# usb_tx_scheduler

**config.mk**
```make
export PLATFORM = sky130hd
export DESIGN_NAME = usb_tx_scheduler
export DESIGN_NICKNAME = d
export VERILOG_FILES = /design/src/rtl/usb_tx_scheduler.sv
export SDC_FILE = /design/constraint.sdc
export NUM_CORES = 1
export LEC_CHECK = 0
export ABC_CLOCK_PERIOD_IN_PS = 4400
export CAP_MARGIN = 40
export CELL_PAD_IN_SITES_DETAIL_PLACEMENT = 1
export CELL_PAD_IN_SITES_GLOBAL_PLACEMENT = 1
export CORE_MARGIN = 2
export CORE_UTILIZATION = 42
export DETAILED_ROUTE_END_ITERATION = 7
export GPL_TIMING_DRIVEN = 1
export PLACE_DENSITY = 0.86
export SETUP_SLACK_MARGIN = 0.4
export SYNTH_ARGS = -nofsm -noshare
export SYNTH_HDL_FRONTEND = slang
export SYNTH_SLANG_ARGS = --single-unit
```
**constraint.sdc**
```tcl
create_clock -name clk -period 4.4 [get_ports clk]
set_clock_uncertainty 0.2 [all_clocks]
set_input_delay 0.44 -clock clk [delete_from_list [all_inputs] [get_ports clk]]
set_output_delay 0.44 -clock clk [all_outputs]
set_load 0.01 [all_outputs]
```
**src/rtl/usb_tx_scheduler.sv**
```systemverilog
// USB TX packet scheduler: arbitrates handshake and DATA0 requests, launches one
// packet at a time into usb_tx, then enforces an inter-packet gap and a start timeout.
module usb_tx_scheduler #(
  parameter int unsigned IPG_CYCLES    = 16,
  parameter int unsigned START_TIMEOUT = 8
) (
  input  logic       clk,
  input  logic       rst,
  input  logic       hs_req,
  input  logic [1:0] hs_type,
  input  logic       data_req,
  input  logic [6:0] buffer_occupancy,
  input  logic       tx_transfer_active,
  output logic       tx_start,
  output logic [1:0] tx_packet,
  output logic       busy,
  output logic       hs_done,
  output logic       data_done,
  output logic       timeout_err,
  output logic       hs_overrun,
  output logic       data_empty_err
);

  localparam int unsigned CNT_W = 8;
  localparam int unsigned ST_W  = 3;

  localparam logic [2:0] IDLE     = 3'd0;
  localparam logic [2:0] START    = 3'd1;
  localparam logic [2:0] WAIT_ACT = 3'd2;
  localparam logic [2:0] ACTIVE   = 3'd3;
  localparam logic [2:0] GAP      = 3'd4;

  localparam logic [CNT_W-1:0] IPG_LIM = CNT_W'(IPG_CYCLES);
  localparam logic [CNT_W-1:0] TO_LIM  = CNT_W'(START_TIMEOUT);

  logic [ST_W-1:0]  state, state_nxt;
  logic [CNT_W-1:0] cnt, cnt_nxt, cnt_inc;
  logic             hs_pend, hs_pend_nxt;
  logic [1:0]       hs_type_reg, hs_type_nxt;
  logic             data_pend, data_pend_nxt;
  logic             cur_hs, cur_hs_nxt;
  logic             hs_take, data_take;
  logic             tx_start_nxt, busy_nxt, hs_done_nxt, data_done_nxt;
  logic             timeout_err_nxt, hs_overrun_nxt, data_empty_err_nxt;
  logic [1:0]       tx_packet_nxt;

  // Saturating increment shared by the timeout and gap phases.
  assign cnt_inc = (cnt == {CNT_W{1'b1}}) ? cnt : cnt + CNT_W'(1);

  // Next-state, request capture and registered-output decode.
  always_comb begin
    state_nxt          = state;
    cnt_nxt            = cnt;
    hs_pend_nxt        = hs_pend;
    hs_type_nxt        = hs_type_reg;
    data_pend_nxt      = data_pend;
    cur_hs_nxt         = cur_hs;
    tx_packet_nxt      = tx_packet;
    hs_take            = 1'b0;
    data_take          = 1'b0;
    hs_done_nxt        = 1'b0;
    data_done_nxt      = 1'b0;
    timeout_err_nxt    = 1'b0;
    hs_overrun_nxt     = 1'b0;
    data_empty_err_nxt = 1'b0;

    case (state)
      IDLE: begin
        if (hs_pend) begin
          hs_take       = 1'b1;
          state_nxt     = START;
          cur_hs_nxt    = 1'b1;
          tx_packet_nxt = hs_type_reg;
        end else if (data_pend) begin
          data_take          = 1'b1;
          state_nxt          = START;
          cur_hs_nxt         = 1'b0;
          tx_packet_nxt      = 2'd0;
          data_empty_err_nxt = (buffer_occupancy == 7'd0);
        end
      end
      START: begin
        state_nxt = WAIT_ACT;
        cnt_nxt   = '0;
      end
      WAIT_ACT: begin
        if (tx_transfer_active) begin
          state_nxt = ACTIVE;
        end else begin
          cnt_nxt = cnt_inc;
          if (cnt_inc >= TO_LIM) begin
            state_nxt       = IDLE;
            timeout_err_nxt = 1'b1;
          end
        end
      end
      ACTIVE: begin
        if (!tx_transfer_active) begin
          hs_done_nxt   = cur_hs;
          data_done_nxt = !cur_hs;
          state_nxt     = GAP;
          cnt_nxt       = '0;
        end
      end
      GAP: begin
        cnt_nxt = cnt_inc;
        if (cnt_inc >= IPG_LIM) state_nxt = IDLE;
      end
      default: state_nxt = IDLE;
    endcase

    // A fresh request wins over the consume-clear so it is never lost.
    if (hs_take)   hs_pend_nxt   = 1'b0;
    if (data_take) data_pend_nxt = 1'b0;
    if (hs_req && (hs_type != 2'd0)) begin
      hs_overrun_nxt = hs_pend && !hs_take;
      hs_pend_nxt    = 1'b1;
      hs_type_nxt    = hs_type;
    end
    if (data_req) data_pend_nxt = 1'b1;

    tx_start_nxt = (state == IDLE) && (state_nxt == START);
    busy_nxt     = (state_nxt != IDLE);
  end

  always_ff @(posedge clk) begin
    if (rst) begin
      state          <= IDLE;
      cnt            <= '0;
      hs_pend        <= 1'b0;
      hs_type_reg    <= 2'd0;
      data_pend      <= 1'b0;
      cur_hs         <= 1'b0;
      tx_start       <= 1'b0;
      tx_packet      <= 2'd0;
      busy           <= 1'b0;
      hs_done        <= 1'b0;
      data_done      <= 1'b0;
      timeout_err    <= 1'b0;
      hs_overrun     <= 1'b0;
      data_empty_err <= 1'b0;
    end else begin
      state          <= state_nxt;
      cnt            <= cnt_nxt;
      hs_pend        <= hs_pend_nxt;
      hs_type_reg    <= hs_type_nxt;
      data_pend      <= data_pend_nxt;
      cur_hs         <= cur_hs_nxt;
      tx_start       <= tx_start_nxt;
      tx_packet      <= tx_packet_nxt;
      busy           <= busy_nxt;
      hs_done        <= hs_done_nxt;
      data_done      <= data_done_nxt;
      timeout_err    <= timeout_err_nxt;
      hs_overrun     <= hs_overrun_nxt;
      data_empty_err <= data_empty_err_nxt;
    end
  end

endmodule

```
# hsv_centroid_tracker

==> src/rtl/airpong_pkg.sv <==
// Shared AirPong definitions: raster geometry, HSV field layout and tracker states.
package airpong_pkg;

    localparam int H_ACTIVE = 1024;
    localparam int V_ACTIVE = 768;

    // Bit positions of the three channels inside a packed {h, s, v} pixel.
    localparam int HSV_H_MSB = 23;
    localparam int HSV_H_LSB = 16;
    localparam int HSV_S_MSB = 15;
    localparam int HSV_S_LSB = 8;
    localparam int HSV_V_MSB = 7;
    localparam int HSV_V_LSB = 0;

    typedef enum logic [1:0] {
        ACCUM = 2'd0,
        DIV_X = 2'd1,
        DIV_Y = 2'd2,
        DONE  = 2'd3
    } tracker_state_e;

endpackage

==> src/rtl/serial_divider.sv <==
// Unsigned restoring divider, one quotient bit per cycle. done pulses exactly
// DIVIDEND_W+1 cycles after start; a zero divisor yields an all-ones quotient.
module serial_divider #(
    parameter int DIVIDEND_W = 30,
    parameter int DIVISOR_W  = 20
) (
    input  logic                  clk,
    input  logic                  reset,
    input  logic                  start,
    input  logic [DIVIDEND_W-1:0] dividend,
    input  logic [DIVISOR_W-1:0]  divisor,
    output logic [DIVIDEND_W-1:0] quotient,
    output logic                  done
);

    localparam int STEP_W = $clog2(DIVIDEND_W + 1);

    logic [DIVIDEND_W-1:0] quo_q;
    logic [DIVISOR_W-1:0]  rem_q;
    logic [DIVISOR_W-1:0]  dvs_q;
    logic [STEP_W-1:0]     steps_q;
    logic                  run_q;
    logic                  done_q;

    logic [DIVISOR_W:0]    rem_shift_d;
    logic [DIVISOR_W-1:0]  rem_sub_d;
    logic                  take_d;

    // Shift the next dividend bit into the partial remainder and trial-subtract.
    always_comb begin
        rem_shift_d = {rem_q, quo_q[DIVIDEND_W-1]};
        take_d      = (rem_shift_d >= {1'b0, dvs_q});
        // The true difference is below the divisor, so modular truncation is exact.
        rem_sub_d   = rem_shift_d[DIVISOR_W-1:0] - dvs_q;
    end

    // Iteration control: load on start, then one restoring step per cycle.
    always_ff @(posedge clk) begin
        if (reset) begin
            quo_q   <= '0;
            rem_q   <= '0;
            dvs_q   <= '0;
            steps_q <= '0;
            run_q   <= 1'b0;
            done_q  <= 1'b0;
        end else begin
            done_q <= 1'b0;
            if (start) begin
                quo_q   <= dividend;
                rem_q   <= '0;
                dvs_q   <= divisor;
                steps_q <= STEP_W'(DIVIDEND_W);
                run_q   <= 1'b1;
            end else if (run_q) begin
                quo_q   <= {quo_q[DIVIDEND_W-2:0], take_d};
                rem_q   <= take_d ? rem_sub_d : rem_shift_d[DIVISOR_W-1:0];
                steps_q <= steps_q - STEP_W'(1);
                if (steps_q == STEP_W'(1)) begin
                    run_q  <= 1'b0;
                    done_q <= 1'b1;
                end
            end
        end
    end

    assign quotient = quo_q;
    assign done     = done_q;

endmodule

==> src/rtl/hsv_centroid_tracker.sv <==
// Classifies every active pixel against an HSV window and reports the centroid
// of the matching pixels once per frame, computed during vertical blanking.
module hsv_centroid_tracker #(
    parameter int H_ACTIVE   = airpong_pkg::H_ACTIVE,
    parameter int V_ACTIVE   = airpong_pkg::V_ACTIVE,
    parameter int MIN_PIXELS = 16,
    parameter int CNT_W      = 20,
    parameter int SUM_W      = 30
) (
    input  logic             clk,
    input  logic             reset,
    input  logic [10:0]      hcount,
    input  logic [9:0]       vcount,
    input  logic [23:0]      hsv,
    input  logic             enable,
    input  logic [7:0]       h_min,
    input  logic [7:0]       h_max,
    input  logic [7:0]       s_min,
    input  logic [7:0]       v_min,
    output logic [10:0]      x_centroid,
    output logic [9:0]       y_centroid,
    output logic [CNT_W-1:0] pixel_count,
    output logic             found,
    output logic             frame_done,
    output logic             busy
);

    import airpong_pkg::*;

    localparam logic [10:0]      H_LIM   = 11'(H_ACTIVE);
    localparam logic [9:0]       V_LIM   = 10'(V_ACTIVE);
    localparam logic [CNT_W-1:0] MIN_CNT = CNT_W'(MIN_PIXELS);

    logic [7:0] pix_h, pix_s, pix_v;
    logic       hue_ok, pix_match, active, accum_en, frame_end;

    logic [CNT_W-1:0] cnt_q, cnt_d;
    logic [SUM_W-1:0] sum_x_q, sum_x_d, sum_y_q, sum_y_d;

    tracker_state_e   state_q;
    logic [CNT_W-1:0] cnt_hold_q;
    logic [SUM_W-1:0] sum_x_hold_q, sum_y_hold_q;
    logic [10:0]      x_quot_q, x_centroid_q;
    logic [9:0]       y_centroid_q;
    logic [CNT_W-1:0] pixel_count_q;
    logic             found_q, frame_done_q, start_x_q;

    logic             div_start, div_done;
    logic [SUM_W-1:0] div_dividend, div_quotient;
    logic             unused_quot_hi;

    // Pixel classification; the hue window wraps through red when h_min > h_max.
    always_comb begin
        pix_h     = hsv[HSV_H_MSB:HSV_H_LSB];
        pix_s     = hsv[HSV_S_MSB:HSV_S_LSB];
        pix_v     = hsv[HSV_V_MSB:HSV_V_LSB];
        hue_ok    = (h_min <= h_max) ? ((pix_h >= h_min) && (pix_h <= h_max))
                                     : ((pix_h >= h_min) || (pix_h <= h_max));
        pix_match = hue_ok && (pix_s >= s_min) && (pix_v >= v_min);
        active    = (hcount < H_LIM) && (vcount < V_LIM);
        accum_en  = enable && active && pix_match;
        frame_end = (hcount == 11'd0) && (vcount == V_LIM);
    end

    // Accumulator next state: frame end always clears, even if the frame is dropped.
    always_comb begin
        cnt_d   = cnt_q;
        sum_x_d = sum_x_q;
        sum_y_d = sum_y_q;
        if (frame_end) begin
            cnt_d   = '0;
            sum_x_d = '0;
            sum_y_d = '0;
        end else if (accum_en) begin
            cnt_d   = cnt_q + CNT_W'(1);
            sum_x_d = sum_x_q + SUM_W'(hcount);
            sum_y_d = sum_y_q + SUM_W'(vcount);
        end
    end

    // Accumulator registers.
    always_ff @(posedge clk) begin
        if (reset) begin
            cnt_q   <= '0;
            sum_x_q <= '0;
            sum_y_q <= '0;
        end else begin
            cnt_q   <= cnt_d;
            sum_x_q <= sum_x_d;
            sum_y_q <= sum_y_d;
        end
    end

    // Frame FSM; results are registered on the edge entering DONE so frame_done
    // is high for exactly the single DONE cycle.
    always_ff @(posedge clk) begin
        if (reset) begin
            state_q       <= ACCUM;
            cnt_hold_q    <= '0;
            sum_x_hold_q  <= '0;
            sum_y_hold_q  <= '0;
            x_quot_q      <= '0;
            x_centroid_q  <= '0;
            y_centroid_q  <= '0;
            pixel_count_q <= '0;
            found_q       <= 1'b0;
            frame_done_q  <= 1'b0;
            start_x_q     <= 1'b0;
        end else begin
            frame_done_q <= 1'b0;
            start_x_q    <= 1'b0;
            case (state_q)
                ACCUM: begin
                    if (frame_end) begin
                        cnt_hold_q   <= cnt_q;
                        sum_x_hold_q <= sum_x_q;
                        sum_y_hold_q <= sum_y_q;
                        if ((cnt_q >= MIN_CNT) && (cnt_q != '0)) begin
                            state_q   <= DIV_X;
                            start_x_q <= 1'b1;
                        end else begin
                            state_q       <= DONE;
                            pixel_count_q <= cnt_q;
                            found_q       <= 1'b0;
                            frame_done_q  <= 1'b1;
                        end
                    end
                end
                DIV_X: begin
                    if (div_done) begin
                        x_quot_q <= div_quotient[10:0];
                        state_q  <= DIV_Y;
                    end
                end
                DIV_Y: begin
                    if (div_done) begin
                        x_centroid_q  <= x_quot_q;
                        y_centroid_q  <= div_quotient[9:0];
                        pixel_count_q <= cnt_hold_q;
                        found_q       <= 1'b1;
                        frame_done_q  <= 1'b1;
                        state_q       <= DONE;
                    end
                end
                DONE:    state_q <= ACCUM;
                default: state_q <= ACCUM;
            endcase
        end
    end

    // The y division is launched in the same cycle the x result arrives.
    assign div_start    = start_x_q || ((state_q == DIV_X) && div_done);
    assign div_dividend = start_x_q ? sum_x_hold_q : sum_y_hold_q;

    serial_divider #(
        .DIVIDEND_W (SUM_W),
        .DIVISOR_W  (CNT_W)
    ) u_div (
        .clk      (clk),
        .reset    (reset),
        .start    (div_start),
        .dividend (div_dividend),
        .divisor  (cnt_hold_q),
        .quotient (div_quotient),
        .done     (div_done)
    );

    // Centroids always fit the raster, so the upper quotient bits are zero.
    assign unused_quot_hi = ^div_quotient[SUM_W-1:11];

    assign x_centroid  = x_centroid_q;
    assign y_centroid  = y_centroid_q;
    assign pixel_count = pixel_count_q;
    assign found       = found_q;
    assign frame_done  = frame_done_q;
    assign busy        = (state_q == DIV_X) || (state_q == DIV_Y);

endmodule

==> config.mk <==
export PLATFORM = sky130hd
export DESIGN_NAME = hsv_centroid_tracker
export DESIGN_NICKNAME = d
export VERILOG_FILES = /design/src/rtl/airpong_pkg.sv /design/src/rtl/serial_divider.sv /design/src/rtl/hsv_centroid_tracker.sv
export SDC_FILE = /design/constraint.sdc
export NUM_CORES = 1
export LEC_CHECK = 0
export ABC_AREA = 1
export CORE_MARGIN = 4
export CORE_UTILIZATION = 40
export DETAILED_ROUTE_END_ITERATION = 10
export GPL_TIMING_DRIVEN = 0
export PLACE_DENSITY = 0.65
export SKIP_LAST_GASP = 1
export SYNTH_ARGS = -nofsm -noshare
export SYNTH_HDL_FRONTEND = slang
export SYNTH_SLANG_ARGS = --single-unit
==> constraint.sdc <==
create_clock -name clk -period 5.55 [get_ports clk]
set_clock_uncertainty 0.1 [all_clocks]
set_input_delay 1.11 -clock clk [delete_from_list [all_inputs] [get_ports clk]]
set_output_delay 1.11 -clock clk [all_outputs]
set_load 0.01 [all_outputs]
# playback_reader

[src/rtl/playback_pkg.sv]
// Shared playback/recorder definitions: FSM encoding and default widths,
// kept in one place so the recorder and reader agree on sizes.
package playback_pkg;

    localparam int PB_ADDR_W = 16;
    localparam int PB_DATA_W = 8;
    localparam int PB_INTERP = 8;

    typedef enum logic [1:0] {
        IDLE  = 2'd0,
        FETCH = 2'd1,
        WAIT  = 2'd2,
        HOLD  = 2'd3
    } state_t;

    // Width of a counter that must reach n-1; never narrower than 1 bit.
    function automatic int rep_width(input int n);
        return (n > 1) ? $clog2(n) : 1;
    endfunction

endpackage

[src/rtl/playback_reader.sv]
// Plays stored samples from address 0 to a latched end address, holding each
// for INTERP ready strobes. Optional macro LOOP_PLAYBACK_EN wraps to 0 forever.
module playback_reader
    import playback_pkg::*;
#(
    parameter int ADDR_W = PB_ADDR_W,
    parameter int DATA_W = PB_DATA_W,
    parameter int INTERP = PB_INTERP
) (
    input  logic              clock,
    input  logic              reset,
    input  logic              start,
    input  logic              stop,
    input  logic [ADDR_W-1:0] end_addr,
    input  logic              ready,
    output logic [ADDR_W-1:0] mem_addr,
    input  logic [DATA_W-1:0] mem_rdata,
    output logic [DATA_W-1:0] to_ac97_data,
    output logic              busy,
    output logic              done,
    output logic              underrun
);

    localparam int REP_W = rep_width(INTERP);
    localparam logic [REP_W-1:0] REP_LAST = REP_W'(INTERP - 1);

    state_t            state_r, state_nxt;
    logic [ADDR_W-1:0] addr_r, end_r;
    logic [REP_W-1:0]  rep_r;
    logic [DATA_W-1:0] sample_r, out_r;
    logic              valid_r, done_r, underrun_r;

    logic accept, abort, fire, last_rep, last_addr;

    assign accept    = (state_r == IDLE) && start && !stop;
    assign abort     = (state_r != IDLE) && stop;
    assign fire      = (state_r == HOLD) && ready && valid_r;
    assign last_rep  = (rep_r == REP_LAST);
    assign last_addr = (addr_r == end_r);

    always_ff @(posedge clock or negedge reset) begin
        if (!reset) state_r <= IDLE;
        else        state_r <= state_nxt;
    end

    always_comb begin
        state_nxt = state_r;
        case (state_r)
            IDLE:    if (accept) state_nxt = FETCH;
            FETCH:   state_nxt = WAIT;
            WAIT:    state_nxt = HOLD;
            HOLD: begin
                if (fire && last_rep) begin
`ifdef LOOP_PLAYBACK_EN
                    state_nxt = FETCH;
`else
                    state_nxt = last_addr ? IDLE : FETCH;
`endif
                end
            end
            default: state_nxt = IDLE;
        endcase
        if (abort) state_nxt = IDLE;
    end

    always_ff @(posedge clock or negedge reset) begin
        if (!reset) begin
            addr_r     <= '0;
            end_r      <= '0;
            rep_r      <= '0;
            sample_r   <= '0;
            out_r      <= '0;
            valid_r    <= 1'b0;
            done_r     <= 1'b0;
            underrun_r <= 1'b0;
        end else begin
            done_r <= 1'b0;
            if (state_r == IDLE) begin
                out_r <= '0;
                if (accept) begin
                    end_r      <= end_addr;
                    addr_r     <= '0;
                    rep_r      <= '0;
                    valid_r    <= 1'b0;
                    underrun_r <= 1'b0;
                end
            end else if (stop) begin
                // abort: mute immediately, leave counters for the next start to reset
                out_r   <= '0;
                valid_r <= 1'b0;
            end else begin
                if (state_r == WAIT) begin
                    sample_r <= mem_rdata;
                    valid_r  <= 1'b1;
                end
                if (ready && !valid_r) underrun_r <= 1'b1;
                if (fire) begin
                    out_r <= sample_r;
                    if (last_rep) begin
                        rep_r   <= '0;
                        valid_r <= 1'b0;
                        if (last_addr) begin
                            done_r <= 1'b1;
`ifdef LOOP_PLAYBACK_EN
                            addr_r <= '0;
`endif
                        end else begin
                            addr_r <= addr_r + ADDR_W'(1);
                        end
                    end else begin
                        rep_r <= rep_r + REP_W'(1);
                    end
                end
            end
        end
    end

    assign mem_addr     = addr_r;
    assign to_ac97_data = out_r;
    assign busy         = (state_r != IDLE);
    assign done         = done_r;
    assign underrun     = underrun_r;

endmodule

[config.mk]
export PLATFORM = sky130hd
export DESIGN_NAME = playback_reader
export DESIGN_NICKNAME = d
export VERILOG_FILES = /design/src/rtl/playback_pkg.sv /design/src/rtl/playback_reader.sv
export SDC_FILE = /design/constraint.sdc
export NUM_CORES = 1
export LEC_CHECK = 0
export ABC_AREA = 1
export CORE_ASPECT_RATIO = 0.5
export CORE_MARGIN = 10
export CORE_UTILIZATION = 49
export CTS_BUF_LIST = sky130_fd_sc_hd__clkbuf_8
export CTS_CLUSTER_DIAMETER = 100
export DETAILED_ROUTE_END_ITERATION = 6
export PLACE_DENSITY = 0.78
export SYNTH_ARGS = -nofsm -noshare
export SYNTH_HDL_FRONTEND = slang
export SYNTH_SLANG_ARGS = --single-unit
[constraint.sdc]
create_clock -name clock -period 1.6 [get_ports clock]
set_input_delay 0.16 -clock clock [delete_from_list [all_inputs] [get_ports clock]]
set_output_delay 0.16 -clock clock [all_outputs]
set_load 0.05 [all_outputs]
### Placement view, playback_reader

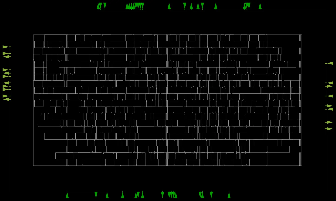
registers: 56
core area: 0.00606 sq mm
Finished Core Util: 0.701
fin cells: 600
n_taps: 88

==> results.cfg, playback_reader <==
; yosys + openroad results
[final_timing]
final_max_slew_viol_count = 0
rsz0062_at_grt = true
slew_headroom = 0.711
setup_viol = 0

[synthesis]
ys_warn_count = 0
synth_cell_types = 31
ys.flop_type = dfrtp_1
area_leaders = dfrtp_1 (46%), nand2_1 (17%), nor2_1 (6.1%), inv_1 (5.8%), o21ai_0 (4.6%)
yosys.area.top_type = dfrtp_1
ys_cells = 415

[finish]
filler_cell_count = 526
logic_gate_count = 295
final-clk-cell-share = 0.0286
signal_buffers = 100
buffer_area_frac = 0.208
num-nonclk-inverters = 53

[setup_path]
path_buffers = 3
critical_path_arrival_ps = 1840
path_class = register to register
crit_required_ps = 1850
cp-end-kind = register
critPathTopFamily = simple AND/OR/NAND/NOR gates

[flow_run]
cap_viol_max_count = 0

[clock_tree]
tritoncts = built
clock_sinks = 56
cts_made_buffers = 5
cts_hold_buf = 1

[power]
power.internal_uw = 3260
switching_power_uw = 2090
p_per_area_mw_per_mm2 = 1260
p_total_uw = 5350
sequentialPowerShare = 0.381
ir_drop_uv = 664
power_leader = combinational logic

[grt]
use_met2 = 0.257
grt_use_met3 = 0.0362

[routing]
drt_wl_total_um = 7710
drc = 0

[status]
status = finished clean

[floorplanning]
dieHeight_um = 75.9
fp_util = 0.506
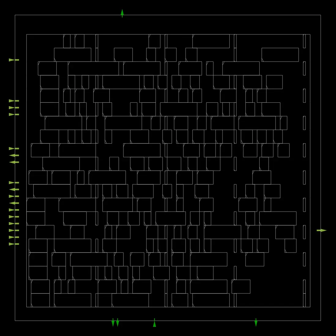
*Placement view, usb_tx_scheduler*
Finished Core Util: 0.523
Fill cells: 378
fin cells: 219

==> results.cfg, usb_tx_scheduler <==
; yosys + openroad results
[setup_path]
slowest_delay_ps = 470
rr_endpoint = timeout_err
crit_required_ps = 4430
crit_start = cnt[0]
cp-end-kind = register
critical_path_arrival_ps = 2310
cp_max_fo = 7
r2r_setup_slack_ps = 2120
crit_chain = ha_1 > and4_1 > mux2i_1 > a31oi_1 > o31a_1

[synthesis]
ys_sh_aoi = 0.255
ys_cells = 161
ys_seq_share = 0.367
area_leaders = dfxtp_1 (37%), a21oi_1 (5.9%), nor3_2 (3.7%), nand2_1 (3.6%), buf_6 (3.3%)
syn_nets = 176
synth-simple-area-share = 0.286
synthCells = 161

[status]
status = finished clean

[finish]
largest_registers = cnt (8), state (3)
buffer_area_frac = 0.154
n_antenna_cell = 0
flop_area_sq_um = 500
seq_share = 0.311
nNetsFinal = 191
largest_register_ffs = 8
signal_buffers = 23
clock_buffer_count = 4

[flow_run]
cap_viol_max_count = 0

[clock_tree]
cts-root-buf = clkbuf_4
cts_made_buffers = 3
cts.repair.resized = 0
ctsHtreeMaxLevel = 1

[routing]
num_vias = 1270
wirelength_met1_um = 1530
vias_per_cell = 5.80
first_pass_iters = 4

[floorplanning]
die_x_um = 61.0
fp_util = 0.443

[hold_path]
holdPathEnd = hs_done
hold_depth = 2

[grt]
grt_pass1_wl_um = 6090
gr-total-overflow = 0
grt_use_met3 = 0.0299

[placement]
place_area_sq_mm = 0.00158

[final_timing]
rsz0062_at_grt = false

[power]
ir_drop_uv = 154
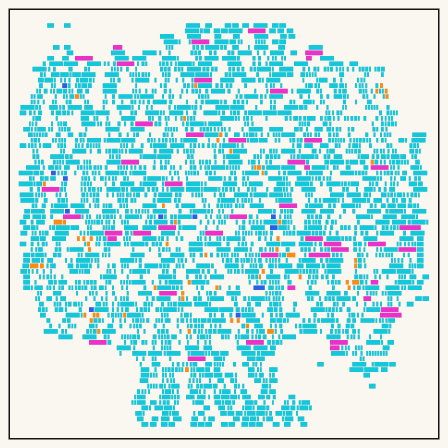
*Cells by drive strength, hsv_centroid_tracker*
color	size	cells
magenta	_6 and larger	46
cyan	_0 and _1 cells	2635
orange	_2 cells	57
blue	_3 and _4 cells	11

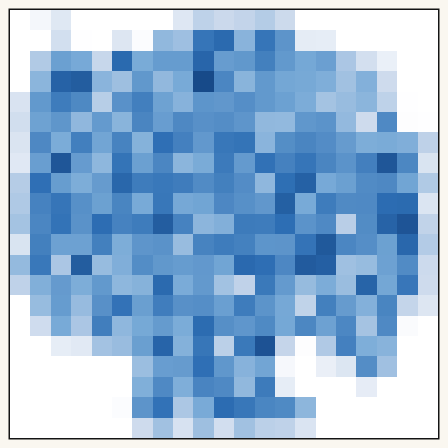
*Local utilization, hsv_centroid_tracker*
The die is cut into 21 by 21 equal tiles; white is low, dark blue is high, 0 to 100% covered.
nearly empty tiles	20%
tiles over 75% full	6.8%
fullest tile	90%

==> results.cfg, hsv_centroid_tracker <==
; yosys + openroad results
[power]
clkPwrFrac = 0.401
p_clk_uw = 2260
comb-power_uw = 1150
pg_seq_uw = 2230
switching_power_uw = 1660
p_leak_uw = 0.00920
ir_drop_uv = 218

[routing]
drc = 0
drt_wl_total_um = 51800
wl_met2_um = 24400
wirelength_met1_um = 22800
highest_layer = met4
drt_iter0_drc = 1500

[floorplanning]
chipArea_sq_mm = 0.0454
fp_util = 0.408
n_tap_cell = 532
coreArea_sq_mm = 0.0412

[status]
status = finished clean

[grt]
grt_max_degree = 14

[finish]
logic_gate_count = 1769
fin_area_sq_mm = 0.0198
num-nonclk-inverters = 374
instances_no_fill = 3281
logic_area_sq_mm = 0.00895
final_cell_mix = nand2_1 (568), inv_1 (370), nor2_1 (322)
buffer_area_frac = 0.0908
final-clk-cell-share = 0.0561
largest_class = combinational gates

[setup_path]
worstReg2RegStart = u_div.dvs_q[14]
path_class = primary input to register

[flow_run]
warnings = 31

[synthesis]
ys_cells = 2566
yosys.area.top_type = dfxtp_1
ys_warn_count = 0

[clock_tree]
cts.repair.resized = 0
clkSlewWorstSetupHoldPaths_ps = 60

[final_timing]
finalHoldViolCount = 0

==> layout pictures side by side <==
Zoomed window.
(a)
Window x 89 to 109, y 47 to 67 um. Cells in gray, sequential cells in the stronger gray; small squares are vias.
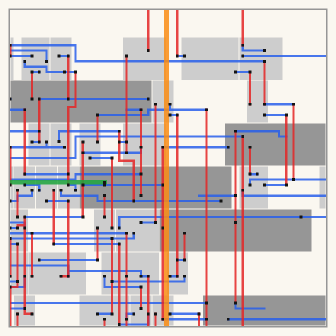
(b)
Window x 36 to 56, y 36 to 56 um. Cells in gray, sequential cells in the stronger gray; small squares are vias.
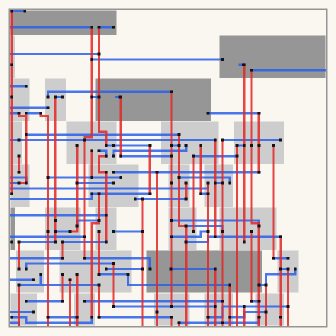
(c)
Window x 150 to 170, y 150 to 170 um. Cells in gray, sequential cells in the stronger gray; small squares are vias.
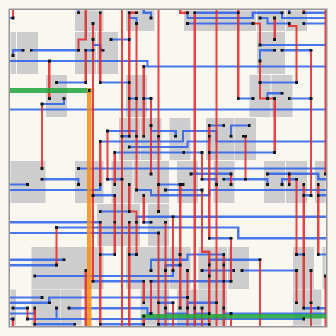
hsv_centroid_tracker: (c)
usb_tx_scheduler: (b)
playback_reader: (a)


# ising_anneal_sequencer

### Cells by drive strength, ising_anneal_sequencer

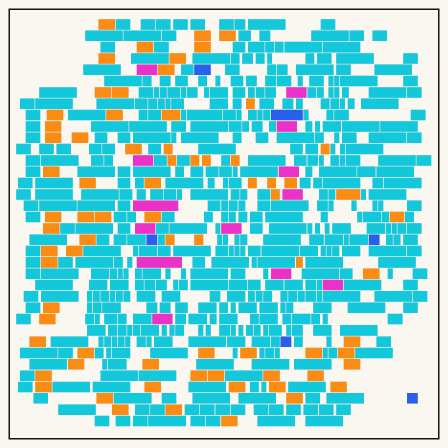

File: src/rtl/ising_ctrl_pkg.sv
// Shared types and defaults for the Ising array anneal sequencer.
//   seq_state_e    : sequencer state encoding
//   anneal_cfg_t   : configuration captured when a start is accepted
//   last_run_idx() : index of the final iteration; a run count of 0 means one run
// Latched config fields are CFG_TW / CFG_RW wide so the struct serves any
// TW <= 32 and RW <= 16. Inputs are zero-extended into it.
package ising_ctrl_pkg;

  localparam int DEF_TW         = 16;
  localparam int DEF_RW         = 8;
  localparam int DEF_SAMPLE_LEN = 6;

  localparam int CFG_TW = 32;
  localparam int CFG_RW = 16;

  typedef enum logic [1:0] {
    S_IDLE   = 2'd0,
    S_ANNEAL = 2'd1,
    S_SAMPLE = 2'd2,
    S_DONE   = 2'd3
  } seq_state_e;

  typedef struct packed {
    logic [CFG_TW-1:0] shil_l;
    logic [CFG_TW-1:0] wt_l;
    logic [CFG_TW-1:0] sample_l;
    logic [CFG_RW-1:0] runs_l;
  } anneal_cfg_t;

  function automatic logic [CFG_RW-1:0] last_run_idx(input logic [CFG_RW-1:0] runs);
    return (runs == '0) ? '0 : runs - CFG_RW'(1);
  endfunction

endpackage

File: src/rtl/ising_phase_timer.sv
// Saturating up-counter used for the anneal phase timer and the sample counter.
//   clk    : rising-edge clock
//   resetb : asynchronous active-low reset, count -> 0
//   clr    : synchronous clear (wins over en)
//   en     : count enable; the count holds at all-ones
//   cnt    : current count
module ising_phase_timer #(
  parameter int W = 16
) (
  input  logic         clk,
  input  logic         resetb,
  input  logic         clr,
  input  logic         en,
  output logic [W-1:0] cnt
);

  logic [W-1:0] cnt_q, cnt_d;

  always_comb begin
    cnt_d = cnt_q;
    if (clr) begin
      cnt_d = '0;
    end else if (en && (cnt_q != {W{1'b1}})) begin
      cnt_d = cnt_q + W'(1);
    end
  end

  always_ff @(posedge clk or negedge resetb) begin
    if (!resetb) cnt_q <= '0;
    else         cnt_q <= cnt_d;
  end

  assign cnt = cnt_q;

endmodule

File: src/rtl/ising_anneal_sequencer.sv
// Multi-run anneal sequencer for the Ising oscillator array.
// Each iteration is an ANNEAL phase with SHIL and weight enables decoded from
// the phase timer t, then a SAMPLE window of SAMPLE_LEN cycles. Iterations
// run back-to-back until the latched run count is reached. Then done pulses.
//   clk, resetb        : array clock, async active-low reset
//   prog_done          : array programmed; low aborts a run and blocks start
//   start              : level start request, honoured in IDLE only
//   shil_time, weight_time_off, sample_time, num_runs : latched on start
//   fails_reached      : abort request
//   shil_enb, weight_enb, sample, run_idx, busy, done, aborted : registered outputs
//
// state    | meaning
// ---------+-----------------------------------------------------------
// S_IDLE   | waiting for start with prog_done high
// S_ANNEAL | t counting; enables decoded from t and the latched config
// S_SAMPLE | sample window; s counts 0..SAMPLE_LEN-1 and t keeps counting
// S_DONE   | single-cycle completion pulse
//
// Every output port is a flop loaded from a decode of the current state,
// timer and config. Output ports therefore trail the internal state by one
// edge. busy appears the edge after start is sampled. Outputs clear the edge
// after an abort is taken.
module ising_anneal_sequencer
  import ising_ctrl_pkg::*;
#(
  parameter int TW         = DEF_TW,
  parameter int RW         = DEF_RW,
  parameter int SAMPLE_LEN = DEF_SAMPLE_LEN
) (
  input  logic          clk,
  input  logic          resetb,
  input  logic          prog_done,
  input  logic          start,
  input  logic [TW-1:0] shil_time,
  input  logic [TW-1:0] weight_time_off,
  input  logic [TW-1:0] sample_time,
  input  logic [RW-1:0] num_runs,
  input  logic          fails_reached,
  output logic          shil_enb,
  output logic          weight_enb,
  output logic          sample,
  output logic [RW-1:0] run_idx,
  output logic          busy,
  output logic          done,
  output logic          aborted
);

  localparam int SW = $clog2(SAMPLE_LEN + 1);

  seq_state_e    state_q, state_d;
  anneal_cfg_t   cfg_q, cfg_d;
  logic [RW-1:0] idx_q, idx_d;
  logic          abort_flag_q, abort_flag_d;

  logic          shil_enb_q, shil_enb_d;
  logic          weight_enb_q, weight_enb_d;
  logic          sample_q, sample_d;
  logic [RW-1:0] run_idx_q, run_idx_d;
  logic          busy_q, busy_d;
  logic          done_q, done_d;
  logic          aborted_q, aborted_d;

  logic [TW-1:0] t_cnt;
  logic [SW-1:0] s_cnt;
  logic          t_clr, t_en, s_clr, s_en;
  logic          abort_req;
  logic          in_run;

  ising_phase_timer #(.W(TW)) u_t_timer (
    .clk    (clk),
    .resetb (resetb),
    .clr    (t_clr),
    .en     (t_en),
    .cnt    (t_cnt)
  );

  ising_phase_timer #(.W(SW)) u_s_timer (
    .clk    (clk),
    .resetb (resetb),
    .clr    (s_clr),
    .en     (s_en),
    .cnt    (s_cnt)
  );

  assign abort_req = fails_reached | ~prog_done;

  always_comb begin
    state_d      = state_q;
    cfg_d        = cfg_q;
    idx_d        = idx_q;
    abort_flag_d = abort_flag_q;
    t_clr        = 1'b0;
    t_en         = 1'b0;
    s_clr        = 1'b1;
    s_en         = 1'b0;

    case (state_q)
      S_IDLE: begin
        if (start && prog_done) begin
          state_d        = S_ANNEAL;
          cfg_d.shil_l   = CFG_TW'(shil_time);
          cfg_d.wt_l     = CFG_TW'(weight_time_off);
          cfg_d.sample_l = CFG_TW'(sample_time);
          cfg_d.runs_l   = CFG_RW'(num_runs);
          idx_d          = '0;
          abort_flag_d   = 1'b0;
          t_clr          = 1'b1;
        end
      end
      S_ANNEAL: begin
        if (abort_req) begin
          state_d      = S_IDLE;
          abort_flag_d = 1'b1;
        end else begin
          t_en = 1'b1;
          if (CFG_TW'(t_cnt) == cfg_q.sample_l) state_d = S_SAMPLE;
        end
      end
      S_SAMPLE: begin
        if (abort_req) begin
          state_d      = S_IDLE;
          abort_flag_d = 1'b1;
        end else begin
          t_en  = 1'b1;
          s_clr = 1'b0;
          s_en  = 1'b1;
          if (s_cnt == SW'(SAMPLE_LEN - 1)) begin
            s_clr = 1'b1;
            if (CFG_RW'(idx_q) == last_run_idx(cfg_q.runs_l)) begin
              state_d = S_DONE;
            end else begin
              // Next iteration starts with no gap: t restarts from zero.
              state_d = S_ANNEAL;
              t_clr   = 1'b1;
              idx_d   = idx_q + RW'(1);
            end
          end
        end
      end
      default: state_d = S_IDLE;
    endcase
  end

  always_comb begin
    in_run       = (state_q == S_ANNEAL) || (state_q == S_SAMPLE);
    busy_d       = in_run;
    shil_enb_d   = in_run && ((cfg_q.shil_l == '0) || (CFG_TW'(t_cnt) < cfg_q.shil_l));
    weight_enb_d = in_run && ((cfg_q.wt_l == '0) || (CFG_TW'(t_cnt) < cfg_q.wt_l));
    sample_d     = (state_q == S_SAMPLE);
    done_d       = (state_q == S_DONE);
    run_idx_d    = idx_q;
    aborted_d    = abort_flag_q;
  end

  always_ff @(posedge clk or negedge resetb) begin
    if (!resetb) begin
      state_q      <= S_IDLE;
      cfg_q        <= '0;
      idx_q        <= '0;
      abort_flag_q <= 1'b0;
      shil_enb_q   <= 1'b0;
      weight_enb_q <= 1'b0;
      sample_q     <= 1'b0;
      run_idx_q    <= '0;
      busy_q       <= 1'b0;
      done_q       <= 1'b0;
      aborted_q    <= 1'b0;
    end else begin
      state_q      <= state_d;
      cfg_q        <= cfg_d;
      idx_q        <= idx_d;
      abort_flag_q <= abort_flag_d;
      shil_enb_q   <= shil_enb_d;
      weight_enb_q <= weight_enb_d;
      sample_q     <= sample_d;
      run_idx_q    <= run_idx_d;
      busy_q       <= busy_d;
      done_q       <= done_d;
      aborted_q    <= aborted_d;
    end
  end

  assign shil_enb   = shil_enb_q;
  assign weight_enb = weight_enb_q;
  assign sample     = sample_q;
  assign run_idx    = run_idx_q;
  assign busy       = busy_q;
  assign done       = done_q;
  assign aborted    = aborted_q;

endmodule

File: config.mk
export PLATFORM = sky130hd
export DESIGN_NAME = ising_anneal_sequencer
export DESIGN_NICKNAME = d
export VERILOG_FILES = /design/src/rtl/ising_ctrl_pkg.sv /design/src/rtl/ising_phase_timer.sv /design/src/rtl/ising_anneal_sequencer.sv
export SDC_FILE = /design/constraint.sdc
export NUM_CORES = 1
export LEC_CHECK = 0
export CORE_UTILIZATION = 55
export CTS_CLUSTER_SIZE = 12
export DETAILED_ROUTE_END_ITERATION = 10
export GPL_ROUTABILITY_DRIVEN = 0
export PLACE_DENSITY = 0.8
export SETUP_SLACK_MARGIN = 0.5
export SKIP_LAST_GASP = 1
export SYNTH_ARGS = -nofsm -noshare
export SYNTH_HDL_FRONTEND = slang
export SYNTH_SLANG_ARGS = --single-unit
export TNS_END_PERCENT = 10
File: constraint.sdc
create_clock -name clk -period 5.22 [get_ports clk]
set_input_delay 1.044 -clock clk [delete_from_list [all_inputs] [get_ports clk]]
set_output_delay 1.044 -clock clk [all_outputs]
set_load 0.02 [all_outputs]
# sbox2x1_buf

### src/rtl/sbox_pkg.sv
// Shared types and constants for the 2:1 switch box buffer.
package sbox_pkg;

    typedef enum logic {
        RUN   = 1'b0,
        DRAIN = 1'b1
    } state_e;

    localparam logic [1:0] BUF_DEPTH = 2'd2;

endpackage

### src/rtl/sbox_fifo2.sv
// Two-entry in-order FIFO; head register feeds the output directly.
module sbox_fifo2
    import sbox_pkg::*;
#(
    parameter int SIZE = 32
) (
    input  logic            clock,
    input  logic            reset,
    input  logic            push,
    input  logic            pop,
    input  logic [SIZE-1:0] din,
    output logic [SIZE-1:0] dout,
    output logic [1:0]      count
);

    logic [SIZE-1:0] head_q, head_d;
    logic [SIZE-1:0] tail_q, tail_d;
    logic [1:0]      count_q, count_d;
    logic            do_push, do_pop;

    always_comb begin
        do_pop  = pop && (count_q != 2'd0);
        do_push = push && (count_q < BUF_DEPTH);
        head_d  = head_q;
        tail_d  = tail_q;
        count_d = count_q;
        unique case ({do_push, do_pop})
            2'b01: begin
                // Vacated slots are zeroed so an empty head reads as 0.
                head_d  = tail_q;
                tail_d  = '0;
                count_d = count_q - 2'd1;
            end
            2'b10: begin
                if (count_q == 2'd0) begin
                    head_d = din;
                end else begin
                    tail_d = din;
                end
                count_d = count_q + 2'd1;
            end
            2'b11: begin
                head_d = din;
            end
            default: begin
            end
        endcase
    end

    always_ff @(posedge clock) begin
        if (!reset) begin
            head_q  <= '0;
            tail_q  <= '0;
            count_q <= 2'd0;
        end else begin
            head_q  <= head_d;
            tail_q  <= tail_d;
            count_q <= count_d;
        end
    end

    assign dout  = head_q;
    assign count = count_q;

endmodule

### src/rtl/sbox2x1_buf.sv
// 2:1 source-selecting merge through a 2-entry buffer with drain-on-switch.
// Define SBOX2X1_BUF_STATS_EN to add the saturating xfer_count output.
module sbox2x1_buf
    import sbox_pkg::*;
#(
    parameter int SIZE = 32
) (
    input  logic            clock,
    input  logic            reset,
    input  logic [SIZE-1:0] in1_data,
    input  logic            in1_write,
    output logic            in1_full_n,
    input  logic [SIZE-1:0] in2_data,
    input  logic            in2_write,
    output logic            in2_full_n,
    output logic [SIZE-1:0] out1_data,
    output logic            out1_write,
    input  logic            out1_full_n,
    input  logic            sel
`ifdef SBOX2X1_BUF_STATS_EN
    ,
    output logic [15:0]     xfer_count
`endif
);

    state_e          state_q, state_d;
    logic            sel_q, sel_d;
    logic            hold_q, hold_d;
    logic            live;
    logic            push;
    logic [SIZE-1:0] push_data;
    logic [SIZE-1:0] fifo_dout;
    logic [1:0]      fifo_count;

    // Ports stay blanked while reset is low and for the cycle after it.
    assign live       = reset && !hold_q;
    assign in1_full_n = live && (state_q == RUN) && !sel_q
                        && (fifo_count < BUF_DEPTH);
    assign in2_full_n = live && (state_q == RUN) && sel_q
                        && (fifo_count < BUF_DEPTH);
    assign out1_write = live && (fifo_count != 2'd0) && out1_full_n;
    assign out1_data  = live ? fifo_dout : '0;

    assign push      = (in1_write && in1_full_n)
                       || (in2_write && in2_full_n);
    assign push_data = sel_q ? in2_data : in1_data;

    sbox_fifo2 #(
        .SIZE (SIZE)
    ) u_fifo (
        .clock (clock),
        .reset (reset),
        .push  (push),
        .pop   (out1_write),
        .din   (push_data),
        .dout  (fifo_dout),
        .count (fifo_count)
    );

    always_comb begin
        state_d = state_q;
        sel_d   = sel_q;
        hold_d  = !reset;
        unique case (state_q)
            RUN: begin
                if (sel != sel_q) begin
                    state_d = DRAIN;
                end
            end
            DRAIN: begin
                if (fifo_count == 2'd0) begin
                    sel_d   = sel;
                    state_d = RUN;
                end
            end
        endcase
    end

    always_ff @(posedge clock) begin
        if (!reset) begin
            state_q <= RUN;
            sel_q   <= 1'b0;
            hold_q  <= 1'b1;
        end else begin
            state_q <= state_d;
            sel_q   <= sel_d;
            hold_q  <= hold_d;
        end
    end

`ifdef SBOX2X1_BUF_STATS_EN
    logic [15:0] xfer_count_q, xfer_count_d;

    always_comb begin
        xfer_count_d = xfer_count_q;
        if (out1_write && (xfer_count_q != 16'hFFFF)) begin
            xfer_count_d = xfer_count_q + 16'd1;
        end
    end

    always_ff @(posedge clock) begin
        if (!reset) begin
            xfer_count_q <= 16'd0;
        end else begin
            xfer_count_q <= xfer_count_d;
        end
    end

    assign xfer_count = xfer_count_q;
`endif

endmodule
### config.mk
export PLATFORM = sky130hd
export DESIGN_NAME = sbox2x1_buf
export DESIGN_NICKNAME = d
export VERILOG_FILES = /design/src/rtl/sbox_pkg.sv /design/src/rtl/sbox_fifo2.sv /design/src/rtl/sbox2x1_buf.sv
export SDC_FILE = /design/constraint.sdc
export NUM_CORES = 1
export LEC_CHECK = 0
export CAP_MARGIN = 0
export CORE_UTILIZATION = 52
export DETAILED_ROUTE_END_ITERATION = 8
export GPL_ROUTABILITY_DRIVEN = 0
export HOLD_SLACK_MARGIN = 0.05
export MAX_ROUTING_LAYER = met4
export PLACE_DENSITY = 0.9
export SLEW_MARGIN = 25
export SYNTH_ARGS = -nofsm -noshare
export SYNTH_HDL_FRONTEND = slang
export SYNTH_SLANG_ARGS = --single-unit
### constraint.sdc
create_clock -name clock -period 4.7 [get_ports clock]
set_clock_uncertainty 0.2 [all_clocks]
set_input_delay 0.47 -clock clock [delete_from_list [all_inputs] [get_ports clock]]
set_output_delay 0.47 -clock clock [all_outputs]
set_load 0.05 [all_outputs]
# bcd_display_scan_4digit

## src/rtl/bcd_display_scan_4digit.sv

```systemverilog
// Four-digit common-anode 7-segment scanner: snapshots the BCD digits once per
// frame, multiplexes them with leading-zero blanking, dash for invalid codes and dp.
module bcd_display_scan_4digit #(
  parameter int REFRESH_DIV   = 100000,
  parameter bit ACTIVE_LOW    = 1'b1,
  parameter bit BLANK_LEADING = 1'b1
) (
  input  logic       clk,
  input  logic       rst,
  input  logic [3:0] dig0,
  input  logic [3:0] dig1,
  input  logic [3:0] dig2,
  input  logic [3:0] dig3,
  input  logic [3:0] dp_en,
  output logic [3:0] an,
  output logic [6:0] seg,
  output logic       dp,
  output logic       frame_start
);

  localparam int CW = (REFRESH_DIV > 1) ? $clog2(REFRESH_DIV) : 1;

  typedef enum logic [1:0] {S0 = 2'd0, S1 = 2'd1, S2 = 2'd2, S3 = 2'd3} slot_t;

  slot_t          slot;
  slot_t          slot_next;
  logic [CW-1:0]  presc;
  logic           tc;
  logic [3:0]     snap0, snap1, snap2, snap3, snap_dp;
  logic [3:0]     cur;
  logic           cur_dp;
  logic           blank;
  logic [3:0]     an_c;
  logic [6:0]     seg_c;

  function automatic logic [6:0] decode(input logic [3:0] v);
    case (v)
      4'd0:    decode = 7'h3F;
      4'd1:    decode = 7'h06;
      4'd2:    decode = 7'h5B;
      4'd3:    decode = 7'h4F;
      4'd4:    decode = 7'h66;
      4'd5:    decode = 7'h6D;
      4'd6:    decode = 7'h7D;
      4'd7:    decode = 7'h07;
      4'd8:    decode = 7'h7F;
      4'd9:    decode = 7'h6F;
      default: decode = 7'h40;
    endcase
  endfunction

  assign tc = (presc == CW'(REFRESH_DIV - 1));

  always_ff @(posedge clk) begin
    if (rst) begin
      presc <= '0;
    end else if (tc) begin
      presc <= '0;
    end else begin
      presc <= presc + CW'(1);
    end
  end

  always_ff @(posedge clk) begin
    if (rst) begin
      slot <= S0;
    end else begin
      slot <= slot_next;
    end
  end

  always_comb begin
    slot_next = slot;
    if (tc) begin
      case (slot)
        S0:      slot_next = S1;
        S1:      slot_next = S2;
        S2:      slot_next = S3;
        S3:      slot_next = S0;
        default: slot_next = S0;
      endcase
    end else begin
      slot_next = slot;
    end
  end

  // The whole frame is captured at once so a displayed frame never mixes two input samples.
  always_ff @(posedge clk) begin
    if (rst) begin
      snap0       <= 4'd0;
      snap1       <= 4'd0;
      snap2       <= 4'd0;
      snap3       <= 4'd0;
      snap_dp     <= 4'd0;
      frame_start <= 1'b0;
    end else if (tc && (slot == S3)) begin
      snap0       <= dig0;
      snap1       <= dig1;
      snap2       <= dig2;
      snap3       <= dig3;
      snap_dp     <= dp_en;
      frame_start <= 1'b1;
    end else begin
      frame_start <= 1'b0;
    end
  end

  always_comb begin
    cur    = snap0;
    cur_dp = snap_dp[0];
    blank  = 1'b0;
    an_c   = 4'b0001;
    case (slot)
      S0: begin
        cur    = snap0;
        cur_dp = snap_dp[0];
        an_c   = 4'b0001;
      end
      S1: begin
        cur    = snap1;
        cur_dp = snap_dp[1];
        blank  = BLANK_LEADING && (snap3 == 4'd0) && (snap2 == 4'd0) && (snap1 == 4'd0);
        an_c   = 4'b0010;
      end
      S2: begin
        cur    = snap2;
        cur_dp = snap_dp[2];
        blank  = BLANK_LEADING && (snap3 == 4'd0) && (snap2 == 4'd0);
        an_c   = 4'b0100;
      end
      S3: begin
        cur    = snap3;
        cur_dp = snap_dp[3];
        blank  = BLANK_LEADING && (snap3 == 4'd0);
        an_c   = 4'b1000;
      end
      default: begin
        cur    = snap0;
        cur_dp = snap_dp[0];
        an_c   = 4'b0001;
      end
    endcase
    seg_c = blank ? 7'h00 : decode(cur);
  end

  // Pin polarity is applied as a final XOR so the decode stays in active-high form.
  always_ff @(posedge clk) begin
    if (rst) begin
      an  <= {4{ACTIVE_LOW}};
      seg <= {7{ACTIVE_LOW}};
      dp  <= ACTIVE_LOW;
    end else begin
      an  <= an_c ^ {4{ACTIVE_LOW}};
      seg <= seg_c ^ {7{ACTIVE_LOW}};
      dp  <= cur_dp ^ ACTIVE_LOW;
    end
  end

endmodule

```

## config.mk

```make
export PLATFORM = sky130hd
export DESIGN_NAME = bcd_display_scan_4digit
export DESIGN_NICKNAME = d
export VERILOG_FILES = /design/src/rtl/bcd_display_scan_4digit.sv
export SDC_FILE = /design/constraint.sdc
export NUM_CORES = 1
export LEC_CHECK = 0
export CORE_ASPECT_RATIO = 1.75
export CORE_UTILIZATION = 25
export CTS_BUF_LIST = sky130_fd_sc_hd__clkbuf_4 sky130_fd_sc_hd__clkbuf_8
export DETAILED_ROUTE_END_ITERATION = 10
export GPL_TIMING_DRIVEN = 1
export PLACE_DENSITY = 0.52
export SETUP_SLACK_MARGIN = 0.2
export SLEW_MARGIN = 10
export SYNTH_ARGS = -nofsm -noshare
export SYNTH_HDL_FRONTEND = slang
export SYNTH_SLANG_ARGS = --single-unit
```

## constraint.sdc

```tcl
create_clock -name clk -period 2.31 [get_ports clk]
set_clock_uncertainty 0.05 [all_clocks]
set_input_delay 0.231 -clock clk [delete_from_list [all_inputs] [get_ports clk]]
set_output_delay 0.231 -clock clk [all_outputs]
set_load 0.01 [all_outputs]
```

# param_icache

$ cat src/rtl/cpu_types_pkg.sv
// Shared types for the pipelined MIPS core: machine word, icache FSM state
// and a per-way cache line template.
package cpu_types_pkg;

    typedef logic [31:0] word_t;

    typedef enum logic {
        IDLE = 1'b0,
        FILL = 1'b1
    } icache_state_t;

    // Line template sized for the default geometry (8 sets x 2 words).
    localparam int ICACHE_DEF_WORDS = 2;
    localparam int ICACHE_DEF_TAG_W = 26;

    typedef struct packed {
        logic                                valid;
        logic [ICACHE_DEF_TAG_W-1:0]         tag;
        word_t [ICACHE_DEF_WORDS-1:0]        data;
    } icache_line_t;

endpackage

$ cat src/rtl/param_icache_way.sv
// One way of the instruction cache: valid bits, tag store and block data,
// with a combinational lookup port and a single fill/maintenance write port.
module icache_way
    import cpu_types_pkg::*;
#(
    parameter int SETS  = 8,
    parameter int WORDS = 2,
    parameter int IDX_W = 3,
    parameter int OFF_W = 1,
    parameter int TAG_W = 26
) (
    input  logic             CLK,
    input  logic             nRST,
    input  logic [IDX_W-1:0] rd_index,
    input  logic [OFF_W-1:0] rd_offset,
    input  logic [TAG_W-1:0] rd_tag,
    output logic             rd_valid,
    output logic             rd_match,
    output word_t            rd_data,
    input  logic             wr_en,
    input  logic [IDX_W-1:0] wr_index,
    input  logic [OFF_W-1:0] wr_offset,
    input  word_t            wr_data,
    input  logic [TAG_W-1:0] wr_tag,
    input  logic             set_valid,
    input  logic             clr_valid,
    input  logic             clr_all
);

    logic [SETS-1:0] valid_q;
    logic [SETS-1:0] valid_d;
    logic [TAG_W-1:0] tag_mem [SETS];
    word_t data_mem [SETS][WORDS];

    // clr_all dominates so an invalidate racing a fill completion wins.
    always_comb begin
        valid_d = valid_q;
        if (clr_valid) valid_d[wr_index] = 1'b0;
        if (set_valid) valid_d[wr_index] = 1'b1;
        if (clr_all)   valid_d = '0;
    end

    always_ff @(posedge CLK or negedge nRST) begin
        if (!nRST) valid_q <= '0;
        else       valid_q <= valid_d;
    end

    always_ff @(posedge CLK) begin
        if (set_valid) tag_mem[wr_index] <= wr_tag;
        if (wr_en)     data_mem[wr_index][wr_offset] <= wr_data;
    end

    always_comb begin
        rd_valid = valid_q[rd_index];
        rd_match = rd_valid && (tag_mem[rd_index] == rd_tag);
        rd_data  = data_mem[rd_index][rd_offset];
    end

endmodule

$ cat src/rtl/param_icache.sv
// Parametrised instruction cache (1 or 2 ways) with multi-word block fill,
// per-set LRU replacement and whole-cache synchronous invalidate.
module param_icache
    import cpu_types_pkg::*;
#(
    parameter int SETS  = 8,
    parameter int WORDS = 2,
    parameter int WAYS  = 2
) (
    input  logic        CLK,
    input  logic        nRST,
    input  logic        imemREN,
    input  logic [31:0] imemaddr,
    output logic        ihit,
    output logic [31:0] imemload,
    input  logic        inv,
    output logic        iREN,
    output logic [31:0] iaddr,
    input  logic [31:0] iload,
    input  logic        iwait
);

    localparam int OFF_BITS  = $clog2(WORDS);
    localparam int IDX_W     = $clog2(SETS);
    localparam int OFF_W     = (OFF_BITS == 0) ? 1 : OFF_BITS;
    localparam int TAG_W     = 30 - OFF_BITS - IDX_W;
    localparam int BLK_BYTES = 4 * WORDS;

    icache_state_t state_q, state_d;
    logic [OFF_W-1:0] cnt_q, cnt_d;
    logic [31:0]      base_q, base_d;
    logic [IDX_W-1:0] index_q, index_d;
    logic [TAG_W-1:0] tag_q, tag_d;
    logic             victim_q, victim_d;
    logic [SETS-1:0]  lru_q, lru_d;

    logic [31:0]      word_addr;
    logic [OFF_W-1:0] req_offset;
    logic [IDX_W-1:0] req_index;
    logic [TAG_W-1:0] req_tag;
    logic [31:0]      req_base;

    logic [WAYS-1:0]  way_valid;
    logic [WAYS-1:0]  way_match;
    word_t            way_data [WAYS];

    logic             any_match, hit, hit_way, victim_sel;
    logic             miss_start, accept, last_word, fill_we, fill_done;
    logic [IDX_W-1:0] wr_index;

    always_comb begin
        word_addr  = {2'b00, imemaddr[31:2]};
        req_offset = OFF_W'(word_addr & 32'(WORDS - 1));
        req_index  = IDX_W'(word_addr >> OFF_BITS);
        req_tag    = TAG_W'(word_addr >> (OFF_BITS + IDX_W));
        req_base   = imemaddr & ~32'(BLK_BYTES - 1);
    end

    // Invalidation of the victim happens in IDLE at the miss; fill writes
    // in FILL use the latched index.
    assign wr_index = (state_q == FILL) ? index_q : req_index;

    generate
        for (genvar gi = 0; gi < WAYS; gi++) begin : g_way
            icache_way #(
                .SETS (SETS),
                .WORDS(WORDS),
                .IDX_W(IDX_W),
                .OFF_W(OFF_W),
                .TAG_W(TAG_W)
            ) u_way (
                .CLK      (CLK),
                .nRST     (nRST),
                .rd_index (req_index),
                .rd_offset(req_offset),
                .rd_tag   (req_tag),
                .rd_valid (way_valid[gi]),
                .rd_match (way_match[gi]),
                .rd_data  (way_data[gi]),
                .wr_en    (fill_we && (victim_q == 1'(gi))),
                .wr_index (wr_index),
                .wr_offset(cnt_q),
                .wr_data  (iload),
                .wr_tag   (tag_q),
                .set_valid(fill_done && (victim_q == 1'(gi))),
                .clr_valid(miss_start && (victim_sel == 1'(gi))),
                .clr_all  (inv)
            );
        end
    endgenerate

    always_comb begin
        any_match  = |way_match;
        hit        = (state_q == IDLE) && imemREN && !inv && any_match;
        hit_way    = (WAYS == 2) && way_match[WAYS-1];
        miss_start = (state_q == IDLE) && imemREN && !inv && !any_match;
        accept     = (state_q == FILL) && !iwait;
        last_word  = (cnt_q == OFF_W'(WORDS - 1));
        fill_we    = accept && !inv;
        fill_done  = fill_we && last_word;
    end

    // Prefer an empty way; only evict by LRU when the set is full.
    always_comb begin
        victim_sel = 1'b0;
        if (WAYS == 2) begin
            if (!way_valid[0])           victim_sel = 1'b0;
            else if (!way_valid[WAYS-1]) victim_sel = 1'b1;
            else                         victim_sel = lru_q[req_index];
        end
    end

    always_ff @(posedge CLK or negedge nRST) begin
        if (!nRST) state_q <= IDLE;
        else       state_q <= state_d;
    end

    always_comb begin
        state_d = state_q;
        case (state_q)
            IDLE: if (miss_start) state_d = FILL;
            FILL: if (inv || fill_done) state_d = IDLE;
            default: state_d = IDLE;
        endcase
    end

    always_comb begin
        iREN     = (state_q == FILL);
        iaddr    = iREN ? (base_q + (32'(cnt_q) << 2)) : 32'h0;
        ihit     = hit;
        imemload = hit ? way_data[hit_way] : 32'h0;
    end

    always_comb begin
        cnt_d    = cnt_q;
        base_d   = base_q;
        index_d  = index_q;
        tag_d    = tag_q;
        victim_d = victim_q;
        if (miss_start) begin
            cnt_d    = '0;
            base_d   = req_base;
            index_d  = req_index;
            tag_d    = req_tag;
            victim_d = victim_sel;
        end else if (state_q == FILL) begin
            if (inv || fill_done) cnt_d = '0;
            else if (fill_we)     cnt_d = cnt_q + 1'b1;
        end
    end

    // LRU bit names the way NOT most recently touched.
    always_comb begin
        lru_d = lru_q;
        if (inv) begin
            lru_d = '0;
        end else if (WAYS == 2) begin
            if (hit)       lru_d[req_index] = ~hit_way;
            if (fill_done) lru_d[index_q]   = ~victim_q;
        end
    end

    always_ff @(posedge CLK or negedge nRST) begin
        if (!nRST) begin
            cnt_q    <= '0;
            base_q   <= '0;
            index_q  <= '0;
            tag_q    <= '0;
            victim_q <= 1'b0;
            lru_q    <= '0;
        end else begin
            cnt_q    <= cnt_d;
            base_q   <= base_d;
            index_q  <= index_d;
            tag_q    <= tag_d;
            victim_q <= victim_d;
            lru_q    <= lru_d;
        end
    end

endmodule

$ cat config.mk
export PLATFORM = sky130hd
export DESIGN_NAME = param_icache
export DESIGN_NICKNAME = d
export VERILOG_FILES = /design/src/rtl/cpu_types_pkg.sv /design/src/rtl/param_icache_way.sv /design/src/rtl/param_icache.sv
export SDC_FILE = /design/constraint.sdc
export NUM_CORES = 2
export LEC_CHECK = 0
export CAP_MARGIN = 10
export CORE_MARGIN = 4
export CORE_UTILIZATION = 32
export DETAILED_ROUTE_END_ITERATION = 12
export PLACE_DENSITY_LB_ADDON = 0.3
export SLEW_MARGIN = 20
export SYNTH_ARGS = -nofsm -noshare
export SYNTH_HDL_FRONTEND = slang
export SYNTH_SLANG_ARGS = --single-unit
export TNS_END_PERCENT = 30
$ cat constraint.sdc
create_clock -name CLK -period 7.55 [get_ports CLK]
set_clock_uncertainty 0.1 [all_clocks]
set_input_delay 1.51 -clock CLK [delete_from_list [all_inputs] [get_ports CLK]]
set_output_delay 1.51 -clock CLK [all_outputs]
set_load 0.005 [all_outputs]
### Placement view, param_icache

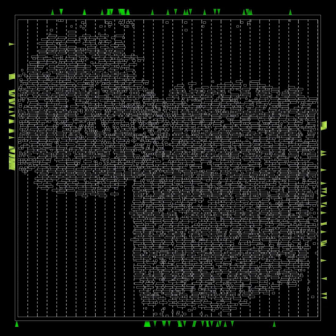
n_taps: 2449
registers: 1496

==> results.cfg, param_icache <==
; yosys + openroad results
[status]
status = finished clean

[clock_tree]
clock.latency.late_pin_ps = 810
tritoncts = built
cts.repair.resized = 1
clock_sinks = 1496

[synthesis]
synth_cell_types = 83
synthCells = 3401
ys_area_sq_mm = 0.0587
ys_async_sr_fraction = 0.0374
top_cell_area_share = 0.736

[hold_path]
hold_depth = 1
holdPathEnd = index_q[0]
worstHoldStart = index_q[0]

[finish]
fin_area_sq_mm = 0.0692
utilization = 0.381
clock_buffer_count = 215
largest_registers = g_way.u_way.data_mem (1024), g_way.u_way.tag_mem (416), tag_q (26)
nNetsFinal = 3744
regMostFlops = g_way.u_way.data_mem
signal_buffers = 328

[placement]
gp_congestion = 0.819

[setup_path]
cp_slowest_cell = clkdlybuf4s50_1
cp-end-kind = primary output
crit_chain = buf_8 > buf_12 > buf_4 > inv_4 > o221ai_1 > a221oi_1 > buf_4 > o21ai_0 > or4_1 > nor4_4 > buf_4 > o21ai_4 > buf_4 > nor3_1 > clkdlybuf4s50_1
path_buffers = 8

[routing]
vias_per_cell = 5.49
wirelength_met1_um = 77800
drt_wl_total_um = 186000
wl_met2_um = 88400
drt_iter0_drc = 3990
highest_layer = met4

[final_timing]
slew_headroom = 0.209
final_max_slew_viol_count = 0
holdWs_ps = 440

[power]
comb-power_uw = 1040
clkPwrFrac = 0.417
p_leak_uw = 0.0219

[grt]
grtUsageTotal = 0.191
grt-busiest-layer = met2
use_met2 = 0.308

[floorplanning]
boundaryPins = 135
coreArea_sq_mm = 0.182
rows = 156
dieHeight_um = 436
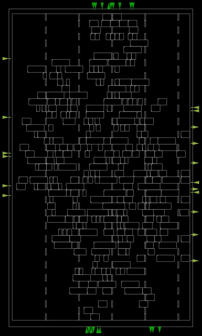
*Placement view, bcd_display_scan_4digit*
n_taps: 122
core area: 0.00947 sq mm
Finished Core Util: 0.331

==> results.cfg, bcd_display_scan_4digit <==
; yosys + openroad results
[setup_path]
path_common_cell = ha_4
start_kind = register
r2r_setup_slack_ps = 100
path_class = register to register

[routing]
dr_wl_met3_um = 189
drt_wl_total_um = 6420

[flow_run]
warnings = 36

[grt]
gr-total-overflow = 0
grt_pass1_vias = 2167
grt_use_met3 = 0.0241
grt_use_met1 = 0.125
grt_max_degree = 27

[power]
power_switching_share = 0.222
power.internal_uw = 1200
ir_drop_uv = 237
p_clk_uw = 544
p_per_area_mw_per_mm2 = 490

[final_timing]
setup_viol = 0
holdWs_ps = 415
rsz0062_at_grt = true
tns_ps = 0

[finish]
clock_buffer_count = 6
filler_cell_count = 955
nNetsFinal = 343
comb_area_frac = 0.429
areaGrowthSynthToFinish_pct = 28.7

[synthesis]
ys_ff = 52
area_leaders = dfxtp_1 (43%), a21oi_1 (6.0%), nand3_1 (5.3%), ha_1 (5.1%), o21ai_0 (4.3%)
logic_family = simple AND/OR/NAND/NOR gates
synthCells = 273
ys_warn_count = 0
ys.flop_type = dfxtp_1

[clock_tree]
cts_hold_buf = 0
cts-root-buf = clkbuf_8

[placement]
port-buffer-count = 34

[hold_path]
hold_depth = 1
worstHoldStart = presc[0]

[status]
status = finished clean
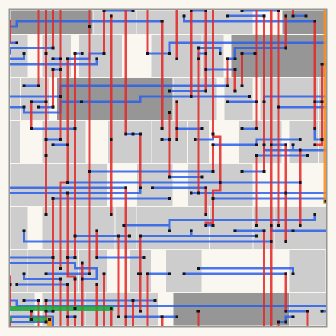
*Zoomed window, sbox2x1_buf*
Window x 55 to 75, y 55 to 75 um. Cells in gray, sequential cells in the stronger gray; small squares are vias.
color	layer
red	metal 2
blue	metal 1
green	metal 3
orange	metal 4
most frequent	buf_4 (5), a21oi_1 (4), dfxtp_1 (4)
cells with their middle in the window	40
sequential cells in the window	4

==> results.cfg, sbox2x1_buf <==
; yosys + openroad results
[finish]
signal_buffers = 114
logic_area_sq_mm = 0.00212
n_antenna_cell = 0

[grt]
grt_use_met1 = 0.320
use_met2 = 0.464
grt_pass1_wl_um = 15700
grt_use_met3 = 0.0562
grt-busiest-layer = met2

[routing]
vias_per_cell = 5.71
num_vias = 3515
drc = 0
dr_wl_met3_um = 713
first_pass_iters = 5

[status]
status = finished clean

[final_timing]
finalHoldViolCount = 0
holdWs_ps = 256
tns_ps = 0
rsz0062_at_grt = false

[synthesis]
netlist_area_sq_mm = 0.00370
area_leaders = dfxtp_1 (37%), mux2_2 (9.7%), mux2i_1 (9.2%), o31a_1 (7.6%), nand2_1 (6.5%)
synth_area_per_cell_sq_um = 8.55

[setup_path]
crit_chain = mux2i_1 > or4_2 > inv_1 > ha_1 > buf_4 > o31a_1 > o21ai_0 > mux2i_1
crit_start = sel_q
critPathTopFamily = flip-flops

[clock_tree]
ctsHtreeMaxLevel = 3
cts_hold_buf = 0
cts-root-buf = clkbuf_8

[floorplanning]
fp_util = 0.542
chipArea_sq_mm = 0.00746

[power]
pwr-share-comb = 0.170
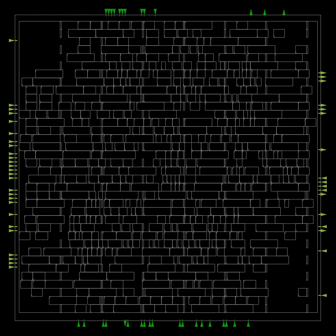
*Placement view, ising_anneal_sequencer*
FP Rows: 36
Finished Core Util: 0.677

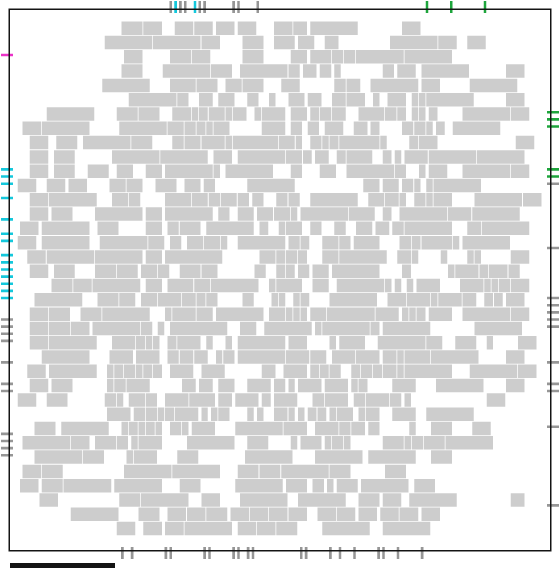
*Ports around the boundary, ising_anneal_sequencer*
Bar = 20 um. Pins as bars across the die edge, other pins in gray.
color	port	pins	direction	edge
cyan	sample_time	16	input	14 left, 2 top
green	run_idx	8	output	5 right, 3 top
magenta	clk	1	input	left

## Picture notes: 'Cells by drive strength' of ising_anneal_sequencer
color	size	cells
cyan	_0 and _1 cells	493
orange	_2 cells	73
magenta	_6 and larger	13
blue	_3 and _4 cells	6

==> results.cfg, ising_anneal_sequencer <==
; yosys + openroad results
[status]
status = finished clean

[flow_run]
cap_viol_max_count = 0

[finish]
areaGrowthSynthToFinish_pct = 19.2
seq_share = 0.376
final-clk-cell-share = 0.0337
comb_area_frac = 0.428
signal_buffers = 76

[clock_tree]
cts.path.max_buffers = 2

[floorplanning]
die_x_um = 103

[grt]
grt_pass1_vias = 4026
grt-busiest-layer = met2

[setup_path]
cp_slowest_cell = o21ai_2
slowest_delay_ps = 710

[hold_path]
holdPathEnd = aborted

[final_timing]
fin_skew_ps = 7.59
fmax_ghz = 0.297

[routing]
first_pass_iters = 5
drt_wl_total_um = 11600

[power]
ir_drop_uv = 210

[placement]
port-buffer-count = 74

==> notes/layouts.md <==
Pictures saved along the way, in no particular order.

Local utilization.
picture 1
The die is cut into 9 by 9 equal tiles; white is low, dark blue is high, 0 to 100% covered.
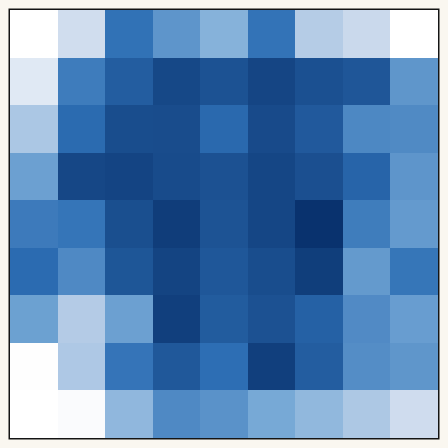
picture 2
The die is cut into 8 by 13 equal tiles; white is low, dark blue is high, 0 to 100% covered.
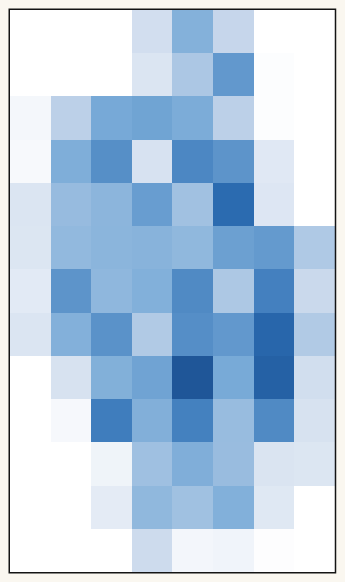
picture 3
The die is cut into 10 by 10 equal tiles; white is low, dark blue is high, 0 to 100% covered.
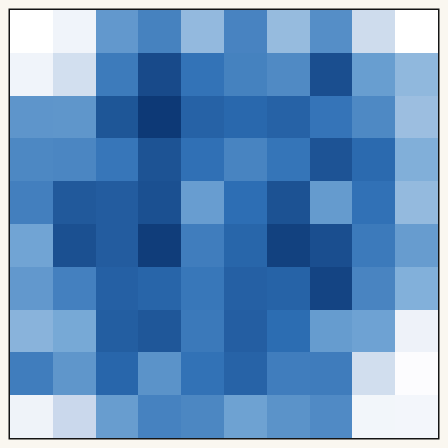
picture 4
The die is cut into 22 by 22 equal tiles; white is low, dark blue is high, 0 to 100% covered.
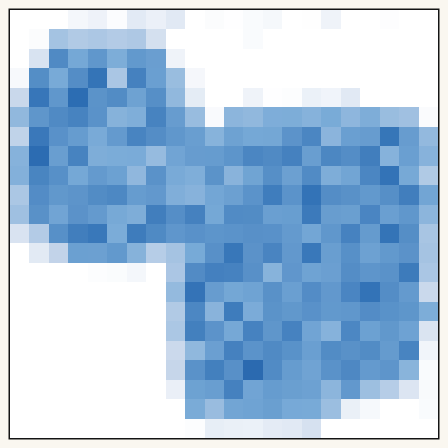
picture 4 -> param_icache
picture 2 -> bcd_display_scan_4digit
picture 1 -> sbox2x1_buf
picture 3 -> ising_anneal_sequencer



==> layout pictures side by side <==
Zoomed window.
shot_01.png
Window x 47 to 67, y 89 to 109 um. Cells in gray, sequential cells in the stronger gray; small squares are vias.
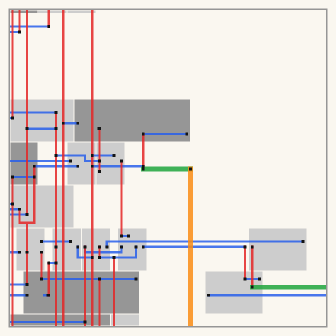
shot_02.png
Window x 317 to 337, y 317 to 337 um. Cells in gray, sequential cells in the stronger gray; small squares are vias.
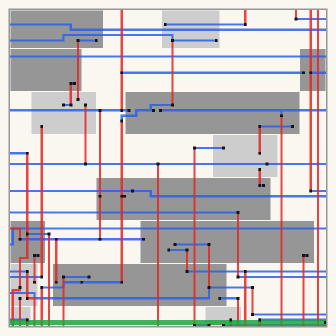
shot_03.png
Window x 67 to 87, y 67 to 87 um. Cells in gray, sequential cells in the stronger gray; small squares are vias.
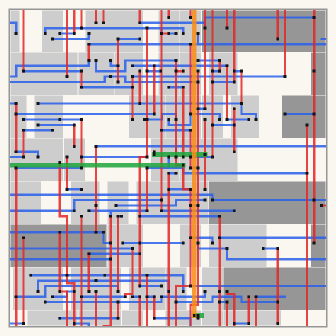
shot_01.png is bcd_display_scan_4digit.
shot_02.png is param_icache.
shot_03.png is ising_anneal_sequencer.


## Gallery

Cells by drive strength.
Plate I
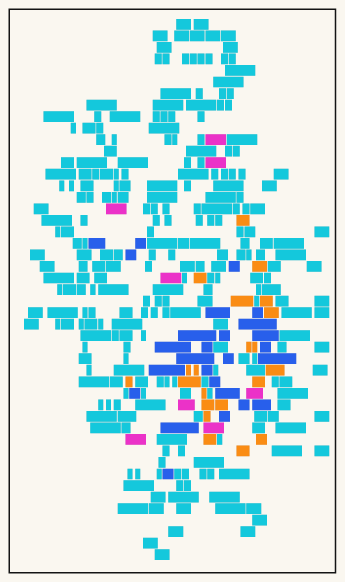
Plate II
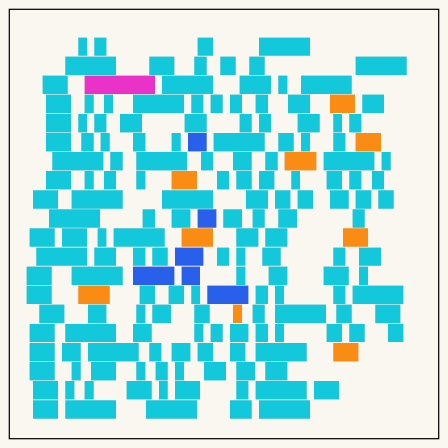
Plate III
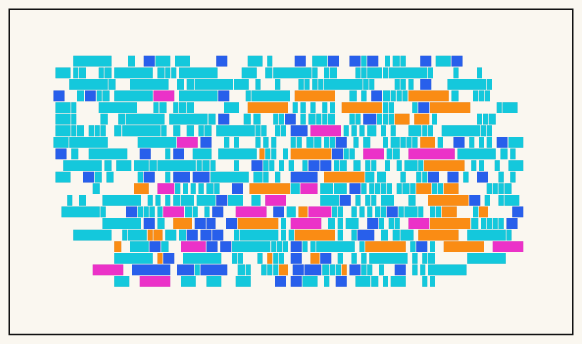
Plate IV
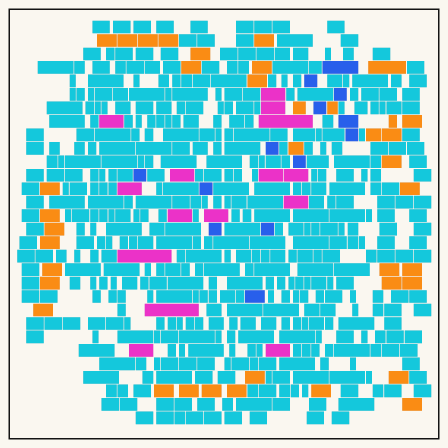
| picture | from |
|---|---|
| Plate II | usb_tx_scheduler |
| Plate I | bcd_display_scan_4digit |
| Plate III | playback_reader |
| Plate IV | sbox2x1_buf |

Key to Plate IV:
color	size	cells
magenta	_6 and larger	15
cyan	_0 and _1 cells	454
blue	_3 and _4 cells	13
orange	_2 cells	38

Power figures rest on the tool's default switching activity, not on a simulated workload.
